==================== seq_divider
seq_divider/met2.png
(2 px per µm)
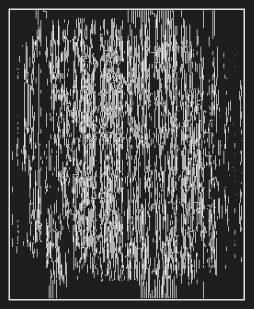
seq_divider/port_nets.png
(2 px per µm)
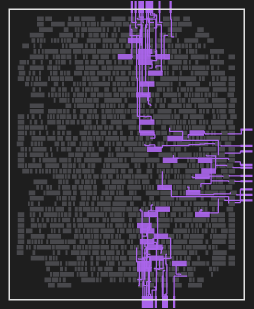
seq_divider/final_congestion.png
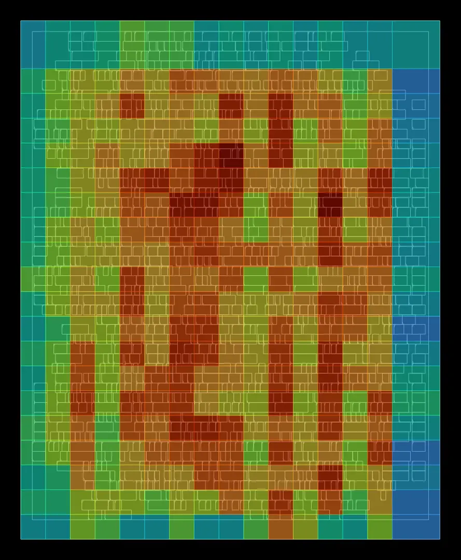
$ cat config.mk
export PLATFORM = sky130hd
export DESIGN_NAME = seq_divider
export DESIGN_NICKNAME = d
export VERILOG_FILES = /design/src/rtl/seq_divider_pkg.sv /design/src/rtl/Nbit_Sub.sv /design/src/rtl/seq_divider.sv
export SDC_FILE = /design/constraint.sdc
export NUM_CORES = 1
export LEC_CHECK = 0
export CORE_ASPECT_RATIO = 1.25
export CORE_MARGIN = 3
export CORE_UTILIZATION = 59
export DETAILED_ROUTE_END_ITERATION = 6
export PLACE_DENSITY = 0.86
export SETUP_SLACK_MARGIN = 0.2
export SYNTH_ARGS = -nofsm -noshare
export SYNTH_HDL_FRONTEND = slang
export SYNTH_SLANG_ARGS = --single-unit
$ cat constraint.sdc
create_clock -name clk -period 7.7 [get_ports clk]
set_clock_uncertainty 0.15 [all_clocks]
set_input_delay 1.925 -clock clk [delete_from_list [all_inputs] [get_ports clk]]
set_output_delay 1.925 -clock clk [all_outputs]
set_load 0.01 [all_outputs]
$ cat src/rtl/seq_divider_pkg.sv
// seq_divider_pkg: shared processor-datapath types and constants for the sequential divider.
// Revision: 1.0
`default_nettype none

package seq_divider_pkg;

  typedef enum logic [1:0] {
    DIV_IDLE = 2'd0,
    DIV_RUN  = 2'd1,
    DIV_DONE = 2'd2
  } div_state_t;

  localparam int DIV_W = 32;

  // The counter must reach N-1 without wrapping.
  function automatic int cnt_width(input int n);
    return $clog2(n) + 1;
  endfunction

endpackage

`default_nettype wire

$ cat src/rtl/Nbit_Sub.sv
// Nbit_Sub: W-bit subtractor (result = a - b) with carry (NOT borrow), zero, negative and overflow flags.
// Revision: 1.0
`default_nettype none

module Nbit_Sub #(
  parameter int W = 32
) (
  input  logic [W-1:0] a,
  input  logic [W-1:0] b,
  output logic [W-1:0] result,
  output logic         carry,
  output logic         zero,
  output logic         negative,
  output logic         overflow
);

  logic [W:0] diff;

  assign diff     = {1'b0, a} - {1'b0, b};
  assign result   = diff[W-1:0];
  assign carry    = ~diff[W];
  assign zero     = (diff[W-1:0] == '0);
  assign negative = diff[W-1];
  assign overflow = (a[W-1] ^ b[W-1]) & (a[W-1] ^ diff[W-1]);

endmodule

`default_nettype wire

$ cat src/rtl/seq_divider.sv
// seq_divider: multi-cycle unsigned restoring divider with start/busy/done handshake.
// Revision: 1.0
`default_nettype none

module seq_divider
  import seq_divider_pkg::*;
#(
  parameter int N = DIV_W
) (
  input  logic         clk,
  input  logic         rst,
  input  logic         start,
  input  logic [N-1:0] dividend,
  input  logic [N-1:0] divisor,
  output logic         busy,
  output logic         done,
  output logic [N-1:0] quotient,
  output logic [N-1:0] remainder,
  output logic         dz_flag,
  output logic         zr_flag
);

  localparam int CW = cnt_width(N);

  localparam logic [1:0] ST_IDLE = DIV_IDLE;
  localparam logic [1:0] ST_RUN  = DIV_RUN;
  localparam logic [1:0] ST_DONE = DIV_DONE;

  logic [1:0]    state;
  logic [N-1:0]  q_sr;
  logic [N-1:0]  r_sr;
  logic [N-1:0]  dvsr;
  logic [CW-1:0] cnt;

  logic [N:0]    trial;
  logic [N:0]    sub_res;
  logic          qbit;
  logic [N:0]    r_next_full;
  logic [N-1:0]  r_next;
  logic [N-1:0]  q_next;

  assign trial = {r_sr, q_sr[N-1]};

  Nbit_Sub #(
    .W(N + 1)
  ) u_sub (
    .a        (trial),
    .b        ({1'b0, dvsr}),
    .result   (sub_res),
    .carry    (qbit),
    .zero     (),
    .negative (),
    .overflow ()
  );

  // On a successful trial subtraction the difference always fits in N bits.
  assign r_next_full = qbit ? sub_res : trial;
  assign r_next      = r_next_full[N-1:0];
  assign q_next      = {q_sr[N-2:0], qbit};

  always_ff @(posedge clk) begin
    if (rst) begin
      state     <= ST_IDLE;
      busy      <= 1'b0;
      done      <= 1'b0;
      dz_flag   <= 1'b0;
      zr_flag   <= 1'b0;
      quotient  <= '0;
      remainder <= '0;
      q_sr      <= '0;
      r_sr      <= '0;
      dvsr      <= '0;
      cnt       <= '0;
    end else begin
      done <= 1'b0;
      case (state)
        ST_IDLE: begin
          if (start) begin
            if (divisor != '0) begin
              dvsr  <= divisor;
              q_sr  <= dividend;
              r_sr  <= '0;
              cnt   <= '0;
              busy  <= 1'b1;
              state <= ST_RUN;
            end else begin
              quotient  <= '1;
              remainder <= dividend;
              dz_flag   <= 1'b1;
              zr_flag   <= 1'b0;
              done      <= 1'b1;
              state     <= ST_DONE;
            end
          end
        end
        ST_RUN: begin
          r_sr <= r_next;
          q_sr <= q_next;
          cnt  <= cnt + 1'b1;
          if (cnt == CW'(N - 1)) begin
            quotient  <= q_next;
            remainder <= r_next;
            zr_flag   <= (q_next == '0);
            dz_flag   <= 1'b0;
            busy      <= 1'b0;
            done      <= 1'b1;
            state     <= ST_DONE;
          end
        end
        ST_DONE: begin
          state <= ST_IDLE;
        end
        default: begin
          busy  <= 1'b0;
          state <= ST_IDLE;
        end
      endcase
    end
  end

endmodule

`default_nettype wire

==> results.txt <==
Summary of implementation figures.

Layout
The layout cell share with drive strength beyond 1 is between 5 and 6%. With fillers left out, the area of the finished cells amounts to roughly 11,000 µm². The area share of buffers outside the clock network is 13.0%. The non-clock inverter total of the final layout is 45. According to the finish report, the design has a final net count of 1,360.

Critical path
The endpoint identified for the worst register-to-register timing path is remainder[15]$_SDFFE_PP0P_. The beginning of the critical path is divisor[4]. STA lists the maximum fanout along the critical path as 57.

The path depth of the worst reg2reg path is 10.

STA
The slew of the pin with the lowest slew margin is about 0.9 ns. The upper clock frequency limit is between 150 and 200 MHz. Setup repair after global routing left no endpoint under its margin. The end-of-flow timing check tallies setup violations at 0.

Checking max transition, the worst relative margin is around 40%.

Route
The routed length on met3 is 2.07 mm. The number of nets with antenna violations after routing is 0. Per the detail_route log, met2 wirelength is ~12 mm. Per the detail_route report, DRC violations left total 0.

Power and ir drop
For the sequential group, total power comes out at 1070 µW. The switching power is 1950 µW. The leakage component of the power is between 0.004 and 0.005 µW.

Per report_power, the clock group accounts for approximately 20% of the total. The flow reports that combinational logic draws between 50 and 60% of the design power.

Logic synthesis
The adder-cell share of the synthesized area is under 10%. The share of flip-flops with an asynchronous set or reset after synthesis is 0%. A synthesized cell averages approximately 7.7 µm². The post-synthesis share of cell area spent on and, or, nand and nor gates is about 25%. The main flop type after synthesis is sky130_fd_sc_hd__dfxtp_1.

The number of distinct library cells after synthesis is approximately 70. The combined area of all synthesized cells is around 9000 µm². In this run, the synthesized area fraction spent on AND-OR/OR-AND gates is recorded as 23.3%.

The top-area cell type share of the netlist area is 38.1%.

Clock tree
Looking at the post-CTS report, the setup buffer insertion count equals 0.

Floorplanning
The die extent in y is 144 µm.

Outcome
The flow ran to the end, and the final reports show no timing, DRC or antenna violations.

Placed design
The post-placement cell count is around 1,400. Per the placement log, port buffering inserted ~130 buffers.

Flow run
The count of tool warnings is 26.
About seq_divider/met2.png:
longest straight run = 39.8 µm
wire length on this layer = 11,800 µm
nets with wire on the layer = 1,119
share of all routed wire = 46%

About seq_divider/port_nets.png:
purple -> remainder  # direction output, edge 11 south, 11 north, 10 east, end cells 32, buffers 32, wire 1,260 µm

About seq_divider/final_congestion.png:
most utilized layer in the global route result: met2
met3 track utilization from global routing: 5.11%
post-layout utilization of the core: 73.1%
total global-route track usage: 29.7%
met1 demand-to-capacity share in global routing: 40.2%


==================== song_scheduler
song_scheduler/port_nets.png
(6 px per µm)
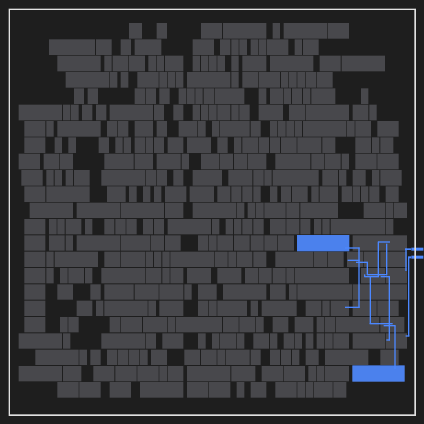
## config.mk

```make
export PLATFORM = sky130hd
export DESIGN_NAME = song_scheduler
export DESIGN_NICKNAME = d
export VERILOG_FILES = /design/src/rtl/song_pkg.sv /design/src/rtl/song_req_arbiter.sv /design/src/rtl/song_scheduler.sv
export SDC_FILE = /design/constraint.sdc
export NUM_CORES = 1
export LEC_CHECK = 0
export ABC_AREA = 1
export ABC_CLOCK_PERIOD_IN_PS = 1750
export CORE_UTILIZATION = 49
export CTS_BUF_LIST = sky130_fd_sc_hd__clkbuf_4 sky130_fd_sc_hd__clkbuf_8
export DETAILED_ROUTE_END_ITERATION = 12
export HOLD_SLACK_MARGIN = 0.06
export PLACE_DENSITY = 0.78
export SYNTH_ARGS = -nofsm -noshare
export SYNTH_HDL_FRONTEND = slang
export SYNTH_SLANG_ARGS = --single-unit
export TNS_END_PERCENT = 1
```

## constraint.sdc

```tcl
create_clock -name clk -period 1.75 [get_ports clk]
set_input_delay 0.175 -clock clk [delete_from_list [all_inputs] [get_ports clk]]
set_output_delay 0.175 -clock clk [all_outputs]
set_load 0.01 [all_outputs]
```

## src/rtl/song_pkg.sv

```systemverilog
// song_pkg: song table bounds, rest tone and scheduler state encoding shared by
// the song scheduler and its arbiter.
package song_pkg;

   localparam logic [3:0] TONE_REST = 4'd0;

   typedef enum logic [2:0] {IDLE, FETCH, LATCH, PLAY, HOLD} state_t;

   // Song table: 0 = 0..20 (background), 1 = 21..27, 2 = 28..33, 3 = 34..39.
   function automatic logic [7:0] song_start(input logic [3:0] s);
      return s == 4'd1 ? 8'd21 : s == 4'd2 ? 8'd28 : s == 4'd3 ? 8'd34 : 8'd0;
   endfunction

   function automatic logic [7:0] song_end(input logic [3:0] s);
      return s == 4'd1 ? 8'd27 : s == 4'd2 ? 8'd33 : s == 4'd3 ? 8'd39 : 8'd20;
   endfunction

endpackage

```

## src/rtl/song_req_arbiter.sv

```systemverilog
// song_req_arbiter: picks the highest pending song (or background music) and
// flags when it should displace the song currently being sequenced.
module song_req_arbiter #(
   parameter int NUM_SONGS = 4,
   parameter int SW = 2
) (
   input  logic [NUM_SONGS-1:0] pending,
   input  logic                 music_en,
   input  logic [SW-1:0]        active_song,
   output logic [SW-1:0]        sel,
   output logic                 sel_valid,
   output logic                 preempt
);

   always_comb begin
      sel = '0;
      for (int i = 1; i < NUM_SONGS; i++)
         if (pending[i]) sel = SW'(i);
      sel_valid = |pending || music_en;
      // Equal index means the active effect was re-requested and restarts.
      preempt = |pending && sel >= active_song;
   end

endmodule

```

## src/rtl/song_scheduler.sv

```systemverilog
// song_scheduler: sequences the shared song ROM between the looping background
// song and prioritised one-shot effects, feeding the timer and tone generator.
module song_scheduler
   import song_pkg::*;
#(
   parameter int NUM_SONGS = 4,
   parameter int ADDR_W = 8,
   localparam int SW = (NUM_SONGS > 1) ? $clog2(NUM_SONGS) : 1
) (
   input  logic                 clk,
   input  logic                 rst,
   input  logic                 music_en,
   input  logic [NUM_SONGS-2:0] sfx_req,
   input  logic                 pause,
   input  logic                 note_change,
   output logic [ADDR_W-1:0]    rom_addr,
   input  logic [7:0]           rom_data,
   output logic [3:0]           dur,
   output logic [3:0]           tone,
   output logic                 note_load,
   output logic [SW-1:0]        active_song,
   output logic                 busy,
   output logic                 sfx_done
);

   state_t                state;
   logic [NUM_SONGS-1:0]  pending;
   logic [NUM_SONGS-1:0]  clr;
   logic [ADDR_W-1:0]     resume_addr;
   logic [SW-1:0]         sel;
   logic                  sel_valid;
   logic                  preempt;
   logic                  run;
   logic                  jump;
   logic                  stop;

   song_req_arbiter #(.NUM_SONGS(NUM_SONGS), .SW(SW)) u_arb (
      .pending(pending),
      .music_en(music_en),
      .active_song(active_song),
      .sel(sel),
      .sel_valid(sel_valid),
      .preempt(preempt)
   );

   // A paused note is frozen, so preemption only acts on running states.
   assign run  = state == FETCH || state == LATCH || (state == PLAY && !pause);
   assign jump = (state == IDLE && sel_valid) || (run && preempt);
   assign stop = run && active_song == '0 && !music_en;
   assign clr  = jump ? NUM_SONGS'(1) << sel : '0;
   assign busy = state != IDLE;

   always_ff @(posedge clk) begin
      if (rst) begin
         state       <= IDLE;
         rom_addr    <= ADDR_W'(song_start(4'd0));
         resume_addr <= ADDR_W'(song_start(4'd0));
         dur         <= '0;
         tone        <= TONE_REST;
         note_load   <= 1'b0;
         active_song <= '0;
         sfx_done    <= 1'b0;
         pending     <= '0;
      end else begin
         note_load <= 1'b0;
         sfx_done  <= 1'b0;
         pending   <= (pending & ~clr) | {sfx_req, 1'b0};
         if (jump) begin
            rom_addr    <= sel == '0 ? resume_addr : ADDR_W'(song_start(4'(sel)));
            active_song <= sel;
            state       <= FETCH;
            // Saving the current address replays the interrupted note later.
            if (state != IDLE && active_song == '0) resume_addr <= rom_addr;
         end else if (stop) begin
            state       <= IDLE;
            tone        <= TONE_REST;
            resume_addr <= ADDR_W'(song_start(4'd0));
         end else begin
            case (state)
               IDLE:  tone <= TONE_REST;
               FETCH: state <= LATCH;
               LATCH: begin
                  dur       <= rom_data[7:4];
                  tone      <= rom_data[3:0];
                  note_load <= 1'b1;
                  state     <= PLAY;
               end
               PLAY: begin
                  if (pause) begin
                     state <= HOLD;
                     tone  <= TONE_REST;
                  end else if (note_change) begin
                     if (rom_addr != ADDR_W'(song_end(4'(active_song)))) begin
                        rom_addr <= rom_addr + ADDR_W'(1);
                        state    <= FETCH;
                     end else if (active_song == '0) begin
                        rom_addr <= ADDR_W'(song_start(4'd0));
                        state    <= FETCH;
                     end else begin
                        sfx_done <= 1'b1;
                        tone     <= TONE_REST;
                        state    <= IDLE;
                     end
                  end
               end
               HOLD:    if (!pause) state <= LATCH;
               default: state <= IDLE;
            endcase
         end
      end
   end

endmodule

```

==> results.txt <==
Summary of implementation figures.

Outcome
The run finished, with violations left. The final reports fail on negative setup slack.

Layout
The layout cell share with drive strength beyond 1 is around a third. The finished design was reported to have a net count of roughly 410. The non-clock inverters instantiated in the layout total 32. In the layout the commonest cells are sky130_fd_sc_hd__nand2_1 (67), sky130_fd_sc_hd__clkdlybuf4s50_1 (35), sky130_fd_sc_hd__buf_4 (34). The final antenna diode tally reported by the flow is 0. There are 35 flip-flops and latches.

STA
The count of final setup violators is 12. Per the final report, max-transition violations number 0. Headroom to the max-slew limit came out at roughly 75%. The most critical hold endpoint after final layout shows a slack of roughly 0.47 ns. The final worst setup slack is -0.0416 ns.

Floorplanning
The total core area is 4060 µm².

Logic synthesis
In this run, the synthesized area fraction spent on and/or/nand/nor cells is recorded as 40.2%. The adder-cell share of the synthesized area is under 10%. Sorting the Yosys area breakdown by cell type puts at the top sky130_fd_sc_hd__dfxtp_1.

Route
The first TritonRoute pass finished after 5 iterations. For this block, wires on met1 add up to 2.89 mm. The number of DRC violations after detailed-routing iteration 0 is between 150 and 200.

The highest metal layer carrying signal wires in the routed design is met4. The post-detailed-route wirelength per cell is 15.4 µm. The detail route stage leaves a number of antenna-violating nets equal to 0.

Clock tree
Looking at the post-CTS report, the setup buffer insertion count equals 6. The skew report gives the latency at the later pin of the worst-skew pair as approximately 0.30 ns. The maximum level of the CTS H-tree is 2.

The clock root buffer is sky130_fd_sc_hd__clkbuf_8. CTS added clock buffers totalling 5. The post-cts sizing count is 32.

Placed design
After detailed placement, the total cell area comes to 2700 µm².

Power and ir drop
The part of the power in combinational logic is between 60% and 70%. The combinational group power is roughly 3700 µW. The flow reported a cell area power density of 1730 nW/µm².

Global routing
Global routing consumed, on the met1 layer, between 30% and 40% of the routing resources.

Critical path
The reg-to-reg setup timing slack is -0.04 ns.
About song_scheduler/port_nets.png:
blue -> active_song  # direction output, edge east, end cells 2, buffers 5, wire 89.7 µm


==================== i2c_slave_responder_flat
**config.mk**
```make
export PLATFORM = sky130hd
export DESIGN_NAME = i2c_slave_responder_flat
export DESIGN_NICKNAME = d
export VERILOG_FILES = /design/src/rtl/i2c_slave_responder_if.sv /design/src/rtl/i2c_slave_responder.sv /design/src/flat_wrapper.sv
export SDC_FILE = /design/constraint.sdc
export NUM_CORES = 1
export LEC_CHECK = 0
export ABC_AREA = 1
export CAP_MARGIN = 20
export CORE_MARGIN = 4
export CORE_UTILIZATION = 54
export DETAILED_ROUTE_END_ITERATION = 10
export GPL_ROUTABILITY_DRIVEN = 0
export PLACE_DENSITY = 0.79
export SKIP_CTS_REPAIR_TIMING = 1
export SLEW_MARGIN = 20
export SYNTH_ARGS = -nofsm -noshare
export SYNTH_HDL_FRONTEND = slang
export SYNTH_SLANG_ARGS = --single-unit
```
**constraint.sdc**
```tcl
create_clock -name pclk -period 2.1 [get_ports pclk]
set_input_delay 0.525 -clock pclk [delete_from_list [all_inputs] [get_ports pclk]]
set_output_delay 0.525 -clock pclk [all_outputs]
set_load 0.01 [all_outputs]
```
**src/rtl/i2c_slave_responder_if.sv**
```systemverilog
// I2C target bus bundle: sampled SCL/SDA levels, open-drain SDA
// enable, and the byte-level write/read side of the responder.
interface i2c_slave_responder_if;
  logic       scl_i;
  logic       sda_i;
  logic       sda_oe;
  logic       wr_valid;
  logic [7:0] wr_data;
  logic       rd_req;
  logic [7:0] rd_data;
  logic       addressed;
  logic       busy;

  modport slave (
    input  scl_i,
    input  sda_i,
    input  rd_data,
    output sda_oe,
    output wr_valid,
    output wr_data,
    output rd_req,
    output addressed,
    output busy
  );

  modport master (
    output scl_i,
    output sda_i,
    output rd_data,
    input  sda_oe,
    input  wr_valid,
    input  wr_data,
    input  rd_req,
    input  addressed,
    input  busy
  );
endinterface

```
**src/rtl/i2c_slave_responder.sv**
```systemverilog
// Oversampling I2C target: START/STOP detect, 7-bit address match,
// write bytes out on a byte port, read bytes fetched on request.
module i2c_slave_responder #(
  parameter logic [6:0] SLAVE_ADDR  = 7'h68,
  parameter int         SYNC_STAGES = 2
) (
  input  logic pclk,
  input  logic areset,
  i2c_slave_responder_if.slave bus
);

  typedef enum logic [2:0] {
    IDLE,
    ADDR,
    ADDR_ACK,
    WR_DATA,
    WR_ACK,
    RD_DATA,
    RD_ACK,
    IGNORE
  } state_t;

  localparam int NS = (SYNC_STAGES < 2) ? 2 : SYNC_STAGES;

  logic [NS-1:0] scl_sync;
  logic [NS-1:0] sda_sync;
  logic          scl_d;
  logic          sda_d;
  logic          scl_s;
  logic          sda_s;
  logic          scl_rise;
  logic          scl_fall;
  logic          start_det;
  logic          stop_det;

  state_t     state;
  logic [2:0] cnt;
  logic [6:0] shreg;
  logic       rw;
  logic       pend;
  logic       sda_oe_q;
  logic       wr_valid_q;
  logic [7:0] wr_data_q;
  logic       rd_req_q;
  logic       addressed_q;
  logic       busy_q;

  assign scl_s = scl_sync[NS-1];
  assign sda_s = sda_sync[NS-1];

  assign scl_rise  = scl_s & ~scl_d;
  assign scl_fall  = ~scl_s & scl_d;
  assign start_det = scl_s & scl_d & sda_d & ~sda_s;
  assign stop_det  = scl_s & scl_d & ~sda_d & sda_s;

  assign bus.sda_oe    = sda_oe_q;
  assign bus.wr_valid  = wr_valid_q;
  assign bus.wr_data   = wr_data_q;
  assign bus.rd_req    = rd_req_q;
  assign bus.addressed = addressed_q;
  assign bus.busy      = busy_q;

  // Idle-high bus: load 1s so reset release never looks like an edge
  always_ff @(posedge pclk or negedge areset) begin
    if (!areset) begin
      scl_sync <= '1;
      sda_sync <= '1;
      scl_d    <= 1'b1;
      sda_d    <= 1'b1;
    end else begin
      scl_sync <= {scl_sync[NS-2:0], bus.scl_i};
      sda_sync <= {sda_sync[NS-2:0], bus.sda_i};
      scl_d    <= scl_s;
      sda_d    <= sda_s;
    end
  end

  always_ff @(posedge pclk or negedge areset) begin
    if (!areset) begin
      state       <= IDLE;
      cnt         <= 3'd0;
      shreg       <= 7'd0;
      rw          <= 1'b0;
      pend        <= 1'b0;
      sda_oe_q    <= 1'b0;
      wr_valid_q  <= 1'b0;
      wr_data_q   <= 8'h00;
      rd_req_q    <= 1'b0;
      addressed_q <= 1'b0;
      busy_q      <= 1'b0;
    end else begin
      wr_valid_q <= 1'b0;
      rd_req_q   <= 1'b0;
      if (start_det) begin
        state       <= ADDR;
        busy_q      <= 1'b1;
        addressed_q <= 1'b0;
        cnt         <= 3'd0;
        pend        <= 1'b0;
        sda_oe_q    <= 1'b0;
      end else if (stop_det) begin
        state       <= IDLE;
        busy_q      <= 1'b0;
        addressed_q <= 1'b0;
        cnt         <= 3'd0;
        pend        <= 1'b0;
        sda_oe_q    <= 1'b0;
      end else begin
        unique case (state)
          IDLE: begin
            sda_oe_q <= 1'b0;
          end
          ADDR: begin
            if (scl_rise && !pend) begin
              shreg <= {shreg[5:0], sda_s};
              cnt   <= cnt + 3'd1;
              if (cnt == 3'd7) begin
                if (shreg == SLAVE_ADDR) begin
                  pend <= 1'b1;
                  rw   <= sda_s;
                end else begin
                  state <= IGNORE;
                end
              end
            end else if (scl_fall && pend) begin
              pend        <= 1'b0;
              sda_oe_q    <= 1'b1;
              addressed_q <= 1'b1;
              rd_req_q    <= rw;
              state       <= ADDR_ACK;
            end
          end
          ADDR_ACK: begin
            if (scl_fall) begin
              cnt <= 3'd0;
              if (rw) begin
                shreg    <= bus.rd_data[6:0];
                sda_oe_q <= ~bus.rd_data[7];
                state    <= RD_DATA;
              end else begin
                sda_oe_q <= 1'b0;
                state    <= WR_DATA;
              end
            end
          end
          WR_DATA: begin
            if (scl_rise && !pend) begin
              shreg <= {shreg[5:0], sda_s};
              cnt   <= cnt + 3'd1;
              if (cnt == 3'd7) begin
                wr_valid_q <= 1'b1;
                wr_data_q  <= {shreg, sda_s};
                pend       <= 1'b1;
              end
            end else if (scl_fall && pend) begin
              pend     <= 1'b0;
              sda_oe_q <= 1'b1;
              state    <= WR_ACK;
            end
          end
          WR_ACK: begin
            if (scl_fall) begin
              sda_oe_q <= 1'b0;
              cnt      <= 3'd0;
              state    <= WR_DATA;
            end
          end
          RD_DATA: begin
            if (scl_fall) begin
              if (cnt == 3'd7) begin
                sda_oe_q <= 1'b0;
                cnt      <= 3'd0;
                state    <= RD_ACK;
              end else begin
                sda_oe_q <= ~shreg[6];
                shreg    <= {shreg[5:0], 1'b0};
                cnt      <= cnt + 3'd1;
              end
            end
          end
          RD_ACK: begin
            if (scl_rise && !pend) begin
              if (!sda_s) begin
                rd_req_q <= 1'b1;
                pend     <= 1'b1;
              end else begin
                state <= IGNORE;
              end
            end else if (scl_fall && pend) begin
              pend     <= 1'b0;
              shreg    <= bus.rd_data[6:0];
              sda_oe_q <= ~bus.rd_data[7];
              cnt      <= 3'd0;
              state    <= RD_DATA;
            end
          end
          default: begin
            sda_oe_q <= 1'b0;
          end
        endcase
      end
    end
  end

endmodule

```
**src/flat_wrapper.sv**
```systemverilog
// flat-port wrapper written by rule: the top's interface ports become plain ports
module i2c_slave_responder_flat 
#(
  parameter logic [6:0] SLAVE_ADDR  = 7'h68,
  parameter int         SYNC_STAGES = 2
)
  (pclk, areset, bus_scl_i, bus_sda_i, bus_rd_data, bus_sda_oe, bus_wr_valid, bus_wr_data, bus_rd_req, bus_addressed, bus_busy);
  i2c_slave_responder_if bus_i ();
  input  logic pclk;
  input  logic areset;
  input wire logic [$bits(bus_i.scl_i)-1:0] bus_scl_i;
  input wire logic [$bits(bus_i.sda_i)-1:0] bus_sda_i;
  input wire logic [$bits(bus_i.rd_data)-1:0] bus_rd_data;
  output wire logic [$bits(bus_i.sda_oe)-1:0] bus_sda_oe;
  output wire logic [$bits(bus_i.wr_valid)-1:0] bus_wr_valid;
  output wire logic [$bits(bus_i.wr_data)-1:0] bus_wr_data;
  output wire logic [$bits(bus_i.rd_req)-1:0] bus_rd_req;
  output wire logic [$bits(bus_i.addressed)-1:0] bus_addressed;
  output wire logic [$bits(bus_i.busy)-1:0] bus_busy;
  assign bus_i.scl_i = bus_scl_i;
  assign bus_i.sda_i = bus_sda_i;
  assign bus_i.rd_data = bus_rd_data;
  assign bus_sda_oe = bus_i.sda_oe;
  assign bus_wr_valid = bus_i.wr_valid;
  assign bus_wr_data = bus_i.wr_data;
  assign bus_rd_req = bus_i.rd_req;
  assign bus_addressed = bus_i.addressed;
  assign bus_busy = bus_i.busy;
  i2c_slave_responder #(.SLAVE_ADDR(SLAVE_ADDR), .SYNC_STAGES(SYNC_STAGES)) u_core (.pclk(pclk), .areset(areset), .bus(bus_i));
endmodule
```
i2c_slave_responder_flat/metal_stack.png
(6 px per µm)
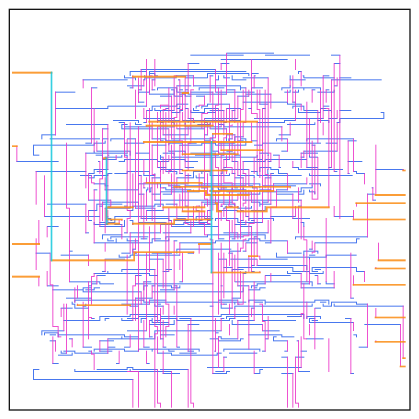
magenta -> met2  # wire length 1,850 µm
orange -> met3  # wire length 300 µm
blue -> met1  # wire length 1,920 µm
cyan -> met4  # wire length 63.9 µm

i2c_slave_responder_flat/port_nets.png
(6 px per µm)
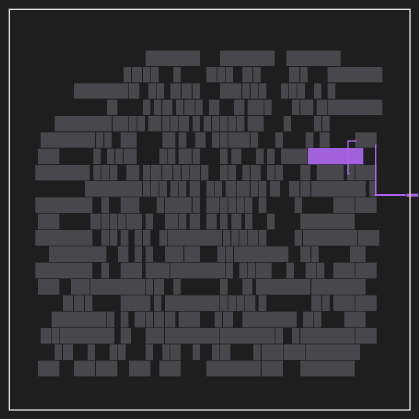
purple -> bus_addressed  # direction output, edge east, end cells 1, buffers 1, wire 22.5 µm

==> results.txt <==
Summary of implementation figures.

Outcome
The run finished with clean final reports.

Critical path
In this design, the largest share of critical-path delay is due to simple AND/OR/NAND/NOR gates. In this design, the stage delay of the slowest critical-path cell is approximately 0.52 ns. The worst setup path category is flop to flop. Max fanout on the critical path was recorded as 16. The number of buffers and inverters on the critical path is 0. The path depth of the worst reg2reg path is 7. STA classifies the critical path startpoint as a flop. The timing report lists the critical path depth as 7 cells. The beginning of the critical path is u_core.state[1]$_DFFE_PN0P_.

Route
The number of vias per cell after detailed routing is roughly 5.3. In the per-layer summary, the met1 wirelength comes to about 1.9 mm. The met2 wirelength from detailed routing is roughly 1.8 mm. The number of nets with antenna violations after routing is 0. The routed length on met3 is 299 µm. In this run, the number of DRC markers left after iteration 0 of detailed routing was 117.

Global routing
The number of antenna violations at the first check in global routing is 0. The wire length of the first global-routing pass is ~7.4 mm. For met2 alone, demand over resource in global routing was 33.7%.

The met3 track demand over resource is under 10%. The number of global-route vias before repair is between 1,500 and 2,000. The global routing report lists combined usage of all routing layers as ~22%.

The fraction of met1 tracks used by global routing is between 30% and 40%. Recorded from the global router log, the overflow total was 0.

Floorplanning
The vertical die dimension reported for this design is about 67 µm. The count of inserted tapcells is 44. The I/O pin count is 25.

Flow run
The report counts max-capacitance violations totalling 0. The tool warning count for the run is 26.

Logic synthesis
The count of flip-flops with a built-in enable after synthesis is 0. Yosys printed 0 warnings. The post-synthesis xor/xnor area fraction is 0%. Of all cell types, the one taking the most synthesized area is sky130_fd_sc_hd__dfrtp_1. Per the synth stats, the proportion of register bits with asynchronous set or reset is 100%.

After synthesis the netlist holds a flip-flop and latch count of 34. The yosys stat cell total is between 200 and 300. Post-synth the commonest register cell is sky130_fd_sc_hd__dfrtp_1.

The chip area in the Yosys report is approximately 1900 µm². Each instance of the synthesized netlist takes up on average between 7 and 8 µm².

Layout
The final report gives the core utilization as between 60 and 70%. The final report gives the standard cell area, fillers excluded, as ~2200 µm². The layout has ~280 filler cells. The fraction of area in multi-input gates is between 30% and 40%.

For this run, the post-layout net count is roughly 290. The antenna diode count is 0. Per the final report, the share of cell area in non-clock buffers is around 11%.

The register with the most flip-flops in the layout has 8 of them. The layout report gives the register share of total cell area as 39.3%. The number of multi-input combinational cells in the layout is around 180. The tally of clock buffers in the finished layout is 6.

The top cell types in the final layout, fill and taps aside, are sky130_fd_sc_hd__nand2_1 (84), sky130_fd_sc_hd__inv_1 (28), sky130_fd_sc_hd__nor2_1 (28), sky130_fd_sc_hd__dfrtp_1 (28), sky130_fd_sc_hd__clkdlybuf4s50_1 (24). For this run, the number of standard cells in the final layout without fillers is roughly 330.

Power and ir drop
The part of the power in combinational logic is approximately 50%. The power in sequential cells is 951 µW. The switching part of the total power is roughly 47%. The internal power contribution is 1450 µW. Per report_power, the sequential group accounts for about a third of the total. The post-layout total power is ~2700 µW. The part of the power in the clock network is approximately 14%.

Clock tree
The clock root buffer is sky130_fd_sc_hd__clkbuf_4. Buffers inserted during clock tree synthesis total 5. The later pin in the worst-skew pair is clocked with a latency of roughly 0.34 ns. TritonCTS built the clock tree.

The deepest clock path buffer count is 2.

STA
The worst slack on hold paths is roughly 0.36 ns. The summed negative setup slack over all endpoints is 0 ns.

Worst hold path
Looking at the hold checks, the worst path lands on u_core.scl_sync[1]$_DFF_PN1_. The number of stages on the worst hold path is 0.

Placed design
Input and output buffers added on the ports amount to 24. The number of placed instances, taps included, is 317.

==================== truth_table_scanner
truth_table_scanner/metal_stack.png
(8 px per µm)
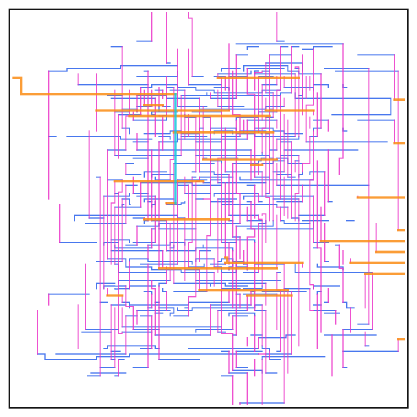
$ cat config.mk
export PLATFORM = sky130hd
export DESIGN_NAME = truth_table_scanner
export DESIGN_NICKNAME = d
export VERILOG_FILES = /design/src/rtl/truth_table_scanner.sv
export SDC_FILE = /design/constraint.sdc
export NUM_CORES = 1
export LEC_CHECK = 0
export CAP_MARGIN = 20
export CORE_MARGIN = 2
export CORE_UTILIZATION = 50
export CTS_CLUSTER_SIZE = 8
export DETAILED_ROUTE_END_ITERATION = 8
export PLACE_DENSITY = 0.83
export SETUP_SLACK_MARGIN = 0.4
export SKIP_CTS_REPAIR_TIMING = 1
export SLEW_MARGIN = 5
export SYNTH_ARGS = -nofsm -noshare
export SYNTH_HDL_FRONTEND = slang
export SYNTH_SLANG_ARGS = --single-unit
export TNS_END_PERCENT = 30
$ cat constraint.sdc
create_clock -name clk -period 2 [get_ports clk]
set_input_delay 0.4 -clock clk [delete_from_list [all_inputs] [get_ports clk]]
set_output_delay 0.4 -clock clk [all_outputs]
set_load 0.01 [all_outputs]
$ cat src/rtl/truth_table_scanner.sv
// -----------------------------------------------------------------------------
// truth_table_scanner
//
// Walks a downstream 3-input combinational stage through input vectors
// 0 .. NVEC-1, holding each vector for HOLD_CYCLES clocks and capturing the
// stage response o into result[index] on the last held cycle.
//
// Parameters
//   NVEC         number of 3-bit vectors scanned (1..8)
//   HOLD_CYCLES  clocks each vector is held before o is sampled (1..15)
//
// Ports
//   clk         in   single clock, rising edge
//   rst_n       in   asynchronous active-low reset
//   start       in   scan request, honoured only in IDLE
//   abort       in   synchronous cancel, effective only while driving
//   o           in   response of the downstream stage
//   a, b, c     out  stimulus to the downstream stage ({a,b,c} = index)
//   busy        out  high while vectors are being driven
//   done        out  one-cycle pulse when a scan completes
//   result      out  bit i holds o captured for vector i
//
// Optional feature (macro SCAN_COMPARE_EN):
//   expected    in   golden response pattern
//   mismatch    out  any masked difference between result and expected
//   first_fail  out  lowest failing vector index (0 when none)
// -----------------------------------------------------------------------------
module truth_table_scanner #(
    parameter int NVEC        = 8,
    parameter int HOLD_CYCLES = 1
) (
    input  logic       clk,
    input  logic       rst_n,
    input  logic       start,
    input  logic       abort,
    input  logic       o,
`ifdef SCAN_COMPARE_EN
    input  logic [7:0] expected,
    output logic       mismatch,
    output logic [2:0] first_fail,
`endif
    output logic       a,
    output logic       b,
    output logic       c,
    output logic       busy,
    output logic       done,
    output logic [7:0] result
);

    typedef enum logic [1:0] {
        S_IDLE  = 2'd0,
        S_DRIVE = 2'd1,
        S_DONE  = 2'd2
    } state_t;

    localparam logic [2:0] LAST_IDX  = 3'(NVEC - 1);
    localparam logic [3:0] LAST_HOLD = 4'(HOLD_CYCLES - 1);

    state_t     r_state;
    logic [2:0] r_index;
    logic [3:0] r_hold;
    logic [7:0] r_result;

    state_t     w_state_nxt;
    logic [2:0] w_index_nxt;
    logic [3:0] w_hold_nxt;
    logic [7:0] w_result_nxt;
    logic       w_clr;       // scan accepted or aborted: clear compare status
    logic       w_finish;    // last vector sampled this edge

    // -------------------------------------------------------------------------
    // State register
    // -------------------------------------------------------------------------
    always_ff @(posedge clk or negedge rst_n) begin
        if (!rst_n) begin
            r_state <= S_IDLE;
        end else begin
            r_state <= w_state_nxt;
        end
    end

    // -------------------------------------------------------------------------
    // Next-state and datapath next values
    // -------------------------------------------------------------------------
    always_comb begin
        w_state_nxt  = r_state;
        w_index_nxt  = r_index;
        w_hold_nxt   = r_hold;
        w_result_nxt = r_result;
        w_clr        = 1'b0;
        w_finish     = 1'b0;

        case (r_state)
            S_IDLE: begin
                if (start) begin
                    w_state_nxt  = S_DRIVE;
                    w_index_nxt  = 3'd0;
                    w_hold_nxt   = 4'd0;
                    w_result_nxt = 8'd0;
                    w_clr        = 1'b1;
                end
            end

            S_DRIVE: begin
                // Abort wins over the sampling edge: the current vector is
                // not captured and no done pulse is produced.
                if (abort) begin
                    w_state_nxt = S_IDLE;
                    w_index_nxt = 3'd0;
                    w_hold_nxt  = 4'd0;
                    w_clr       = 1'b1;
                end else if (r_hold == LAST_HOLD) begin
                    w_hold_nxt            = 4'd0;
                    w_result_nxt[r_index] = o;
                    if (r_index < LAST_IDX) begin
                        w_index_nxt = r_index + 3'd1;
                    end else begin
                        w_index_nxt = 3'd0;
                        w_state_nxt = S_DONE;
                        w_finish    = 1'b1;
                    end
                end else begin
                    w_hold_nxt = r_hold + 4'd1;
                end
            end

            S_DONE: begin
                // Single-cycle completion marker; start is ignored here.
                w_state_nxt = S_IDLE;
            end

            default: begin
                w_state_nxt = S_IDLE;
                w_index_nxt = 3'd0;
                w_hold_nxt  = 4'd0;
            end
        endcase
    end

    // -------------------------------------------------------------------------
    // Datapath registers
    // -------------------------------------------------------------------------
    always_ff @(posedge clk or negedge rst_n) begin
        if (!rst_n) begin
            r_index  <= 3'd0;
            r_hold   <= 4'd0;
            r_result <= 8'd0;
        end else begin
            r_index  <= w_index_nxt;
            r_hold   <= w_hold_nxt;
            r_result <= w_result_nxt;
        end
    end

`ifdef SCAN_COMPARE_EN
    // -------------------------------------------------------------------------
    // Golden compare: evaluated on the completing edge using the result
    // value that includes the final sample, so it is valid during DONE.
    // -------------------------------------------------------------------------
    localparam logic [7:0] MASK = 8'((9'd1 << NVEC) - 9'd1);

    logic [7:0] w_fail_vec;
    logic [2:0] w_first;
    logic       r_mismatch;
    logic [2:0] r_first_fail;

    always_comb begin
        w_fail_vec = (w_result_nxt ^ expected) & MASK;
        w_first    = 3'd0;
        // Descending scan so the lowest set bit is the one that sticks.
        for (int i = 7; i >= 0; i--) begin
            if (w_fail_vec[i]) begin
                w_first = 3'(i);
            end
        end
    end

    always_ff @(posedge clk or negedge rst_n) begin
        if (!rst_n) begin
            r_mismatch   <= 1'b0;
            r_first_fail <= 3'd0;
        end else if (w_clr) begin
            r_mismatch   <= 1'b0;
            r_first_fail <= 3'd0;
        end else if (w_finish) begin
            r_mismatch   <= |w_fail_vec;
            r_first_fail <= w_first;
        end
    end

    assign mismatch   = r_mismatch;
    assign first_fail = r_first_fail;
`endif

    // -------------------------------------------------------------------------
    // Outputs: decoded from registered state so reset clears them at once.
    // -------------------------------------------------------------------------
    logic w_driving;
    assign w_driving = (r_state == S_DRIVE);

    assign busy      = w_driving;
    assign done      = (r_state == S_DONE);
    assign {a, b, c} = w_driving ? r_index : 3'b000;
    assign result    = r_result;

endmodule

==> results.txt <==
Summary of implementation figures.

Outcome
The run finished with clean final reports.

Critical path
For the worst flop-to-flop path, the logic depth is 5. Per the timing report, the most critical flop-to-flop path finishes at result[2]$_DFFE_PN0P_. The data arrival time of the critical path is approximately 1.3 ns.

The type of element capturing the critical path is a primary output. The launching element type of the critical path is a flop. The number of buffers and inverters on the critical path is 2. The worst endpoint required time is 1.60 ns. The beginning of the critical path is r_state[0]$_DFFE_PN0P_. The reg-to-reg setup timing slack is between 0.3 and 0.4 ns. The startpoint identified for the worst register-to-register timing path is r_hold[0]$_DFFE_PN0P_.

Power and ir drop
The power in sequential cells is roughly 500 µW. The flow reports power dissipated in combinational cells as 735 µW. The part of the power in the clock network is approximately an eighth. The analysis attributes to net switching a power of roughly 550 µW.

The power report lists the clock group at 187 µW. The switching part of the total power is about two fifths. The leakage component of the power is around 0.00063 µW.

In the power breakdown, the internal column shows just under 900 µW. The group drawing the most power is combinational logic. The part of the power in combinational logic is 51.6%.

Clock tree
In this run the number of H-tree levels came out at 1. TritonCTS created 3 clock buffers. The deepest clock path buffer count is 2. The clock root buffer is sky130_fd_sc_hd__clkbuf_4.

Logic synthesis
After synthesis, the most frequently instantiated cells are sky130_fd_sc_hd__dfrtp_1 (17), sky130_fd_sc_hd__nand3_1 (12), sky130_fd_sc_hd__o211ai_1 (9). In the Yosys report, the sequential cells make up 40.9% of the chip area. Counting flops and latches in the post-synthesis netlist gives 17. In the synthesized netlist the dominant register cell turns out to be sky130_fd_sc_hd__dfrtp_1. The library cell with the highest instance count after synthesis is sky130_fd_sc_hd__dfrtp_1. After synthesis the cells add up to around 1000 µm². Looking at area per cell type in the netlist, the leader is sky130_fd_sc_hd__dfrtp_1.

At floorplan, the net count of the design was reported as 117.

Layout
There are 17 flip-flops and latches. Per the cell usage report, the commonest logic cell in the layout is sky130_fd_sc_hd__dfrtp_1. The area share of buffers outside the clock network is between 20 and 25%.

The area taken by multi-input logic gates is 566 µm². The antenna diode count is 0. After layout, the buffer instance count without clock buffers stands at 30. The register with the most flip-flops in the layout has 8 of them.

After layout, the inverter instance count without clock inverters stands at 4. The fraction of the core area covered by cells at the end of the flow is 68.3%. The tally of clock buffers in the finished layout is 4.

Per the run report, area growth between synthesis and finish was 28.7%.

Global routing
The largest net degree at the start of global routing is 20. Summed over all layers, the global routing overflow is 0. For this run, the total global-route usage over all layers was measured as around 23%.

The fraction of met1 tracks used by global routing is 29.5%.

Placed design
The half-perimeter wire length of the detailed placement result is roughly 1.7 mm. The placement stage leaves a total instance area of 1230 µm². The pre-CTS setup check shows a worst slack of around 0.19 ns.

Route
The total via count after detailed routing is about 1,000. Summed over all nets, wire length on met2 after detailed routing comes to roughly 1.3 mm. The total detailed-routing wirelength is around 2.7 mm. TritonRoute reported its final design rule violation total as 0.

Floorplanning
The floorplan step set the die width to roughly 50 µm. The chip occupies around 2500 µm².

STA
The upper clock frequency limit is 604 MHz. The hold violation total from the final report is 0. The summed negative setup slack over all endpoints is 0 ns.

Setup repair after global routing could not meet its margin everywhere. Headroom to the max-slew limit came out at roughly three quarters. The final cycle utilization of the critical path is 82.8%. The pin closest to its max-slew limit shows a slew of approximately 0.35 ns.

The final worst setup slack is around 0.34 ns. The end-of-flow timing check tallies setup violations at 0. Hold is met by roughly 0.42 ns.

Flow run
The count of tool warnings is 28.
## Picture notes: truth_table_scanner/metal_stack.png
orange -> met3  # wire length 199 µm
magenta -> met2  # wire length 1,320 µm
cyan -> met4  # wire length 13.6 µm
blue -> met1  # wire length 1,120 µm


==================== keypad_encoder
[src/rtl/keypad_pkg.sv]
// keypad_pkg: command codes, key indices and FSM state encoding shared with the security FSM.
package keypad_pkg;
    localparam logic [1:0] COM_NONE = 2'd0;
    localparam logic [1:0] COM_ARM  = 2'd1;
    localparam logic [1:0] COM_DIS  = 2'd2;
    localparam int KEY_ARM = 10;
    localparam int KEY_DIS = 11;
    typedef enum logic [1:0] {
        IDLE         = 2'd0,
        PRESS_WAIT   = 2'd1,
        EMIT         = 2'd2,
        RELEASE_WAIT = 2'd3
    } state_t;
endpackage

[src/rtl/keypad_sync.sv]
// keypad_sync: parameterised-width 2-flop synchroniser with synchronous active-low reset.
module keypad_sync #(
    parameter int WIDTH = 12
) (
    input  logic             clk,
    input  logic             reset,
    input  logic [WIDTH-1:0] d,
    output logic [WIDTH-1:0] q
);
    logic [WIDTH-1:0] meta;
    always_ff @(posedge clk) begin
        if (!reset) begin
            meta <= '0;
            q    <= '0;
        end else begin
            meta <= d;
            q    <= meta;
        end
    end
endmodule

[src/rtl/keypad_encoder.sv]
// keypad_encoder: debounces 12 buttons into one-cycle command / digit events; KEYPAD_MULTI_REJECT_EN drops multi-key presses.
module keypad_encoder
    import keypad_pkg::*;
#(
    parameter int DEBOUNCE_CYCLES = 4
) (
    input  logic        clk,
    input  logic        reset,
    input  logic [11:0] keys,
    output logic [1:0]  command,
    output logic [3:0]  digit,
    output logic        input_digit
);
    localparam int CW = $clog2(DEBOUNCE_CYCLES) + 1;
    localparam logic [CW-1:0] LAST = CW'(DEBOUNCE_CYCLES - 1);
    state_t        state;
    logic [11:0]   keys_s;
    logic [11:0]   snap;
    logic [CW-1:0] cnt;
    logic [3:0]    idx;
    logic          multi;
    keypad_sync #(.WIDTH(12)) u_sync (
        .clk   (clk),
        .reset (reset),
        .d     (keys),
        .q     (keys_s)
    );
    // Lowest-index set bit wins: digits before ARM before DISARM.
    always_comb begin
        idx = 4'd0;
        for (int i = 11; i >= 0; i--)
            if (snap[i]) idx = 4'(i);
    end
`ifdef KEYPAD_MULTI_REJECT_EN
    assign multi = $countones(snap) > 1;
`else
    assign multi = 1'b0;
`endif
    always_ff @(posedge clk) begin
        if (!reset) begin
            state       <= IDLE;
            snap        <= '0;
            cnt         <= '0;
            command     <= COM_NONE;
            digit       <= '0;
            input_digit <= 1'b0;
        end else begin
            command     <= COM_NONE;
            digit       <= '0;
            input_digit <= 1'b0;
            case (state)
                IDLE:
                    if (keys_s != '0) begin
                        snap  <= keys_s;
                        cnt   <= '0;
                        state <= PRESS_WAIT;
                    end
                PRESS_WAIT:
                    if (keys_s != snap) state <= IDLE;
                    else if (cnt == LAST) begin
                        cnt <= '0;
                        if (multi) state <= RELEASE_WAIT;
                        else begin
                            state       <= EMIT;
                            input_digit <= idx < 4'd10;
                            digit       <= idx < 4'd10 ? idx : 4'd0;
                            command     <= idx == 4'(KEY_ARM) ? COM_ARM :
                                           idx == 4'(KEY_DIS) ? COM_DIS : COM_NONE;
                        end
                    end else cnt <= cnt + CW'(1);
                EMIT: begin
                    state <= RELEASE_WAIT;
                    cnt   <= '0;
                end
                RELEASE_WAIT:
                    if (keys_s != '0) cnt <= '0;
                    else if (cnt == LAST) state <= IDLE;
                    else cnt <= cnt + CW'(1);
                default: state <= IDLE;
            endcase
        end
    end
endmodule

[config.mk]
export PLATFORM = sky130hd
export DESIGN_NAME = keypad_encoder
export DESIGN_NICKNAME = d
export VERILOG_FILES = /design/src/rtl/keypad_pkg.sv /design/src/rtl/keypad_sync.sv /design/src/rtl/keypad_encoder.sv
export SDC_FILE = /design/constraint.sdc
export NUM_CORES = 1
export LEC_CHECK = 0
export ABC_CLOCK_PERIOD_IN_PS = 2000
export CORE_MARGIN = 1
export CORE_UTILIZATION = 55
export DETAILED_ROUTE_END_ITERATION = 16
export PLACE_DENSITY = 0.76
export SETUP_SLACK_MARGIN = 0.02
export SYNTH_ARGS = -nofsm -noshare
export SYNTH_HDL_FRONTEND = slang
export SYNTH_SLANG_ARGS = --single-unit
[constraint.sdc]
create_clock -name clk -period 2 [get_ports clk]
set_clock_uncertainty 0.15 [all_clocks]
set_input_delay 0.4 -clock clk [delete_from_list [all_inputs] [get_ports clk]]
set_output_delay 0.4 -clock clk [all_outputs]
set_load 0.01 [all_outputs]
keypad_encoder/port_nets.png
(6 px per µm)
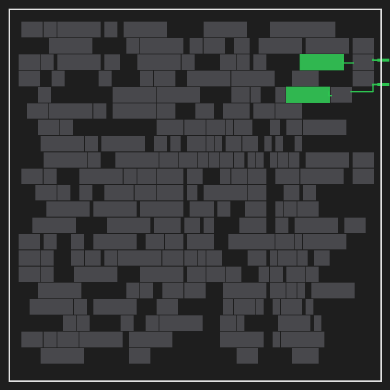
green -> command  # direction output, edge east, end cells 2, buffers 2, wire 10.1 µm

keypad_encoder/final_congestion.png
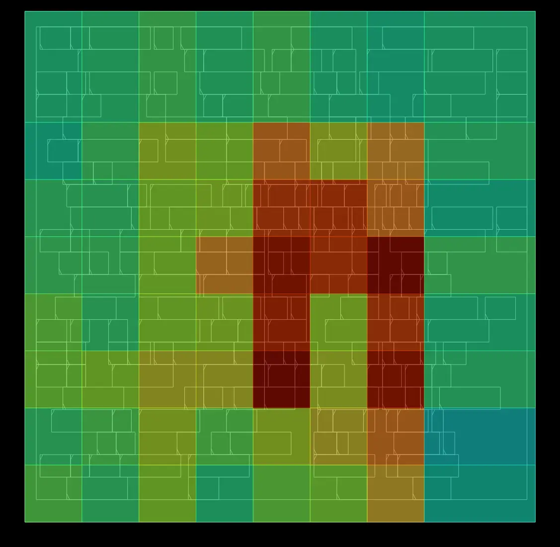
met2 Usage GRT: 34.6%
post-layout utilization of the core: 67.8%
met3 track utilization from global routing: 7.45%
most utilized layer in the global route result: met2

==> results.txt <==
Summary of implementation figures.

Critical path
For the worst reg-to-reg path, the endpoint reported by OpenROAD is digit[1]$_SDFF_PP0_. The launch point of the worst register-to-register path is recorded as snap[2]$_SDFFE_PN0P_. In this run the worst setup path begins at snap[2]$_SDFFE_PN0P_. The number of buffers and inverters on the critical path is 0. The largest stage delay on the critical path is approximately 0.47 ns. The path depth of the worst reg2reg path is 5. The cell sequence reported for the critical path is xnor2_1, nand4_2, nor4_4, o21ai_2, nor4_2. STA classifies the critical path endpoint as a flop.

Floorplanning
Pin placement for this block handled 21 I/O pins. The die extent in y is 61.7 µm. The flow inserted 46 tap cells.

Logic synthesis
Yosys reports a chip area of between 1500 and 2000 µm². The synthesized netlist devotes 27.4% of its cell area to simple gates. The yosys stat cell total is between 150 and 200. The register area share after synthesis is roughly half. The multiplexer area fraction after synthesis is about 6%. Counting instances in the post-synthesis netlist gives the leading cell types as sky130_fd_sc_hd__dfxtp_1 (48), sky130_fd_sc_hd__and2_1 (24), sky130_fd_sc_hd__nor2b_1 (13). The most common cell in the synthesized netlist is sky130_fd_sc_hd__dfxtp_1. The most used flip-flop cell after synthesis is sky130_fd_sc_hd__dfxtp_1. The largest total area in the synthesized netlist belongs to sky130_fd_sc_hd__dfxtp_1. The total nets after synthesis is 205.

STA
The shortest clock period the worst path allows after layout is between 1.5 and 2 ns. On the final layout, the worst hold slack is between 0.2 and 0.3 ns. The slew of the pin with the lowest slew margin is ~0.47 ns.

The final layout reports a setup TNS of 0 ns. Max-slew check failures listed in the final report amount to 0. In the final report, the number of hold violations comes to 0. The final cycle utilization of the critical path is about 91%. Setup repair after global routing left no endpoint under its margin. The worst pin sits at a relative slew slack of between 60% and 70%.

Layout
The dominant kind of cell is flip-flops and latches. The sequential portion of the cell area is about two fifths. The relative area of clock buffers and inverters in the final design is just under 4%. The non-clock inverter total of the final layout is 5. The most used logic cell in the final layout is sky130_fd_sc_hd__dfxtp_1. There are roughly 48 flip-flops and latches. The area taken by multi-input logic gates is 955 µm². The tally of clock buffers in the finished layout is 6. For this run, the script counts the antenna cells in the layout as 0. Of the cells placed in the final design, the portion with a size suffix greater than 1 is 12.7%.

Route
In the routed design, unresolved DRC markers number 0. Summed over all nets, wire length on met3 after detailed routing comes to 176 µm. The routed metal-1 wire length is ~1.4 mm. The iteration tally of the first detailed-router pass is 4.

Summing over every cut layer, the via total after detailed routing is roughly 1,400.

Flow run
Across the run, the number of max-cap violations was 0.

Global routing
The number of antenna violations at the first check in global routing is 0. Entering global routing, the biggest net connects 46 pins. The global route stage reports its total congestion overflow as 0.

Clock tree
The register clock-pin slew on the reported worst setup and hold paths is 0.13 ns. CTS reports a maximum clock tree buffer depth of 2. Clock tree synthesis inserted a total of 5 buffers. TritonCTS built the clock tree. The total setup buffers inserted after CTS is 0. The root buffer cell chosen for the clock tree is sky130_fd_sc_hd__clkbuf_4.

Power and ir drop
Of the total power, the share spent switching nets is 24.9%. The sequential cell fraction of total power is between 50 and 60%. The report lists the power per cell area as 823 nW/µm². The design draws 1890 µW. The analysis attributes to cell leakage a power of 0.000847 µW. The switching power is between 400 and 500 µW.

Placed design
The half-perimeter wire length of the detailed placement result is around 2.4 mm. The post-placement cell count is about 250. Buffers placed on the I/O ports in this run total 20.

Worst hold path
Checking hold timing, the worst path is listed with class flop to flop. The hold path startpoint is u_sync.meta[2]$_SDFF_PN0_.

Outcome
The flow ran to the end, and the final reports show no timing, DRC or antenna violations.

==================== spi_adc_capture_flat
spi_adc_capture_flat/final_congestion.png
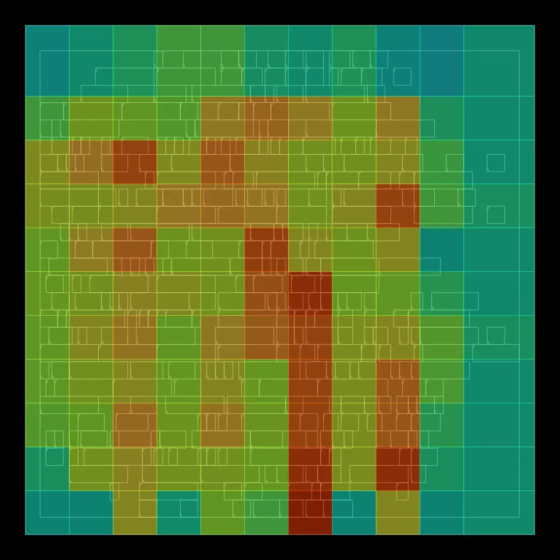
spi_adc_capture_flat/pins.png
(3 px per µm) Pins as bars across the die edge, other pins in gray.
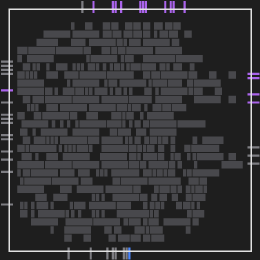
spi_adc_capture_flat/metal_stack.png
(4 px per µm)
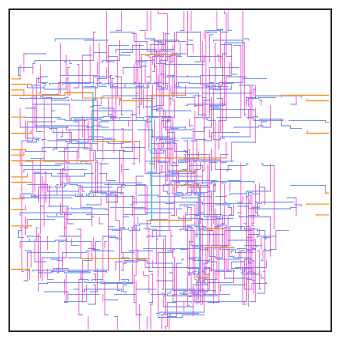
$ cat src/rtl/spi_adc_capture_if.sv
// Serial link between the capture block and the ADC(s): shared CS/SCLK and
// one data line per channel.
interface spi_adc_capture_if #(
  parameter int NCH = 1
);
  logic           adcs;
  logic           adsclk;
  logic [NCH-1:0] addatain;

  modport master (output adcs, output adsclk, input addatain);
  modport slave  (input adcs, input adsclk, output addatain);
endinterface

$ cat src/rtl/spi_adc_capture.sv
// SPI ADC capture: frames a conversion with CS, clocks LEAD_BITS + DATA_W bits
// on SCLK and loads all channels into addata at once.
//
// state | meaning
// IDLE  | CS high, waiting for a start request or continuous mode
// CSL   | CS low setup before the first SCLK
// LEAD  | leading bits clocked and discarded
// SHIFT | result bits shifted in MSB first
// DONE  | results published, conversion counted
// CSH   | CS high quiet time before the next decision
module spi_adc_capture #(
  parameter int DATA_W    = 16,
  parameter int NCH       = 1,
  parameter int LEAD_BITS = 1,
  parameter int CSL_TICKS = 4,
  parameter int CSH_TICKS = 3
) (
  input  logic                  userclk,
  input  logic                  rst_n,
  input  logic                  adclken,
  input  logic                  mode,
  input  logic                  start,
  spi_adc_capture_if.master     bus,
  output logic [NCH*DATA_W-1:0] addata,
  output logic                  addata_valid,
  output logic                  busy,
  output logic [15:0]           smp_cnt
);

  localparam int TICK_MAX = (CSL_TICKS > CSH_TICKS) ? CSL_TICKS : CSH_TICKS;
  localparam int BIT_MAX  = (LEAD_BITS > DATA_W) ? LEAD_BITS : DATA_W;
  localparam int CNT_W    = (TICK_MAX < 2) ? 1 : $clog2(TICK_MAX);
  localparam int BIT_W    = $clog2(BIT_MAX);

  generate
    if (CSL_TICKS < 1 || CSH_TICKS < 1 || DATA_W < 2) begin : g_bad_param
      $error("spi_adc_capture: CSL_TICKS and CSH_TICKS must be >= 1, DATA_W >= 2");
    end
  endgenerate

  typedef enum logic [2:0] {IDLE, CSL, LEAD, SHIFT, DONE, CSH} state_t;

  state_t                     state;
  logic [CNT_W-1:0]           tick_cnt;
  logic [BIT_W-1:0]           bit_cnt;
  logic                       phase;
  logic                       pending;
  logic [NCH-1:0][DATA_W-1:0] sr;

  always_ff @(posedge userclk or negedge rst_n) begin
    if (!rst_n) begin
      state        <= IDLE;
      tick_cnt     <= '0;
      bit_cnt      <= '0;
      phase        <= 1'b0;
      pending      <= 1'b0;
      sr           <= '0;
      addata       <= '0;
      addata_valid <= 1'b0;
      busy         <= 1'b0;
      smp_cnt      <= '0;
      bus.adcs     <= 1'b1;
      bus.adsclk   <= 1'b1;
    end else begin
      addata_valid <= 1'b0;
      // start is latched every cycle in IDLE, not just on ticks
      if (state == IDLE && start)
        pending <= 1'b1;
      if (adclken) begin
        case (state)
          IDLE: begin
            if (mode || pending) begin
              state    <= CSL;
              tick_cnt <= CNT_W'(CSL_TICKS - 1);
              pending  <= 1'b0;
              busy     <= 1'b1;
              bus.adcs <= 1'b0;
            end
          end
          CSL: begin
            if (tick_cnt == '0) begin
              phase      <= 1'b0;
              bus.adsclk <= 1'b0;
              if (LEAD_BITS > 0) begin
                state   <= LEAD;
                bit_cnt <= BIT_W'(LEAD_BITS - 1);
              end else begin
                state   <= SHIFT;
                bit_cnt <= BIT_W'(DATA_W - 1);
              end
            end else begin
              tick_cnt <= tick_cnt - 1'b1;
            end
          end
          LEAD, SHIFT: begin
            if (!phase) begin
              // rising SCLK edge doubles as the sample point
              phase      <= 1'b1;
              bus.adsclk <= 1'b1;
              if (state == SHIFT)
                for (int k = 0; k < NCH; k++)
                  sr[k] <= {sr[k][DATA_W-2:0], bus.addatain[k]};
            end else if (bit_cnt == '0) begin
              if (state == LEAD) begin
                state      <= SHIFT;
                bit_cnt    <= BIT_W'(DATA_W - 1);
                phase      <= 1'b0;
                bus.adsclk <= 1'b0;
              end else begin
                state    <= DONE;
                bus.adcs <= 1'b1;
              end
            end else begin
              bit_cnt    <= bit_cnt - 1'b1;
              phase      <= 1'b0;
              bus.adsclk <= 1'b0;
            end
          end
          DONE: begin
            addata       <= sr;
            addata_valid <= 1'b1;
            smp_cnt      <= smp_cnt + 16'd1;
            state        <= CSH;
            tick_cnt     <= CNT_W'(CSH_TICKS - 1);
          end
          CSH: begin
            if (tick_cnt == '0) begin
              state <= IDLE;
              busy  <= 1'b0;
            end else begin
              tick_cnt <= tick_cnt - 1'b1;
            end
          end
          default: state <= IDLE;
        endcase
      end
    end
  end

endmodule
$ cat src/flat_wrapper.sv
// flat-port wrapper written by rule: the top's interface ports become plain ports
module spi_adc_capture_flat 
#(
  parameter int DATA_W    = 16,
  parameter int NCH       = 1,
  parameter int LEAD_BITS = 1,
  parameter int CSL_TICKS = 4,
  parameter int CSH_TICKS = 3
)
  (userclk, rst_n, adclken, mode, start, addata, addata_valid, busy, smp_cnt, bus_adcs, bus_adsclk, bus_addatain);
  spi_adc_capture_if #(.NCH(NCH)) bus_i ();
  input  logic userclk;
  input  logic rst_n;
  input  logic adclken;
  input  logic mode;
  input  logic start;
  output logic [NCH*DATA_W-1:0] addata;
  output logic addata_valid;
  output logic busy;
  output logic [15:0] smp_cnt;
  output wire logic [$bits(bus_i.adcs)-1:0] bus_adcs;
  output wire logic [$bits(bus_i.adsclk)-1:0] bus_adsclk;
  input wire logic [$bits(bus_i.addatain)-1:0] bus_addatain;
  assign bus_adcs = bus_i.adcs;
  assign bus_adsclk = bus_i.adsclk;
  assign bus_i.addatain = bus_addatain;
  spi_adc_capture #(.DATA_W(DATA_W), .NCH(NCH), .LEAD_BITS(LEAD_BITS), .CSL_TICKS(CSL_TICKS), .CSH_TICKS(CSH_TICKS)) u_core (.userclk(userclk), .rst_n(rst_n), .adclken(adclken), .mode(mode), .start(start), .bus(bus_i), .addata(addata), .addata_valid(addata_valid), .busy(busy), .smp_cnt(smp_cnt));
endmodule
$ cat config.mk
export PLATFORM = sky130hd
export DESIGN_NAME = spi_adc_capture_flat
export DESIGN_NICKNAME = d
export VERILOG_FILES = /design/src/rtl/spi_adc_capture_if.sv /design/src/rtl/spi_adc_capture.sv /design/src/flat_wrapper.sv
export SDC_FILE = /design/constraint.sdc
export NUM_CORES = 1
export LEC_CHECK = 0
export CAP_MARGIN = 20
export CORE_MARGIN = 2
export CORE_UTILIZATION = 48
export DETAILED_ROUTE_END_ITERATION = 6
export GPL_TIMING_DRIVEN = 1
export PLACE_DENSITY = 0.85
export REMOVE_ABC_BUFFERS = 1
export SLEW_MARGIN = 15
export SYNTH_ARGS = -nofsm -noshare
export SYNTH_HDL_FRONTEND = slang
export SYNTH_SLANG_ARGS = --single-unit
$ cat constraint.sdc
create_clock -name userclk -period 1.9 [get_ports userclk]
set_clock_uncertainty 0.1 [all_clocks]
set_input_delay 0.38 -clock userclk [delete_from_list [all_inputs] [get_ports userclk]]
set_output_delay 0.38 -clock userclk [all_outputs]
set_load 0.05 [all_outputs]
==> results.txt <==
Summary of implementation figures.

Route
The DRC violation count after routing is 0. The number of DRC violations after detailed-routing iteration 0 is 99. The total detailed-routing wirelength is about 5.6 mm. After detailed routing, no signal wire sits above met4.

The routed length on met3 is roughly 250 µm. The total via count after detailed routing is approximately 2,100. The number of vias per cell after detailed routing is about 5.2. In the per-layer summary, the met1 wirelength comes to approximately 2.5 mm.

Clock tree
The clock reaches the later pin of the worst-skew pair after about 0.33 ns. In this run, CTS created clock tree buffers numbering 9. The number of clock sinks is 63. The longest clock path from root to sink contains 2 buffers.

The total setup buffers inserted after CTS is 2.

Layout
Leaving out fill and tap cells, the most frequent cells in the layout are sky130_fd_sc_hd__nand2_1 (70), sky130_fd_sc_hd__dfrtp_1 (60), sky130_fd_sc_hd__buf_4 (49). After routing the design area is 3630 µm². The relative area of clock buffers and inverters in the final design is roughly 6.6%.

The largest registers in the layout are u_core.addata (16), u_core.smp_cnt (16), u_core.sr (16). Once layout is complete, the cells apart from fillers number about 400. The plain and repair buffers instantiated in the layout total 59. Per the layout area report, the combinational fraction of cell area is 32.5%. The tally of clock buffers in the finished layout is 13.

The antenna diode count is 0. Leaving out fill and tap cells, the most frequent cell in the layout is sky130_fd_sc_hd__nand2_1.

Logic synthesis
The synthesis run shows the most used standard cells to be sky130_fd_sc_hd__nand2_1 (70), sky130_fd_sc_hd__dfrtp_1 (61), sky130_fd_sc_hd__mux2_2 (18). The multiplexer area fraction after synthesis is around 7.3%. The top-area cell type share of the netlist area is approximately 55%. The chip area in the Yosys report is approximately 2800 µm².

The number of distinct library cells after synthesis is 38. The count of synthesis-stage warnings from yosys is 0. For this run, asynchronously set or reset flops after synthesis account for 100%. The adder-cell share of the synthesized area is about 1.3%. Yosys shows that the main logic family after synthesis is simple AND/OR/NAND/NOR gates.

Per the synthesis report, the XOR/XNOR share of the synthesized area is 4.72%. A synthesized cell averages ~10 µm².

Floorplanning
The number of standard-cell rows in the floorplan is 27. For this configuration, the core starts out at a cell density of approximately half. The area of the die is 6420 µm². The total core area is between 5000 and 6000 µm².

Critical path
The slowest library cell on the worst path is sky130_fd_sc_hd__or4_4. The reg-to-reg setup timing slack is approximately 0.075 ns. STA lists the maximum fanout along the critical path as 4. The start of the worst register-to-register path is u_core.state[1]$_DFFE_PN0P_. The signal on the critical path passes through nand4bb_1, or4_4, nor3_2, xor2_1. Per the post-run analysis, buffers plus inverters along the critical path come to 0.

STA
For the final routed database, the setup TNS stands at 0 ns. The highest clock rate this design can be run at is approximately 550 MHz. Counting endpoints that fail hold in the final report gives 0. The count of final setup violators is 0. Once routing completed, OpenROAD measured the worst setup slack at between 0.07 and 0.08 ns. The final cycle utilization of the critical path is a little under 100%.

Global routing
The number of antenna violations at the first check in global routing came to 0. Global routing used roughly a quarter of the available met1 tracks.

Placed design
The routability-driven placement congestion ratio is between 0.8 and 0.9. In this run the tool buffered the top-level ports with slightly above 40 buffer cells. The half-perimeter wire length of the detailed placement result is 3.67 mm.

Power and ir drop
In this run, the clock network consumes 29.4% of the power. In this run, the combinational gates consume 32.8% of the power. Internal power comes to roughly 3200 µW. For this design the static power due to leakage is around 0.0018 µW. The power report shows net switching accounting for about a third of the total. The switching component of the power was reported as between 1500 and 2000 µW.

Worst hold path
The hold path startpoint is adclken. For hold timing, the worst endpoint is u_core.pending$_DFF_PN0_. The worst min-delay path category is primary input to flop.

Outcome
The run finished with clean final reports.
## Picture notes: spi_adc_capture_flat/final_congestion.png
most utilized layer in the global route result: met2
met2 Usage GRT: 32.3%
post-layout utilization of the core: 65.5%
met3 track utilization from global routing: 5.17%

## Picture notes: spi_adc_capture_flat/pins.png
purple -> smp_cnt  # pins 16, direction output, edge 11 north, 4 east, 1 west
blue -> mode  # pins 1, direction input, edge south

## Picture notes: spi_adc_capture_flat/metal_stack.png
magenta -> met2  # wire length 2,840 µm
cyan -> met4  # wire length 65.3 µm
blue -> met1  # wire length 2,500 µm
orange -> met3  # wire length 245 µm


==================== instr_fetch_unit
instr_fetch_unit/port_nets.png
(2 px per µm)
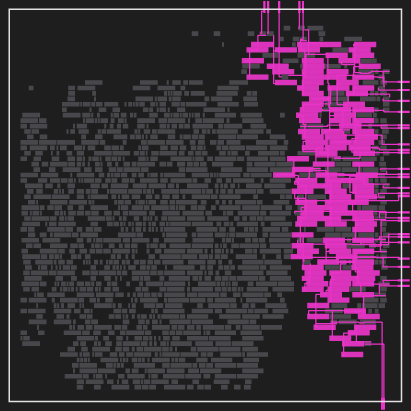
instr_fetch_unit/registers.png
(1.5 px per µm) Other sequential cells in the stronger gray, the rest of the logic in the fainter gray.
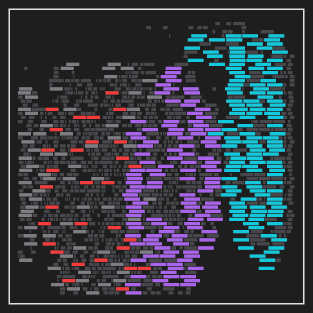
instr_fetch_unit/metal_stack.png
(2 px per µm)
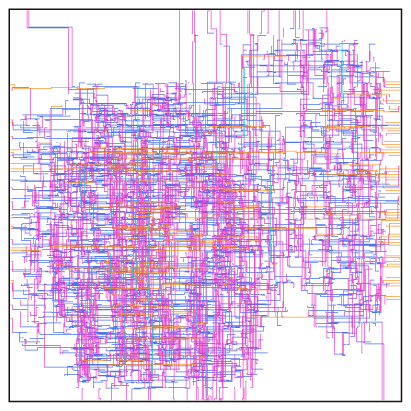
File: src/rtl/instr_fetch_unit.sv
// Instruction fetch unit: presents the word at the pipeline's pc from a small
// prefetch queue and keeps that queue filled over a single-outstanding
// req/ack memory port. Any pc discontinuity flushes the queue and redirects
// fetching. A request already on the bus when a redirect arrives is drained,
// and its data is discarded.
module instr_fetch_unit #(
    parameter int          DEPTH      = 4,
    parameter logic [29:0] RESET_ADDR = 30'h0
) (
    input  logic        clk,
    input  logic        rst_n,
    input  logic [29:0] pc,
    input  logic        fetch_en,
    output logic        instr_valid,
    output logic [31:0] instr,
    output logic        mem_req,
    output logic [29:0] mem_addr,
    input  logic        mem_ack,
    input  logic [31:0] mem_rdata
);

    localparam int            AW      = $clog2(DEPTH);
    localparam logic [AW:0]   FULL    = (AW+1)'(DEPTH);
    localparam logic [AW:0]   CNT_ONE = (AW+1)'(1);
    localparam logic [AW-1:0] PTR_ONE = AW'(1);
    localparam logic [AW-1:0] PTR_ZERO = '0;

    localparam logic [1:0] S_IDLE  = 2'd0;
    localparam logic [1:0] S_REQ   = 2'd1;
    localparam logic [1:0] S_DRAIN = 2'd2;

    logic [1:0]    state;
    logic [AW:0]   count;
    logic [AW:0]   count_n;
    logic [AW-1:0] head;
    logic [AW-1:0] tail;
    logic [29:0]   fetch_addr;
    logic [29:0]   redirect_addr;

    // Queue storage carries no reset; occupancy (count) qualifies every read.
    logic [29:0]   q_addr [DEPTH];
    logic [31:0]   q_data [DEPTH];

    logic [29:0]   expected;
    logic          hit;
    logic          miss;
    logic          pop;
    logic          push;
    logic          ack_eff;

    // Hit/miss detection, queue pop/push decisions and next occupancy.
    always_comb begin
        expected = fetch_addr;
        if (count != '0) begin
            expected = q_addr[head];
        end else if (state == S_DRAIN) begin
            expected = redirect_addr;
        end
        hit     = (count != '0) && (q_addr[head] == pc);
        miss    = (pc != expected);
        pop     = fetch_en && hit;
        // An ack only completes a request that is actually on the bus.
        ack_eff = mem_ack && mem_req;
        push    = (state == S_REQ) && ack_eff && !miss;
        count_n = count;
        if (push && !pop) begin
            count_n = count + CNT_ONE;
        end else if (pop && !push) begin
            count_n = count - CNT_ONE;
        end
        instr_valid = hit;
        instr       = hit ? q_data[head] : 32'h0;
    end

    // Fetch control FSM, queue pointers and the registered memory request.
    always_ff @(posedge clk or negedge rst_n) begin
        if (!rst_n) begin
            state         <= S_IDLE;
            count         <= '0;
            head          <= PTR_ZERO;
            tail          <= PTR_ZERO;
            fetch_addr    <= RESET_ADDR;
            redirect_addr <= RESET_ADDR;
            mem_req       <= 1'b0;
            mem_addr      <= RESET_ADDR;
        end else begin
            if (pop) begin
                head <= head + PTR_ONE;
            end
            if (push) begin
                tail <= tail + PTR_ONE;
            end
            count <= count_n;

            case (state)
                S_IDLE: begin
                    if (miss) begin
                        count      <= '0;
                        head       <= PTR_ZERO;
                        tail       <= PTR_ZERO;
                        fetch_addr <= pc;
                        mem_addr   <= pc;
                        mem_req    <= 1'b1;
                        state      <= S_REQ;
                    end else if (count_n < FULL) begin
                        mem_addr <= fetch_addr;
                        mem_req  <= 1'b1;
                        state    <= S_REQ;
                    end
                end
                S_REQ: begin
                    if (ack_eff && !miss) begin
                        fetch_addr <= fetch_addr + 30'd1;
                        if (count_n < FULL) begin
                            mem_addr <= fetch_addr + 30'd1;
                        end else begin
                            mem_req <= 1'b0;
                            state   <= S_IDLE;
                        end
                    end else if (ack_eff) begin
                        // Returned word belongs to the abandoned stream.
                        count      <= '0;
                        head       <= PTR_ZERO;
                        tail       <= PTR_ZERO;
                        fetch_addr <= pc;
                        mem_addr   <= pc;
                    end else if (miss) begin
                        // Bus must hold its address until ack; remember the target.
                        count         <= '0;
                        head          <= PTR_ZERO;
                        tail          <= PTR_ZERO;
                        redirect_addr <= pc;
                        state         <= S_DRAIN;
                    end
                end
                S_DRAIN: begin
                    if (ack_eff) begin
                        fetch_addr <= miss ? pc : redirect_addr;
                        mem_addr   <= miss ? pc : redirect_addr;
                        state      <= S_REQ;
                    end else if (miss) begin
                        redirect_addr <= pc;
                    end
                end
                default: begin
                    mem_req <= 1'b0;
                    state   <= S_IDLE;
                end
            endcase
        end
    end

    // Prefetch queue write port.
    always_ff @(posedge clk) begin
        if (push) begin
            q_addr[tail] <= fetch_addr;
            q_data[tail] <= mem_rdata;
        end
    end

endmodule
File: config.mk
export PLATFORM = sky130hd
export DESIGN_NAME = instr_fetch_unit
export DESIGN_NICKNAME = d
export VERILOG_FILES = /design/src/rtl/instr_fetch_unit.sv
export SDC_FILE = /design/constraint.sdc
export NUM_CORES = 1
export LEC_CHECK = 0
export CAP_MARGIN = 20
export CORE_MARGIN = 5
export CORE_UTILIZATION = 50
export DETAILED_ROUTE_END_ITERATION = 16
export PLACE_DENSITY = 0.82
export SYNTH_ARGS = -nofsm -noshare
export SYNTH_HDL_FRONTEND = slang
export SYNTH_SLANG_ARGS = --single-unit
File: constraint.sdc
create_clock -name clk -period 5.1 [get_ports clk]
set_input_delay 0.765 -clock clk [delete_from_list [all_inputs] [get_ports clk]]
set_output_delay 0.765 -clock clk [all_outputs]
set_load 0.005 [all_outputs]
==> results.txt <==
Summary of implementation figures.

Logic synthesis
Of the total synthesized cell area, the portion taken by full adders, half adders and majority gates is between 1 and 1.5%. The top-area cell type share of the netlist area is between 40% and 50%. The register area share after synthesis is about 58%. Yosys stat counts 1,232 cells in the synthesized netlist.

The synthesis run identifies the leading combinational cell family as multiplexers. For reference, the top cells by area after synthesis are sky130_fd_sc_hd__edfxtp_1 (43%), sky130_fd_sc_hd__dfrtp_1 (15%), sky130_fd_sc_hd__mux2i_1 (6.8%), sky130_fd_sc_hd__mux4_2 (6.4%), sky130_fd_sc_hd__mux2_2 (5.6%). The post-synthesis xor/xnor area fraction is roughly 4.5%.

The number of distinct library cells after synthesis is approximately 71. The synthesized area per cell is 13.9 µm². The count of synthesis-stage warnings from yosys is 0.

The share of synthesized cell area in and-or and or-and compound cells is under 10%. The cell type that accounts for the most area after synthesis is sky130_fd_sc_hd__edfxtp_1.

Power and ir drop
The switching power is about 3400 µW. In this run, flip-flops and latches consume between 40% and 50% of the power. The post-layout total power is ~10,000 µW. The power per unit of standard cell area is approximately 490 nW/µm². The power report puts the leakage power at approximately 0.007 µW.

Layout
Of the cells placed in the final design, the portion with a size suffix greater than 1 is between 20% and 30%. Sequential cells make up around half of the cell area. The number of non-filler instances in the completed layout is between 1,500 and 2,000. The layout has approximately 2,600 filler cells. Cells fill a little over 60% of the core in the end. Per the final report, the share of cell area in non-clock buffers is a little under a tenth.

The number of antenna diodes in the final layout is 1. The fraction of area in multi-input gates is between 30% and 40%. In the final layout, excluding clock buffers the buffer count is about 190.

Summing all multi-input logic gate instances after layout gives 6640 µm². The design has between 300 and 400 sequential cells.

Floorplanning
The floorplan step set the die height to 195 µm. The count of inserted tapcells is between 400 and 500. The total core area is roughly 34,000 µm². The initial standard-cell utilization of the core is between 50 and 60%.

The I/O pin count is approximately 130.

Critical path
The STA report counts the stages on the worst setup path as 10. Per STA, the startpoint of the critical path is head[0]$_DFF_PN0_. The capture point of the critical path is instr[29].

The reg-to-reg setup timing slack is 0.35 ns. The largest stage delay on the critical path is about 0.73 ns. The worst setup path is captured at a primary output. Looking at the critical path, the single cell with the biggest stage delay is sky130_fd_sc_hd__or4b_2.

Outcome
The run finished with clean final reports.

Clock tree
Per the CTS log, the maximum H-tree level is 2. The number of buffers added to fix hold violations after cts is 0. The insertion delay to the later sink of the worst-skew pair is ~0.53 ns.

The root buffer cell chosen for the clock tree is sky130_fd_sc_hd__clkbuf_16. In this run the post-CTS setup repair buffer count came out at 3. The deepest clock path buffer count is 3. TritonCTS built the clock tree. The timing report gives the clock slew at the launch and capture registers of the worst setup and hold paths as approximately 0.060 ns.

STA
Setup total negative slack on the finished layout was measured at 0 ns. The upper clock frequency limit is 199 MHz. The slew of the pin with the lowest slew margin is ~0.99 ns. Between clock sinks in the finished design, the worst skew comes to 0.0233 ns. The most critical hold endpoint after final layout shows a slack of 0.264 ns.

Global routing
The wire length of the first global-routing pass is around 65 mm. The met3 track demand over resource is ~3.4%.

Route
The routed length on met3 is between 3 and 4 mm. The total detailed-routing wirelength is 41.9 mm. Dividing the detail-routed via count by the number of cells gives 5.99. The routed layout has ~11,000 vias. After detailed routing, the average wire length per cell comes to 22.9 µm. The met2 wirelength from detailed routing is 19.8 mm. The routed layout reports a DRC error count of 0.

Flow run
The max capacitance violation total is 0.

Placed design
The detailed placer reported the number of placed instances as between 1,500 and 2,000. At the placement stage, the worst setup path has a slack of about 0.092 ns. The half-perimeter wire length of the detailed placement result is 27.3 mm.

Worst hold path
The type recorded for the worst min-delay path is primary input to async pin.
About instr_fetch_unit/port_nets.png:
magenta -> mem_rdata  # direction input, edge 25 east, 5 north, 2 south, end cells 128, buffers 32, wire 2,100 µm

About instr_fetch_unit/registers.png:
red -> fetch_addr  # flops 30
purple -> q_addr  # flops 120
cyan -> q_data  # flops 128

About instr_fetch_unit/metal_stack.png:
cyan -> met4  # wire length 1,010 µm
blue -> met1  # wire length 17,600 µm
magenta -> met2  # wire length 19,800 µm
orange -> met3  # wire length 3,560 µm


==================== mux_4to1_rr
`src/rtl/mux4_pkg.sv`:
```
// Shared constants, FSM state type and pointer helper for the 4-to-1 round-robin merge mux.
package mux4_pkg;

  localparam int CH_NUM = 4;
  localparam int SEL_W  = 2;

  typedef enum logic {
    EMPTY = 1'b0,
    FULL  = 1'b1
  } state_t;

  // Lane after g, wrapping so the lane just served drops to lowest priority.
  function automatic logic [SEL_W-1:0] next_ptr(input logic [SEL_W-1:0] g);
    return SEL_W'((int'(g) + 1) % CH_NUM);
  endfunction

endpackage

```
`src/rtl/rr_arbiter_4.sv`:
```
// Combinational rotating-priority arbiter: first requester found scanning ptr, ptr+1, ... wins.
module rr_arbiter_4
  import mux4_pkg::*;
(
  input  logic [CH_NUM-1:0] req,
  input  logic [SEL_W-1:0]  ptr,
  input  logic              en,
  output logic [CH_NUM-1:0] gnt,
  output logic [SEL_W-1:0]  idx,
  output logic              any
);

  logic             found;
  logic [SEL_W-1:0] lane;

  // any/idx reflect the scan alone; en only gates the one-hot grant.
  always_comb begin
    found = 1'b0;
    idx   = '0;
    lane  = '0;
    for (int k = 0; k < CH_NUM; k++) begin
      lane = ptr + SEL_W'(k);
      if (!found && req[lane]) begin
        found = 1'b1;
        idx   = lane;
      end
    end
    any = found;
    gnt = '0;
    if (en && found) gnt[idx] = 1'b1;
  end

endmodule

```
`src/rtl/mux_4to1_rr.sv`:
```
// Registered 4-to-1 round-robin merge mux with source-lane tag.
// Optional per-lane saturating grant counters when MUX4_GRANT_CNT_EN is defined.
module mux_4to1_rr
  import mux4_pkg::*;
#(
  parameter int DATA_W = 8
`ifdef MUX4_GRANT_CNT_EN
  , parameter int CNT_W = 8
`endif
) (
  input  logic                     clk,
  input  logic                     rst_n,
  input  logic [CH_NUM-1:0]        in_valid,
  output logic [CH_NUM-1:0]        in_ready,
  input  logic [CH_NUM*DATA_W-1:0] in_data,
  output logic                     out_valid,
  input  logic                     out_ready,
  output logic [DATA_W-1:0]        out_data,
  output logic [SEL_W-1:0]         out_sel,
  output logic                     busy
`ifdef MUX4_GRANT_CNT_EN
  , input  logic                   cnt_clr,
  output logic [CH_NUM*CNT_W-1:0]  grant_cnt
`endif
);

  state_t            state_q, state_d;
  logic [SEL_W-1:0]  ptr_q;
  logic [CH_NUM-1:0] gnt;
  logic [SEL_W-1:0]  idx;
  logic              any;
  logic              load_ok;
  logic              xfer;

  assign out_valid = (state_q == FULL);
  assign load_ok   = (state_q == EMPTY) || (out_valid && out_ready);
  assign busy      = out_valid | (|in_valid);

  // Holding off grants during reset keeps the handshake silent while the word is dropped.
  rr_arbiter_4 u_arb (
    .req (in_valid),
    .ptr (ptr_q),
    .en  (load_ok && rst_n),
    .gnt (gnt),
    .idx (idx),
    .any (any)
  );

  assign in_ready = gnt;
  assign xfer     = any && load_ok;

  always_ff @(posedge clk) begin
    if (!rst_n) state_q <= EMPTY;
    else        state_q <= state_d;
  end

  always_comb begin
    state_d = state_q;
    case (state_q)
      EMPTY: if (xfer) state_d = FULL;
      FULL:  if (out_ready && !xfer) state_d = EMPTY;
    endcase
  end

  always_ff @(posedge clk) begin
    if (!rst_n) begin
      out_data <= '0;
      out_sel  <= '0;
      ptr_q    <= '0;
    end else if (xfer) begin
      out_data <= in_data[int'(idx)*DATA_W +: DATA_W];
      out_sel  <= idx;
      ptr_q    <= next_ptr(idx);
    end
  end

`ifdef MUX4_GRANT_CNT_EN
  // Clear beats a same-cycle increment; counters stick at all-ones.
  always_ff @(posedge clk) begin
    for (int i = 0; i < CH_NUM; i++) begin
      if (!rst_n || cnt_clr) begin
        grant_cnt[i*CNT_W +: CNT_W] <= '0;
      end else if (in_valid[i] && in_ready[i] &&
                   (grant_cnt[i*CNT_W +: CNT_W] != {CNT_W{1'b1}})) begin
        grant_cnt[i*CNT_W +: CNT_W] <= grant_cnt[i*CNT_W +: CNT_W] + CNT_W'(1);
      end
    end
  end
`endif

endmodule

```
`config.mk`:
```
export PLATFORM = sky130hd
export DESIGN_NAME = mux_4to1_rr
export DESIGN_NICKNAME = d
export VERILOG_FILES = /design/src/rtl/mux4_pkg.sv /design/src/rtl/rr_arbiter_4.sv /design/src/rtl/mux_4to1_rr.sv
export SDC_FILE = /design/constraint.sdc
export NUM_CORES = 1
export LEC_CHECK = 0
export CAP_MARGIN = 5
export CORE_MARGIN = 8
export CORE_UTILIZATION = 30
export CTS_CLUSTER_SIZE = 20
export DETAILED_ROUTE_END_ITERATION = 7
export PLACE_DENSITY = 0.7
export SYNTH_ARGS = -nofsm -noshare
export SYNTH_HDL_FRONTEND = slang
export SYNTH_HIERARCHICAL = 1
export SYNTH_SLANG_ARGS = --single-unit
```
`constraint.sdc`:
```
create_clock -name clk -period 2.5 [get_ports clk]
set_input_delay 0.625 -clock clk [delete_from_list [all_inputs] [get_ports clk]]
set_output_delay 0.625 -clock clk [all_outputs]
set_load 0.02 [all_outputs]
```
mux_4to1_rr/final_congestion.png
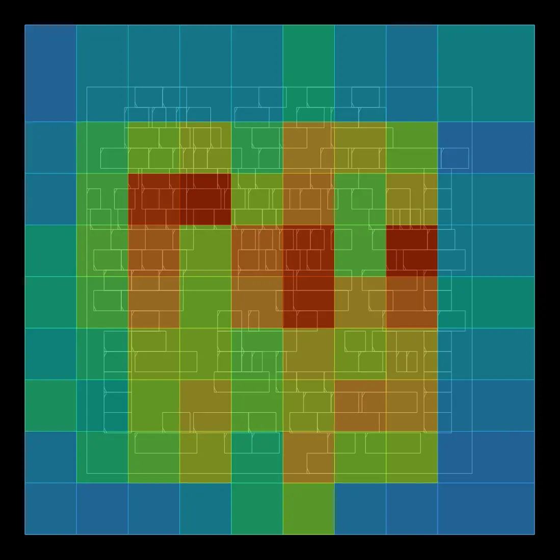
most utilized layer in the global route result: met2
total global-route track usage: 12.0%

mux_4to1_rr/metal_stack.png
(6 px per µm)
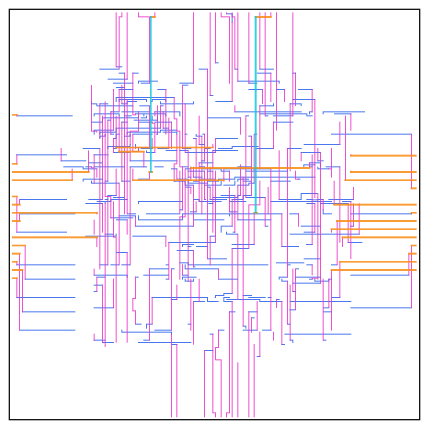
magenta -> met2  # wire length 1,560 µm
cyan -> met4  # wire length 58.5 µm
orange -> met3  # wire length 236 µm
blue -> met1  # wire length 960 µm

==> results.txt <==
Summary of implementation figures.

STA
On the final layout, the worst clock skew is a little under 0.0009 ns. The final max-slew violation count recorded for this run is 0.

Route
The topmost layer with routed signal wires is met4. In this run, the number of DRC markers left after iteration 0 of detailed routing was 17. For this block, the via count after detailed routing is 916. For this block, the routed nets add up to 2.82 mm of wire.

The routed design shows a wire length per standard cell of roughly 16 µm.

Logic synthesis
The library cell with the highest instance count after synthesis is sky130_fd_sc_hd__dfxtp_1. The top cell type by area accounts for between 30% and 40% of the synthesized area. sky130_fd_sc_hd__dfxtp_1 takes more of the synthesized area than any other cell. In this run, synthesis inferred 0 flip-flops with an integrated enable. Counting instances in the post-synthesis netlist gives the leading cell types as sky130_fd_sc_hd__dfxtp_1 (13), sky130_fd_sc_hd__nand2_1 (10), sky130_fd_sc_hd__mux4_2 (8), sky130_fd_sc_hd__o2bb2ai_1 (8), sky130_fd_sc_hd__a21oi_1 (7). Per the synth stats, the proportion of register bits with asynchronous set or reset is 0%. For reference, XOR and XNOR gates occupy ~1.1% of the area reported after synthesis. In the Yosys report, the sequential cells make up 31.9% of the chip area. The synthesis run shows multiplexers occupying between 20 and 25% of the cell area. In the synthesized netlist, the dominant kind of combinational cell is multiplexers.

Clock tree
The number of buffers added to fix hold violations after cts is 0. The clock drives 13 sinks.

Flow run
The number of maximum-capacitance violations recorded for the run is 0.

Floorplanning
The count of inserted tapcells is 31. After floorplanning, the die was sized to cover ~4600 µm².

Layout
The count of filler cells inserted in the layout is 265. out_data holds more flip-flops than any other register. Per the final report, the share of cell area in non-clock buffers is 41.6%.

Sequential cells placed in the final layout were counted as 13. The flip-flop count of the largest register after layout is 8.

Placed design
The placed standard-cell area is roughly 1500 µm². After its last routability iteration, the placer logged a weighted congestion of between 0.7 and 0.8.

Critical path
The number of buffers and inverters on the critical path is 5. Per the timing report, the most critical flop-to-flop path finishes at out_data[6]$_SDFFE_PN0P_.

Power and ir drop
Power attributed to the clock group is 128 µW. The largest share of the power goes to combinational logic. The leakage component of the power is ~0.0006 µW.

Outcome
The flow ran to the end, and the final reports show no timing, DRC or antenna violations.

Global routing
Entering global routing, the biggest net connects 10 pins. The number of antenna violations at the first check in global routing is 0.

Worst hold path
The startpoint identified for the worst hold timing path is out_data[2]$_SDFFE_PN0P_.
mux_4to1_rr/port_nets.png
(6 px per µm)
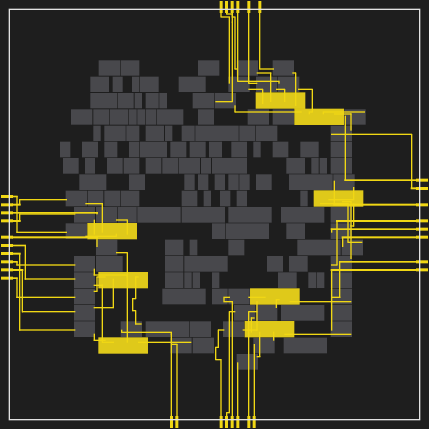
yellow -> in_data  # direction input, edge 10 west, 8 south, 8 east, 6 north, end cells 8, buffers 32, wire 741 µm


==================== expr_sig_compactor_flat
expr_sig_compactor_flat/registers.png
(3 px per µm) Other sequential cells in the stronger gray, the rest of the logic in the fainter gray.
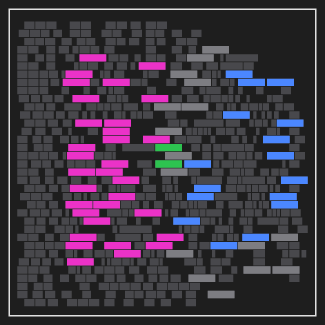
expr_sig_compactor_flat/final_congestion.png
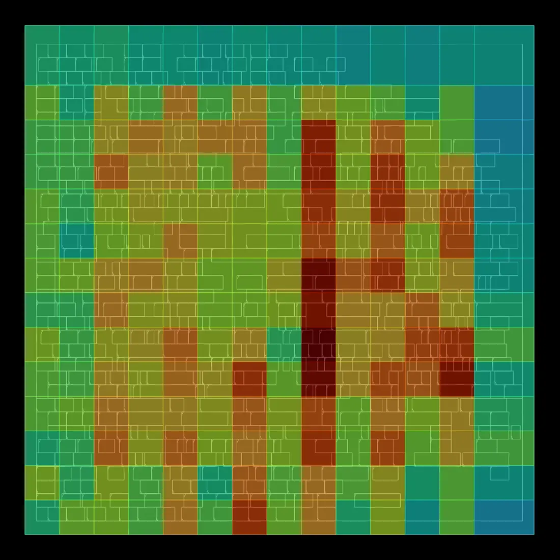
--- src/rtl/expr_sig_compactor_pkg.sv ---
// expr_sig_compactor_pkg: shared FSM state type, default MISR polynomial and the 96->32 fold
package expr_sig_pkg;
  typedef enum logic [1:0] {IDLE, RUN, DONE} expr_sig_state_t;
  localparam logic [31:0] EXPR_SIG_POLY = 32'h04C11DB7;
  function automatic logic [31:0] expr_sig_fold(input logic [95:0] d);
    return d[31:0] ^ d[63:32] ^ d[95:64];
  endfunction
endpackage

--- src/rtl/expr_sig_compactor_if.sv ---
// expr_sig_compactor_if: run control, vector handshake and result bus of the compactor
// master = producer/checker side, slave = compactor side.
// golden/mismatch exist only when EXPR_SIG_GOLDEN_CHECK_EN is defined.
interface expr_sig_compactor_if #(parameter int DATA_W = 90) ();
  logic              start;
  logic [15:0]       num_vec;
  logic              in_valid;
  logic              in_ready;
  logic [DATA_W-1:0] in_data;
  logic              busy;
  logic              done;
  logic [31:0]       signature;
  logic [15:0]       vec_count;
`ifdef EXPR_SIG_GOLDEN_CHECK_EN
  logic [31:0]       golden;
  logic              mismatch;
  modport master (output start, num_vec, in_valid, in_data, golden,
                  input in_ready, busy, done, signature, vec_count, mismatch);
  modport slave  (input start, num_vec, in_valid, in_data, golden,
                  output in_ready, busy, done, signature, vec_count, mismatch);
`else
  modport master (output start, num_vec, in_valid, in_data,
                  input in_ready, busy, done, signature, vec_count);
  modport slave  (input start, num_vec, in_valid, in_data,
                  output in_ready, busy, done, signature, vec_count);
`endif
endinterface

--- src/rtl/expr_sig_compactor_misr.sv ---
// expr_sig_misr: SIG_W-bit MISR register with synchronous SEED load and step enable
// Ports: clk, rst_n (async, active-low), load, en, fold_i (folded vector),
// sig_o (current signature), sig_d_o (next value, only with EXPR_SIG_GOLDEN_CHECK_EN).
module expr_sig_misr import expr_sig_pkg::*; #(
  parameter int               SIG_W = 32,
  parameter logic [SIG_W-1:0] POLY  = EXPR_SIG_POLY,
  parameter logic [SIG_W-1:0] SEED  = '0
) (
  input  logic             clk,
  input  logic             rst_n,
  input  logic             load,
  input  logic             en,
  input  logic [SIG_W-1:0] fold_i,
`ifdef EXPR_SIG_GOLDEN_CHECK_EN
  output logic [SIG_W-1:0] sig_d_o,
`endif
  output logic [SIG_W-1:0] sig_o
);
  logic [SIG_W-1:0] sig_q, sig_d;
  always_comb sig_d = load ? SEED :
                      en   ? ({sig_q[SIG_W-2:0], 1'b0} ^ (sig_q[SIG_W-1] ? POLY : '0) ^ fold_i) :
                             sig_q;
  always_ff @(posedge clk or negedge rst_n)
    if (!rst_n) sig_q <= SEED;
    else        sig_q <= sig_d;
  assign sig_o = sig_q;
`ifdef EXPR_SIG_GOLDEN_CHECK_EN
  assign sig_d_o = sig_d;
`endif
endmodule

--- src/rtl/expr_sig_compactor.sv ---
// expr_sig_compactor: folds each accepted result vector to 32 bits and compresses the run into a MISR signature
// Ports: clk, rst_n (async, active-low), bus (expr_sig_compactor_if.slave:
// start/num_vec run control, in_valid/in_ready/in_data vector handshake,
// busy/done/signature/vec_count results). Optional EXPR_SIG_GOLDEN_CHECK_EN adds golden/mismatch.
module expr_sig_compactor import expr_sig_pkg::*; #(
  parameter int          DATA_W = 90,
  parameter int          SIG_W  = 32,
  parameter logic [31:0] POLY   = EXPR_SIG_POLY,
  parameter logic [31:0] SEED   = 32'h0
) (
  input logic                 clk,
  input logic                 rst_n,
  expr_sig_compactor_if.slave bus
);
  expr_sig_state_t state_q;
  logic [15:0] cnt_q, num_q;
  logic [DATA_W-1:0] data;
  logic [31:0] sig;
  logic accept, xfer, last;
  assign data   = bus.in_data;
  // start is honoured from IDLE and DONE only; a run in progress ignores it
  assign accept = bus.start && state_q != RUN;
  assign xfer   = state_q == RUN && bus.in_valid;
  assign last   = xfer && (cnt_q + 16'd1 == num_q);
`ifdef EXPR_SIG_GOLDEN_CHECK_EN
  logic [31:0] sig_d;
  logic mismatch_q;
`endif
  expr_sig_misr #(.SIG_W(SIG_W), .POLY(POLY), .SEED(SEED)) u_misr (
    .clk    (clk),
    .rst_n  (rst_n),
    .load   (accept),
    .en     (xfer),
    .fold_i (expr_sig_fold(96'(data))),
`ifdef EXPR_SIG_GOLDEN_CHECK_EN
    .sig_d_o(sig_d),
`endif
    .sig_o  (sig)
  );
  always_ff @(posedge clk or negedge rst_n)
    if (!rst_n) begin
      state_q <= IDLE;
      cnt_q   <= '0;
      num_q   <= '0;
`ifdef EXPR_SIG_GOLDEN_CHECK_EN
      mismatch_q <= 1'b0;
`endif
    end else if (accept) begin
      state_q <= bus.num_vec == '0 ? DONE : RUN;
      cnt_q   <= '0;
      num_q   <= bus.num_vec;
`ifdef EXPR_SIG_GOLDEN_CHECK_EN
      // an empty run enters DONE immediately with SEED as its final signature
      mismatch_q <= bus.num_vec == '0 && SEED != bus.golden;
`endif
    end else if (xfer) begin
      cnt_q <= cnt_q + 16'd1;
      if (last) begin
        state_q <= DONE;
`ifdef EXPR_SIG_GOLDEN_CHECK_EN
        mismatch_q <= sig_d != bus.golden;
`endif
      end
    end
  assign bus.in_ready  = state_q == RUN;
  assign bus.busy      = state_q == RUN;
  assign bus.done      = state_q == DONE;
  assign bus.signature = sig;
  assign bus.vec_count = cnt_q;
`ifdef EXPR_SIG_GOLDEN_CHECK_EN
  assign bus.mismatch  = mismatch_q;
`endif
endmodule

--- src/flat_wrapper.sv ---
// flat-port wrapper written by rule: the top's interface ports become plain ports
module expr_sig_compactor_flat import expr_sig_pkg::*;
#(
  parameter int          DATA_W = 90,
  parameter int          SIG_W  = 32,
  parameter logic [31:0] POLY   = EXPR_SIG_POLY,
  parameter logic [31:0] SEED   = 32'h0
)
  (clk, rst_n, bus_start, bus_num_vec, bus_in_valid, bus_in_data, bus_in_ready, bus_busy, bus_done, bus_signature, bus_vec_count);
  expr_sig_compactor_if #(.DATA_W(DATA_W)) bus_i ();
  input logic clk;
  input logic rst_n;
  input wire logic [$bits(bus_i.start)-1:0] bus_start;
  input wire logic [$bits(bus_i.num_vec)-1:0] bus_num_vec;
  input wire logic [$bits(bus_i.in_valid)-1:0] bus_in_valid;
  input wire logic [$bits(bus_i.in_data)-1:0] bus_in_data;
  output wire logic [$bits(bus_i.in_ready)-1:0] bus_in_ready;
  output wire logic [$bits(bus_i.busy)-1:0] bus_busy;
  output wire logic [$bits(bus_i.done)-1:0] bus_done;
  output wire logic [$bits(bus_i.signature)-1:0] bus_signature;
  output wire logic [$bits(bus_i.vec_count)-1:0] bus_vec_count;
  assign bus_i.start = bus_start;
  assign bus_i.num_vec = bus_num_vec;
  assign bus_i.in_valid = bus_in_valid;
  assign bus_i.in_data = bus_in_data;
  assign bus_in_ready = bus_i.in_ready;
  assign bus_busy = bus_i.busy;
  assign bus_done = bus_i.done;
  assign bus_signature = bus_i.signature;
  assign bus_vec_count = bus_i.vec_count;
  expr_sig_compactor #(.DATA_W(DATA_W), .SIG_W(SIG_W), .POLY(POLY), .SEED(SEED)) u_core (.clk(clk), .rst_n(rst_n), .bus(bus_i));
endmodule
--- config.mk ---
export PLATFORM = sky130hd
export DESIGN_NAME = expr_sig_compactor_flat
export DESIGN_NICKNAME = d
export VERILOG_FILES = /design/src/rtl/expr_sig_compactor_pkg.sv /design/src/rtl/expr_sig_compactor_if.sv /design/src/rtl/expr_sig_compactor_misr.sv /design/src/rtl/expr_sig_compactor.sv /design/src/flat_wrapper.sv
export SDC_FILE = /design/constraint.sdc
export NUM_CORES = 1
export LEC_CHECK = 0
export CAP_MARGIN = 20
export CORE_MARGIN = 2
export CORE_UTILIZATION = 45
export CTS_CLUSTER_DIAMETER = 60
export DETAILED_ROUTE_END_ITERATION = 10
export MAX_ROUTING_LAYER = met4
export PLACE_DENSITY = 0.78
export SYNTH_ARGS = -nofsm -noshare
export SYNTH_HDL_FRONTEND = slang
export SYNTH_HIERARCHICAL = 1
export SYNTH_SLANG_ARGS = --single-unit
--- constraint.sdc ---
create_clock -name clk -period 2.6 [get_ports clk]
set_input_delay 0.26 -clock clk [delete_from_list [all_inputs] [get_ports clk]]
set_output_delay 0.26 -clock clk [all_outputs]
set_load 0.01 [all_outputs]
==> results.txt <==
Summary of implementation figures.

STA
The clock arrives with just over 0.009 ns of skew. After routing, the total negative slack on setup checks comes to 0 ns.

Logic synthesis
The multiplexer area fraction after synthesis is 7.73%. The main flop type after synthesis is sky130_fd_sc_hd__dfrtp_1. In this run the cell area of the synthesized design comes to between 4000 and 5000 µm². The library cell with the highest instance count after synthesis is sky130_fd_sc_hd__xnor2_1.

The largest non-sequential cell family by area is XOR/XNOR gates. The count of flip-flops with a built-in enable after synthesis is 0. The area recorded from the Yosys report for this design is roughly 4300 µm². The post-synthesis share of cell area spent on and, or, nand and nor gates is 14.4%.

Route
The number of DRC violations after detailed-routing iteration 0 is ~140. After detailed routing, the met2 layer carries roughly 5.6 mm of wire. Per the detail_route report, DRC violations left total 0.

Power and ir drop
The power per unit of standard cell area is 740 nW/µm². The part of the power in combinational logic is 41.2%. The clock-net power is 1080 µW. The switching power is about 1500 µW. The combinational group power is between 1500 and 2000 µW. The power report puts the leakage power at 0.00247 µW. Internal power comes to about 3100 µW.

Critical path
The number of buffers and inverters on the critical path is 0. The report lists the cells along the critical path as ha_2, nand3_1, nor2_2, mux2_2, or4_4, nor4b_4, nor3_1. The report shows a maximum critical-path fanout of 6.

The type of element capturing the critical path is a flop. Data arrives at the worst endpoint at roughly 2.7 ns. The slowest library cell on the worst path is sky130_fd_sc_hd__or4_4.

Global routing
The number of antenna violations at the first check in global routing came to 0.

Outcome
The run finished with clean final reports.

Floorplanning
The area of the die is between 10,000 and 15,000 µm². The die span in x is roughly 100 µm. The I/O pin count is approximately 160.

Flow run
The count of tool warnings is 26. The max capacitance violation total is 0.

Clock tree
The number of buffers added to fix hold violations after cts is 1.

Layout
The non-clock inverter total of the final layout is 5. Of the total standard cell area in the layout, the sequential portion is around a quarter. The number of non-filler instances in the completed layout is 710.

Worst hold path
The worst min-delay path category is primary input to async pin.

Placed design
The half-perimeter wire length of the detailed placement result is 8.41 mm.
Notes on expr_sig_compactor_flat/registers.png above:
blue -> u_core/bus.vec_count  # flops 16
green -> u_core/state_q  # flops 2
magenta -> u_core/u_misr/sig_o  # flops 32

Notes on expr_sig_compactor_flat/final_congestion.png above:
average wire per standard cell: 15.3 µm
met2 Usage GRT: 38.0%
post-layout utilization of the core: 67.8%


==================== instr_prefetch_buffer
instr_prefetch_buffer/port_nets.png
(3 px per µm)
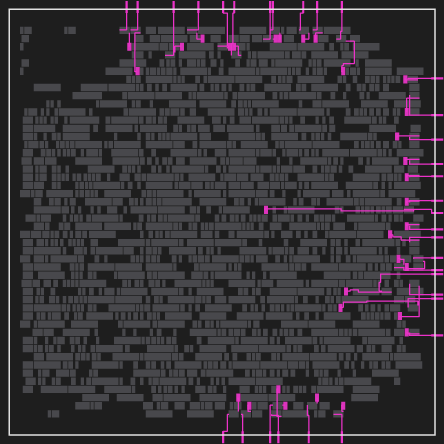
instr_prefetch_buffer/final_congestion.png
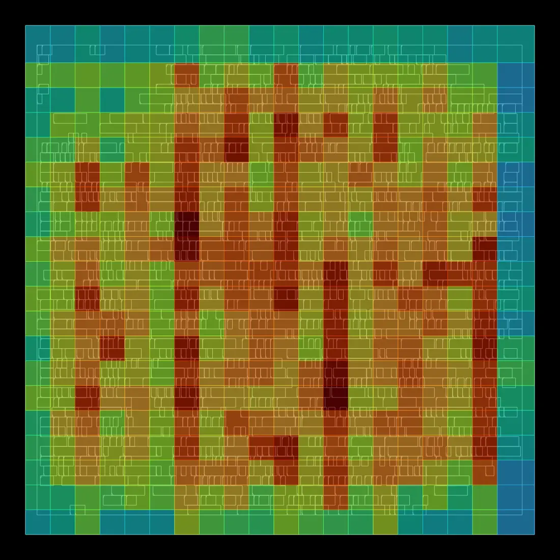
**config.mk**
```make
export PLATFORM = sky130hd
export DESIGN_NAME = instr_prefetch_buffer
export DESIGN_NICKNAME = d
export VERILOG_FILES = /design/src/rtl/instr_prefetch_buffer.sv
export SDC_FILE = /design/constraint.sdc
export NUM_CORES = 1
export LEC_CHECK = 0
export ABC_AREA = 1
export CORE_MARGIN = 3
export CORE_UTILIZATION = 56
export DETAILED_ROUTE_END_ITERATION = 10
export GPL_TIMING_DRIVEN = 0
export PLACE_DENSITY = 0.81
export SLEW_MARGIN = 40
export SYNTH_ARGS = -nofsm -noshare
export SYNTH_HDL_FRONTEND = slang
export SYNTH_SLANG_ARGS = --single-unit
```
**constraint.sdc**
```tcl
create_clock -name clk -period 10.4 [get_ports clk]
set_input_delay 1.04 -clock clk [delete_from_list [all_inputs] [get_ports clk]]
set_output_delay 1.04 -clock clk [all_outputs]
set_load 0.03 [all_outputs]
```
**src/rtl/instr_prefetch_buffer.sv**
```systemverilog
// Sequential instruction prefetcher: issues word reads to the banked instruction
// memory, captures 1-cycle-latency data and queues instruction/PC pairs for decode.
module instr_prefetch_buffer #(
  parameter int                ADDR_W   = 15,
  parameter int                DEPTH    = 4,
  parameter logic [ADDR_W+1:0] RESET_PC = '0
) (
  input  logic                        clk,
  input  logic                        reset,
  output logic [ADDR_W-1:0]           mem_addr,
  output logic                        mem_chip_sel,
  output logic                        mem_wren,
  output logic [7:0]                  mem_mask_wren,
  input  logic [31:0]                 mem_rdata,
  input  logic                        redirect,
  input  logic [ADDR_W+1:0]           redirect_pc,
  output logic                        instr_valid,
  input  logic                        instr_ready,
  output logic [31:0]                 instr_out,
  output logic [ADDR_W+1:0]           instr_pc,
  output logic [$clog2(DEPTH):0]      level
);

  localparam int PW = $clog2(DEPTH);
  localparam int CW = PW + 1;

  logic [ADDR_W-1:0] fetch_ptr_q, fetch_ptr_d;
  logic              inflight_q, inflight_d;
  logic [ADDR_W-1:0] inflight_addr_q, inflight_addr_d;
  logic [31:0]       instr_mem_q [DEPTH];
  logic [31:0]       instr_mem_d [DEPTH];
  logic [ADDR_W-1:0] pc_mem_q [DEPTH];
  logic [ADDR_W-1:0] pc_mem_d [DEPTH];
  logic [PW-1:0]     rd_ptr_q, rd_ptr_d;
  logic [PW-1:0]     wr_ptr_q, wr_ptr_d;
  logic [CW-1:0]     count_q, count_d;

  logic [CW:0]       occupancy;
  logic              issue;
  logic              push;
  logic              pop;
  logic              unused_pc_bits;

  assign unused_pc_bits = ^redirect_pc[1:0];

  // Slots already spoken for include the read whose data arrives next edge,
  // so the FIFO can never overflow even though pops are ignored here.
  always_comb begin
    occupancy = {1'b0, count_q} + {{CW{1'b0}}, inflight_q};
    issue     = !reset && !redirect && (occupancy < (CW+1)'(DEPTH));
    push      = inflight_q && !redirect;
    pop       = (count_q != '0) && instr_ready && !redirect;
  end

  always_comb begin
    fetch_ptr_d     = fetch_ptr_q;
    inflight_d      = 1'b0;
    inflight_addr_d = inflight_addr_q;
    instr_mem_d     = instr_mem_q;
    pc_mem_d        = pc_mem_q;
    rd_ptr_d        = rd_ptr_q;
    wr_ptr_d        = wr_ptr_q;
    count_d         = count_q;

    if (redirect) begin
      fetch_ptr_d = redirect_pc[ADDR_W+1:2];
      rd_ptr_d    = '0;
      wr_ptr_d    = '0;
      count_d     = '0;
    end else begin
      if (issue) begin
        inflight_d      = 1'b1;
        inflight_addr_d = fetch_ptr_q;
        fetch_ptr_d     = fetch_ptr_q + ADDR_W'(1);
      end
      if (push) begin
        instr_mem_d[wr_ptr_q] = mem_rdata;
        pc_mem_d[wr_ptr_q]    = inflight_addr_q;
        wr_ptr_d              = wr_ptr_q + PW'(1);
      end
      if (pop) begin
        rd_ptr_d = rd_ptr_q + PW'(1);
      end
      case ({push, pop})
        2'b10:   count_d = count_q + CW'(1);
        2'b01:   count_d = count_q - CW'(1);
        default: count_d = count_q;
      endcase
    end
  end

  always_ff @(posedge clk or posedge reset) begin
    if (reset) begin
      fetch_ptr_q     <= RESET_PC[ADDR_W+1:2];
      inflight_q      <= 1'b0;
      inflight_addr_q <= '0;
      instr_mem_q     <= '{default: '0};
      pc_mem_q        <= '{default: '0};
      rd_ptr_q        <= '0;
      wr_ptr_q        <= '0;
      count_q         <= '0;
    end else begin
      fetch_ptr_q     <= fetch_ptr_d;
      inflight_q      <= inflight_d;
      inflight_addr_q <= inflight_addr_d;
      instr_mem_q     <= instr_mem_d;
      pc_mem_q        <= pc_mem_d;
      rd_ptr_q        <= rd_ptr_d;
      wr_ptr_q        <= wr_ptr_d;
      count_q         <= count_d;
    end
  end

  assign mem_addr      = fetch_ptr_q;
  assign mem_chip_sel  = issue;
  assign mem_wren      = 1'b0;
  assign mem_mask_wren = 8'h00;
  assign instr_valid   = (count_q != '0);
  assign instr_out     = instr_mem_q[rd_ptr_q];
  assign instr_pc      = {pc_mem_q[rd_ptr_q], 2'b00};
  assign level         = count_q;

`ifndef SYNTHESIS
  // A push into a full queue means the issue throttle is broken.
  assert property (@(posedge clk) disable iff (reset)
    !(push && !pop && (count_q == CW'(DEPTH))));
`endif

endmodule

```
==> results.txt <==
Summary of implementation figures.

Route
The DRC violation count after routing is 0. The met2 wirelength from detailed routing is roughly 13 mm. In the log, the iteration count for the first detailed-route pass is 7.

Outcome
The run finished with clean final reports.

Power and ir drop
Combinational logic is responsible for 25.2% of the overall power.

Layout
The register with the most flip-flops in the final layout is instr_mem_q. The count of filler cells inserted in the layout is approximately 1,400. Per the final report, the share of cell area in clock cells is between 6 and 7%.

Logic synthesis
The adder-cell share of the synthesized area is 0.804%. In the Yosys report, the sequential cells make up a little under three fifths of the chip area. The share of flip-flops with an asynchronous set or reset after synthesis is 100%. The synthesis stats list as the most numerous cell sky130_fd_sc_hd__nand2_1. Ranked by instance count, the synthesized netlist is headed by sky130_fd_sc_hd__nand2_1 (263), sky130_fd_sc_hd__dfrtp_1 (226), sky130_fd_sc_hd__o21ai_0 (211). Per the synthesis report, the dominant area consumer among library cells is sky130_fd_sc_hd__dfrtp_1. The share of synthesized cell area in and-or and or-and compound cells is 19.1%. The post-synthesis xor/xnor area fraction is less than 1%.

STA
The final cycle utilization of the critical path is approximately two fifths. The worst path in the final design needs a cycle of a little over 4 ns, including I/O delays and setup.

Global routing
The fraction of met1 tracks used by global routing is 37.5%. The number of antenna violations at the first check in global routing was 0.

Critical path
The reg-to-reg setup timing slack is about 8.5 ns.

Placed design
The placed standard-cell area is ~12,000 µm². Input and output buffers added on the ports amount to approximately 120.

Clock tree
The post-cts sizing count is 0.
About instr_prefetch_buffer/port_nets.png:
magenta -> mem_rdata  # direction input, edge 15 east, 11 north, 6 south, end cells 32, buffers 32, wire 610 µm

About instr_prefetch_buffer/final_congestion.png:
post-layout utilization of the core: 71.7%
total global-route track usage: 27.9%
most utilized layer in the global route result: met2
met2 Usage GRT: 46.0%
average wire per standard cell: 17.5 µm


==================== param_fifo
$ cat config.mk
export PLATFORM = sky130hd
export DESIGN_NAME = param_fifo
export DESIGN_NICKNAME = d
export VERILOG_FILES = /design/src/rtl/param_fifo.sv
export SDC_FILE = /design/constraint.sdc
export NUM_CORES = 1
export LEC_CHECK = 0
export CAP_MARGIN = 0
export CORE_AREA = 2 2 143 145
export CTS_CLUSTER_SIZE = 16
export DETAILED_ROUTE_END_ITERATION = 8
export DIE_AREA = 0 0 145 147
export GPL_ROUTABILITY_DRIVEN = 0
export GPL_TIMING_DRIVEN = 1
export MAX_ROUTING_LAYER = met4
export PLACE_DENSITY = 0.76
export SETUP_SLACK_MARGIN = 0.4
export SYNTH_ARGS = -nofsm -noshare
export SYNTH_HDL_FRONTEND = slang
export SYNTH_SLANG_ARGS = --single-unit
$ cat constraint.sdc
create_clock -name clk -period 4.4 [get_ports clk]
set_input_delay 1.32 -clock clk [delete_from_list [all_inputs] [get_ports clk]]
set_output_delay 1.32 -clock clk [all_outputs]
set_load 0.02 [all_outputs]
$ cat src/rtl/param_fifo.sv
// Parameterised synchronous FIFO with occupancy flags, overflow/underflow pulses,
// a high-water mark, and either registered-read or first-word-fall-through output.
module param_fifo #(
  parameter int DATA_WIDTH = 8,
  parameter int DEPTH      = 32,
  parameter int AE_THRESH  = 2,
  parameter int AF_THRESH  = 2,
  parameter bit FWFT       = 1'b0
) (
  input  logic                       clk,
  input  logic                       rst_n,
  input  logic                       wr_en,
  input  logic                       rd_en,
  input  logic [DATA_WIDTH-1:0]      data_in,
  input  logic                       clr_peak,
  output logic [DATA_WIDTH-1:0]      data_out,
  output logic                       valid,
  output logic                       empty,
  output logic                       almost_empty,
  output logic                       full,
  output logic                       almost_full,
  output logic                       overflow,
  output logic                       underflow,
  output logic [$clog2(DEPTH):0]     count,
  output logic [$clog2(DEPTH):0]     peak
);

  localparam int AW = $clog2(DEPTH);
  localparam int CW = AW + 1;

  localparam logic [CW-1:0] FULL_CNT = CW'(DEPTH);
  localparam logic [CW-1:0] AE_CNT   = CW'(AE_THRESH);
  localparam logic [CW-1:0] AF_CNT   = CW'(DEPTH - AF_THRESH);

  logic [DATA_WIDTH-1:0] mem [DEPTH];
  logic [AW-1:0]         wr_ptr;
  logic [AW-1:0]         rd_ptr;
  logic [CW-1:0]         count_next;
  logic                  rd_acc;
  logic                  wr_acc;

  // A read frees a slot in the same cycle, so a full FIFO can still accept a
  // simultaneous write; an empty FIFO never forwards the incoming word to a read.
  assign rd_acc = rd_en && (count != '0);
  assign wr_acc = wr_en && ((count != FULL_CNT) || rd_acc);

  always_comb begin
    count_next = count;
    if (wr_acc && !rd_acc)
      count_next = count + 1'b1;
    else if (rd_acc && !wr_acc)
      count_next = count - 1'b1;
  end

  // NOTE: sequential state uses non-blocking assignments so every register
  // samples the pre-edge values, regardless of statement order.
  always_ff @(posedge clk) begin
    if (!rst_n) begin
      wr_ptr    <= '0;
      rd_ptr    <= '0;
      count     <= '0;
      peak      <= '0;
      overflow  <= 1'b0;
      underflow <= 1'b0;
    end else begin
      if (wr_acc) wr_ptr <= wr_ptr + 1'b1;
      if (rd_acc) rd_ptr <= rd_ptr + 1'b1;
      count     <= count_next;
      overflow  <= wr_en && !wr_acc;
      underflow <= rd_en && !rd_acc;
      if (clr_peak)
        peak <= count_next;
      else if (count_next > peak)
        peak <= count_next;
    end
  end

  // NOTE: the storage array is deliberately not reset; stale words are never
  // observable because count and the pointers are.
  always_ff @(posedge clk) begin
    if (rst_n && wr_acc)
      mem[wr_ptr] <= data_in;
  end

  assign empty        = (count == '0);
  assign full         = (count == FULL_CNT);
  assign almost_empty = (count != '0) && (count <= AE_CNT);
  assign almost_full  = (count >= AF_CNT) && (count != FULL_CNT);

  generate
    if (FWFT) begin : g_fwft
      // Masked while empty so nothing left over from before a reset leaks out.
      assign data_out = empty ? '0 : mem[rd_ptr];
      assign valid    = !empty;
    end else begin : g_std
      always_ff @(posedge clk) begin
        if (!rst_n) begin
          data_out <= '0;
          valid    <= 1'b0;
        end else begin
          valid <= rd_acc;
          if (rd_acc)
            data_out <= mem[rd_ptr];
        end
      end
    end
  endgenerate

endmodule

param_fifo/metal_stack.png
(2 px per µm)
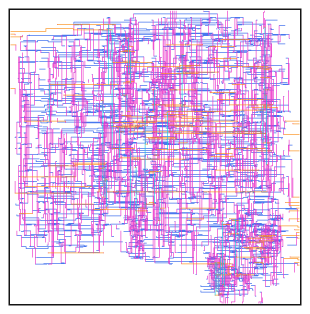
orange -> met3  # wire length 1,680 µm
magenta -> met2  # wire length 12,300 µm
blue -> met1  # wire length 9,870 µm
cyan -> met4  # wire length 685 µm

param_fifo/final_congestion.png
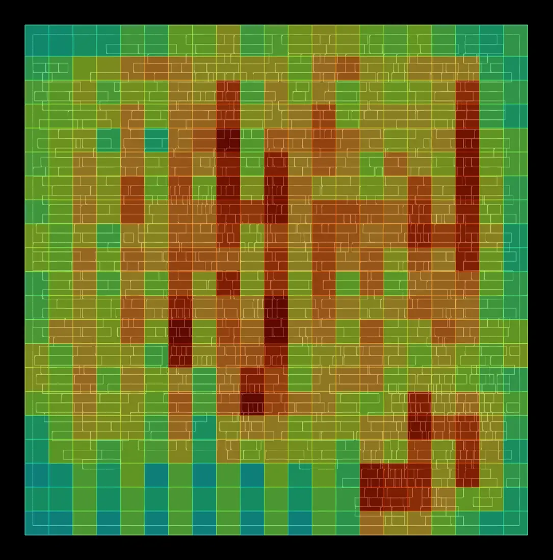
met3 track utilization from global routing: 3.42%
average wire per standard cell: 23.3 µm
post-layout utilization of the core: 68.5%
met2 Usage GRT: 39.2%
met1 demand-to-capacity share in global routing: 32.3%

==> results.txt <==
Summary of implementation figures.

Critical path
The worst endpoint required time is approximately 3.1 ns. The endpoint of the worst-slack reg-to-reg timing path is peak[4]$_SDFFE_PN0P_. The most critical setup path has its endpoint at empty. The report puts the cell count of the worst reg-to-reg path at 12. Among cell families on the critical path, the largest total delay comes from simple AND/OR/NAND/NOR gates. Per STA, the highest per-stage delay on the worst path measures 0.57 ns. The worst setup path is of the flop to primary output kind.

Per the post-run analysis, buffers plus inverters along the critical path come to 2. The beginning of the critical path is count[0]$_SDFF_PN0_.

Route
The topmost layer with routed signal wires is met4. The routed layout reports a DRC error count of 0. The total detailed-routing wirelength is 24.6 mm.

The number of nets with antenna violations after routing is 0. The total via count after detailed routing is ~6,600. The number of vias per cell after detailed routing is a little over 6. The iteration count recorded for the first detailed-route pass is 5.

Layout
In the final layout, flip-flops and latches take up about 61% of the cell area. The fraction of cell area in multi-input combinational cells is reported as 23.2%. The relative area of clock buffers and inverters in the final design is under 10%. The register with the highest flop count is mem.

The tally of clock buffers in the finished layout is 32. The most used logic cell in the final layout is sky130_fd_sc_hd__edfxtp_1. The registers reported with the highest flop counts are mem (256), data_out (8). The area taken by sequential standard cells is reported as 8350 µm². For the completed layout, the total cell area is recorded as between 10,000 and 15,000 µm². In the final layout, the multi-input gates occupy between 3000 and 4000 µm².

The top cell types in the final layout, fill and taps aside, are sky130_fd_sc_hd__edfxtp_1 (256), sky130_fd_sc_hd__nor2_1 (54), sky130_fd_sc_hd__buf_4 (49).

Clock tree
The number of hold buffers added after CTS was 0. The maximum level of the CTS H-tree is 1. TritonCTS built the clock tree. The register clock-pin slew on the reported worst setup and hold paths is about 0.060 ns.

The total setup buffers inserted after CTS is 0. The insertion delay to the later sink of the worst-skew pair is approximately 0.56 ns. The post-cts sizing count is 3.

Global routing
Overall routing resource usage recorded by global route was roughly a quarter. Entering global routing, the biggest net connects 40 pins. The number of global-route vias before repair was around 6,800.

Power and ir drop
The worst-case vdd ir drop is between 0.3 and 0.4 mV. In this run the static leakage power is 0.00435 µW. The power in sequential cells is 3290 µW.

The switching portion of total power comes to around 29%. The flow reports power dissipated in the clock network as about 2300 µW. Sequential cells account for 44.6% of the total power.

STA
The final clock skew is approximately 0.032 ns. The final worst setup slack is ~0.63 ns. After routing, the total negative slack on setup checks comes to 0 ns. The relative slew slack is between 15 and 20%. The final timing report lists a max-slew violation count of 0. Looking at the max-slew report, the worst-margin pin has a slew of roughly 1.2 ns.

For reference, the final report shows the hold violation count at 0.

Logic synthesis
Of the combinational cells, the family taking the most area is multiplexers. The number of standard cells after synthesis is approximately 680. The synthesized netlist devotes between 5 and 6% of its cell area to simple gates. The count of flip-flops with a built-in enable after synthesis is approximately 260. The register area share after synthesis is a little under three quarters.

The synthesized area per cell is 17.2 µm². In this run, the synthesized area fraction spent on AND-OR/OR-AND gates is recorded as under 10%. For this run the top cell type by instance count after synthesis was sky130_fd_sc_hd__edfxtp_1. Yosys reports a chip area of 11,700 µm².

The adder-cell share of the synthesized area is between 1 and 1.5%. The total nets after synthesis is a little over 700.

Floorplanning
The die span in x is approximately 150 µm. The total core area is 19,800 µm². The initialized floorplan defines 52 standard-cell rows. The share of the core area taken by cells at floorplan is 59.2%. The die extent in y is about 150 µm.

Worst hold path
STA shows the worst min-delay path finishing at data_out[3]$_SDFFE_PN0N_. In this run the most critical hold path is launched from data_out[3]$_SDFFE_PN0N_.

Outcome
The flow ran to the end, and the final reports show no timing, DRC or antenna violations.

Placed design
The post-placement cell count is 1,004.

==================== y_conv_core
y_conv_core/pins.png
(1.5 px per µm) Pins as bars across the die edge, other pins in gray.
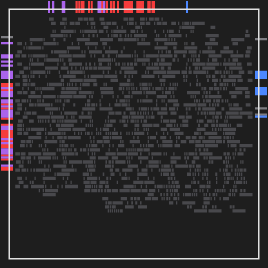
y_conv_core/port_nets.png
(2 px per µm)
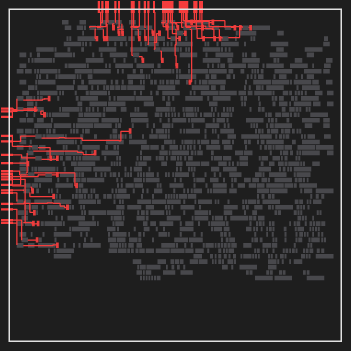
y_conv_core/registers.png
(1.5 px per µm) Other sequential cells in the stronger gray, the rest of the logic in the fainter gray.
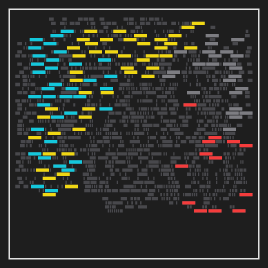
--- src/rtl/y_conv_pkg.sv ---
// Shared types, limits and magnitude reduction for the Y-gradient convolution engine.
// Define Y_CONV_SAT_EN to clamp oversize magnitudes to CONV_MAX instead of wrapping them.
package y_conv_pkg;

    typedef logic [3:0]        pixel_t;
    typedef logic signed [4:0] coef_t;

    typedef pixel_t [2:0]      pix_row_t;
    typedef coef_t  [2:0]      coef_row_t;
    typedef pix_row_t  [2:0]   window_t;
    typedef coef_row_t [2:0]   kernel_t;

    typedef logic signed [12:0] acc_t;
    typedef logic signed [10:0] row_sum_t;
    typedef logic [9:0]         conv_t;

    localparam conv_t CONV_MAX = 10'd1023;

    typedef enum logic [2:0] {
        ST_IDLE,
        ST_ROW0,
        ST_ROW1,
        ST_ROW2,
        ST_DONE
    } state_t;

    // |s| fits in 13 bits because the accumulator never reaches -4096.
    function automatic conv_t reduce_mag(input acc_t s);
        acc_t mag;
        mag = s[12] ? -s : s;
`ifdef Y_CONV_SAT_EN
        return (mag > acc_t'(CONV_MAX)) ? CONV_MAX : mag[9:0];
`else
        return mag[9:0];
`endif
    endfunction

endpackage

--- src/rtl/y_conv_row_mac.sv ---
// Combinational 3-tap dot product of one unsigned pixel row with one signed coefficient row.
module y_conv_row_mac
    import y_conv_pkg::*;
(
    input  pix_row_t  pix_row,
    input  coef_row_t coef_row,
    output row_sum_t  row_sum
);

    row_sum_t prod [3];

    for (genvar gi = 0; gi < 3; gi++) begin : g_tap
        assign prod[gi] = $signed({7'b0, pix_row[gi]}) *
                          $signed({{6{coef_row[gi][4]}}, coef_row[gi]});
    end

    assign row_sum = prod[0] + prod[1] + prod[2];

endmodule

--- src/rtl/y_conv_core.sv ---
// Sequential 3x3 Y-gradient convolution: one row per cycle, |sum| published two cycles after the last row.
// Saturating or wrapping output is selected by the Y_CONV_SAT_EN macro (see y_conv_pkg).
module y_conv_core
    import y_conv_pkg::*;
(
    input  logic                  clk,
    input  logic                  n_rst,
    input  logic                  calc_enable,
    input  logic [2:0][2:0][3:0]  pixels,
    input  logic [2:0][2:0][4:0]  filter,
    output logic                  calc_done,
    output logic [9:0]            conv
);

    state_t   state_q, state_d;
    window_t  pix_q, pix_d;
    kernel_t  coef_q, coef_d;
    acc_t     acc_q, acc_d;
    conv_t    res_q, res_d;
    conv_t    conv_q, conv_d;
    logic     done_q, done_d;

    logic     [1:0] row_sel;
    row_sum_t row_sum;
    acc_t     acc_sum;
    logic     accept;

    always_comb begin
        row_sel = 2'd0;
        case (state_q)
            ST_ROW1: row_sel = 2'd1;
            ST_ROW2: row_sel = 2'd2;
            default: row_sel = 2'd0;
        endcase
    end

    y_conv_row_mac u_row_mac (
        .pix_row  (pix_q[row_sel]),
        .coef_row (coef_q[row_sel]),
        .row_sum  (row_sum)
    );

    assign acc_sum = acc_q + acc_t'(row_sum);

    // A restart from DONE is only honoured once the previous result has been published.
    assign accept = calc_enable && ((state_q == ST_IDLE) || ((state_q == ST_DONE) && done_q));

    always_comb begin
        state_d = state_q;
        pix_d   = pix_q;
        coef_d  = coef_q;
        acc_d   = acc_q;
        res_d   = res_q;
        conv_d  = conv_q;
        done_d  = done_q;

        case (state_q)
            ST_ROW0: begin
                acc_d   = acc_sum;
                state_d = ST_ROW1;
            end
            ST_ROW1: begin
                acc_d   = acc_sum;
                state_d = ST_ROW2;
            end
            ST_ROW2: begin
                acc_d   = acc_sum;
                res_d   = reduce_mag(acc_sum);
                state_d = ST_DONE;
            end
            ST_DONE: begin
                if (!done_q) begin
                    conv_d = res_q;
                    done_d = 1'b1;
                end
            end
            ST_IDLE: state_d = ST_IDLE;
            default: state_d = ST_IDLE;
        endcase

        if (accept) begin
            pix_d   = pixels;
            coef_d  = filter;
            acc_d   = '0;
            done_d  = 1'b0;
            state_d = ST_ROW0;
        end
    end

    always_ff @(posedge clk or posedge n_rst) begin
        if (n_rst) begin
            state_q <= ST_IDLE;
            pix_q   <= '0;
            coef_q  <= '0;
            acc_q   <= '0;
            res_q   <= '0;
            conv_q  <= '0;
            done_q  <= 1'b0;
        end else begin
            state_q <= state_d;
            pix_q   <= pix_d;
            coef_q  <= coef_d;
            acc_q   <= acc_d;
            res_q   <= res_d;
            conv_q  <= conv_d;
            done_q  <= done_d;
        end
    end

    assign calc_done = done_q;
    assign conv      = conv_q;

endmodule

--- config.mk ---
export PLATFORM = sky130hd
export DESIGN_NAME = y_conv_core
export DESIGN_NICKNAME = d
export VERILOG_FILES = /design/src/rtl/y_conv_pkg.sv /design/src/rtl/y_conv_row_mac.sv /design/src/rtl/y_conv_core.sv
export SDC_FILE = /design/constraint.sdc
export NUM_CORES = 1
export LEC_CHECK = 0
export ABC_AREA = 1
export CAP_MARGIN = 20
export CORE_MARGIN = 3
export CORE_UTILIZATION = 35
export CTS_BUF_LIST = sky130_fd_sc_hd__clkbuf_8 sky130_fd_sc_hd__clkbuf_16
export DETAILED_ROUTE_END_ITERATION = 10
export PLACE_DENSITY_LB_ADDON = 0.2
export SLEW_MARGIN = 20
export SYNTH_ARGS = -nofsm -noshare
export SYNTH_HDL_FRONTEND = slang
export SYNTH_SLANG_ARGS = --single-unit
--- constraint.sdc ---
create_clock -name clk -period 14.2 [get_ports clk]
set_input_delay 1.42 -clock clk [delete_from_list [all_inputs] [get_ports clk]]
set_output_delay 1.42 -clock clk [all_outputs]
set_load 0.01 [all_outputs]
==> results.txt <==
Summary of implementation figures.

Outcome
The run finished with clean final reports.

Floorplanning
Row generation in the floorplan step produced approximately 57 rows. ~95 I/O pins were placed.

Clock tree
The tree is rooted in a sky130_fd_sc_hd__clkbuf_16. The TritonCTS clock tree is built.

STA
In the final timing run, aggregate negative setup slack is 0 ns.

Route
The iteration tally of the first detailed-router pass is 5. The met2 wirelength from detailed routing is roughly 11 mm.

Logic synthesis
The cell type contributing the most total cell area after synthesis is sky130_fd_sc_hd__dfrtp_1. The synthesized netlist was found by Yosys to have approximately 1,100 cells.

Layout
Once layout is complete, the utilization of the core stands at between 40% and 50%. The sequential cells in the finished layout cover a total of 2950 µm². The non-clock inverters instantiated in the layout total roughly 190.

The antenna diode count is 0. The number of non-filler instances in the completed layout is between 1,500 and 2,000.

Worst hold path
The number of cells on the worst hold path is listed as 2.

Placed design
Before CTS, the worst setup slack after placement is 5.04 ns. Port buffering added 94 buffers.

Critical path
The capture point of the critical path is res_q[5]$_DFFE_PP0P_.

Global routing
In this run the most used layer during global routing was met2. In the global route stage, overall resource usage came out at 16.5%.

Flow run
The max capacitance violation total is 0.
About y_conv_core/pins.png:
purple -> pixels  # pins 36, direction input, edge 29 west, 7 north
blue -> conv  # pins 10, direction output, edge 9 east, 1 north
red -> filter  # pins 45, direction input, edge 27 north, 18 west
all pins by edge = 48 west, 35 north, 12 east

About y_conv_core/port_nets.png:
red -> filter  # direction input, edge 27 north, 18 west, end cells 45, buffers 45, wire 983 µm

About y_conv_core/registers.png:
cyan -> pix_q  # flops 36
yellow -> coef_q  # flops 45
red -> acc_q  # flops 13
not colored = 24



==> layout pictures side by side <==
Routing congestion map.
panel A
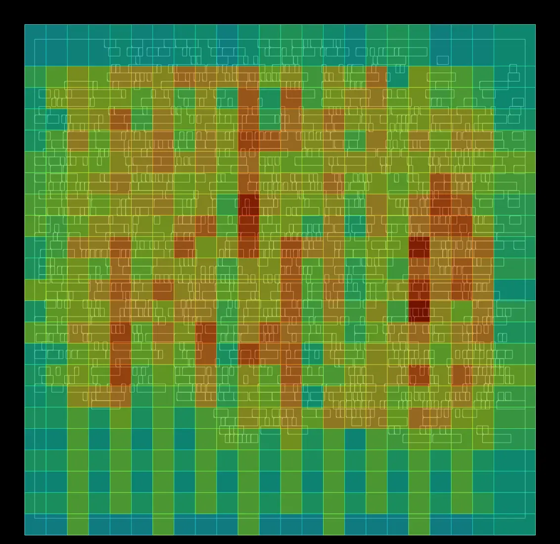
panel B
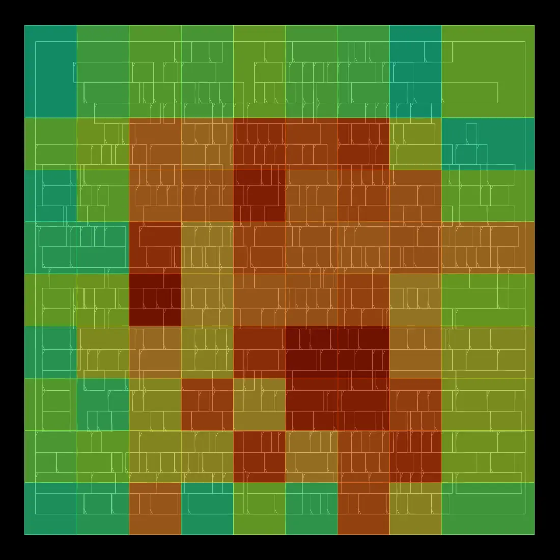
panel C
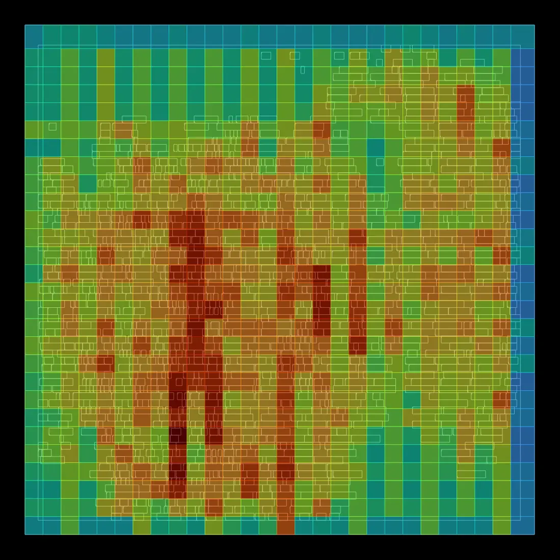
panel D
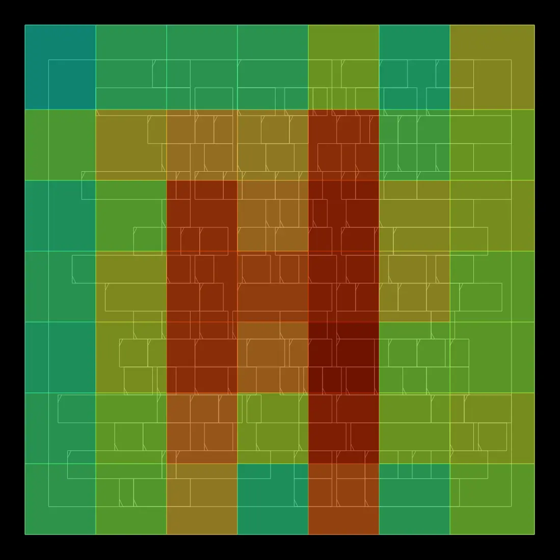
Of these, highest track usage: panel B
Of these, lowest utilization: panel A
instr_fetch_unit -> panel C
song_scheduler -> panel B
y_conv_core -> panel A
truth_table_scanner -> panel D


## Gallery

I/O nets highlighted.
image #1
(2 px per µm)
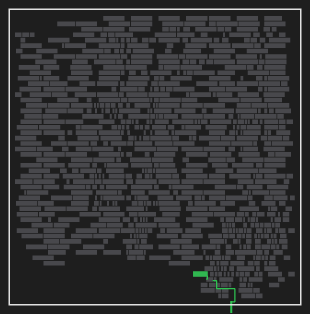
image #2
(4 px per µm)
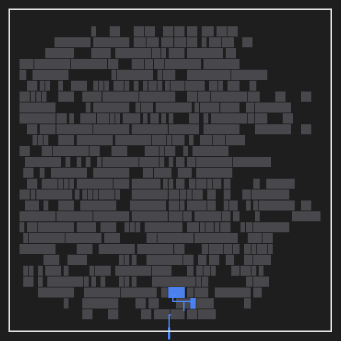
image #3
(8 px per µm)
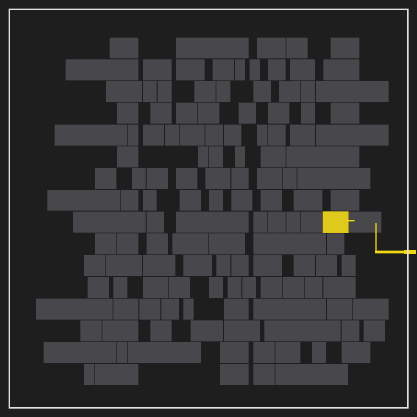
image #4
(4 px per µm)
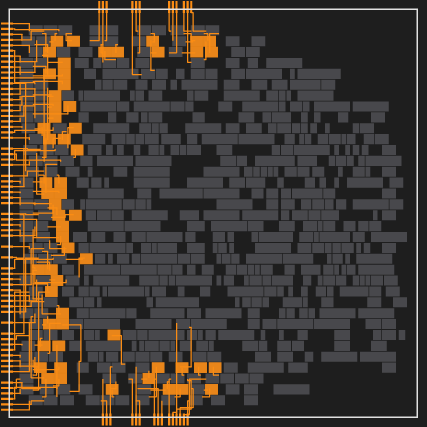
Of these, fewest cells: image #3
Of these, smallest die: image #3
image #2 -> spi_adc_capture_flat
image #3 -> truth_table_scanner
image #1 -> param_fifo
image #4 -> expr_sig_compactor_flat

Key to image #1:
green -> overflow  # direction output, edge south, end cells 1, buffers 1, wire 26.4 µm

Power is estimated from default activity; no workload was simulated.
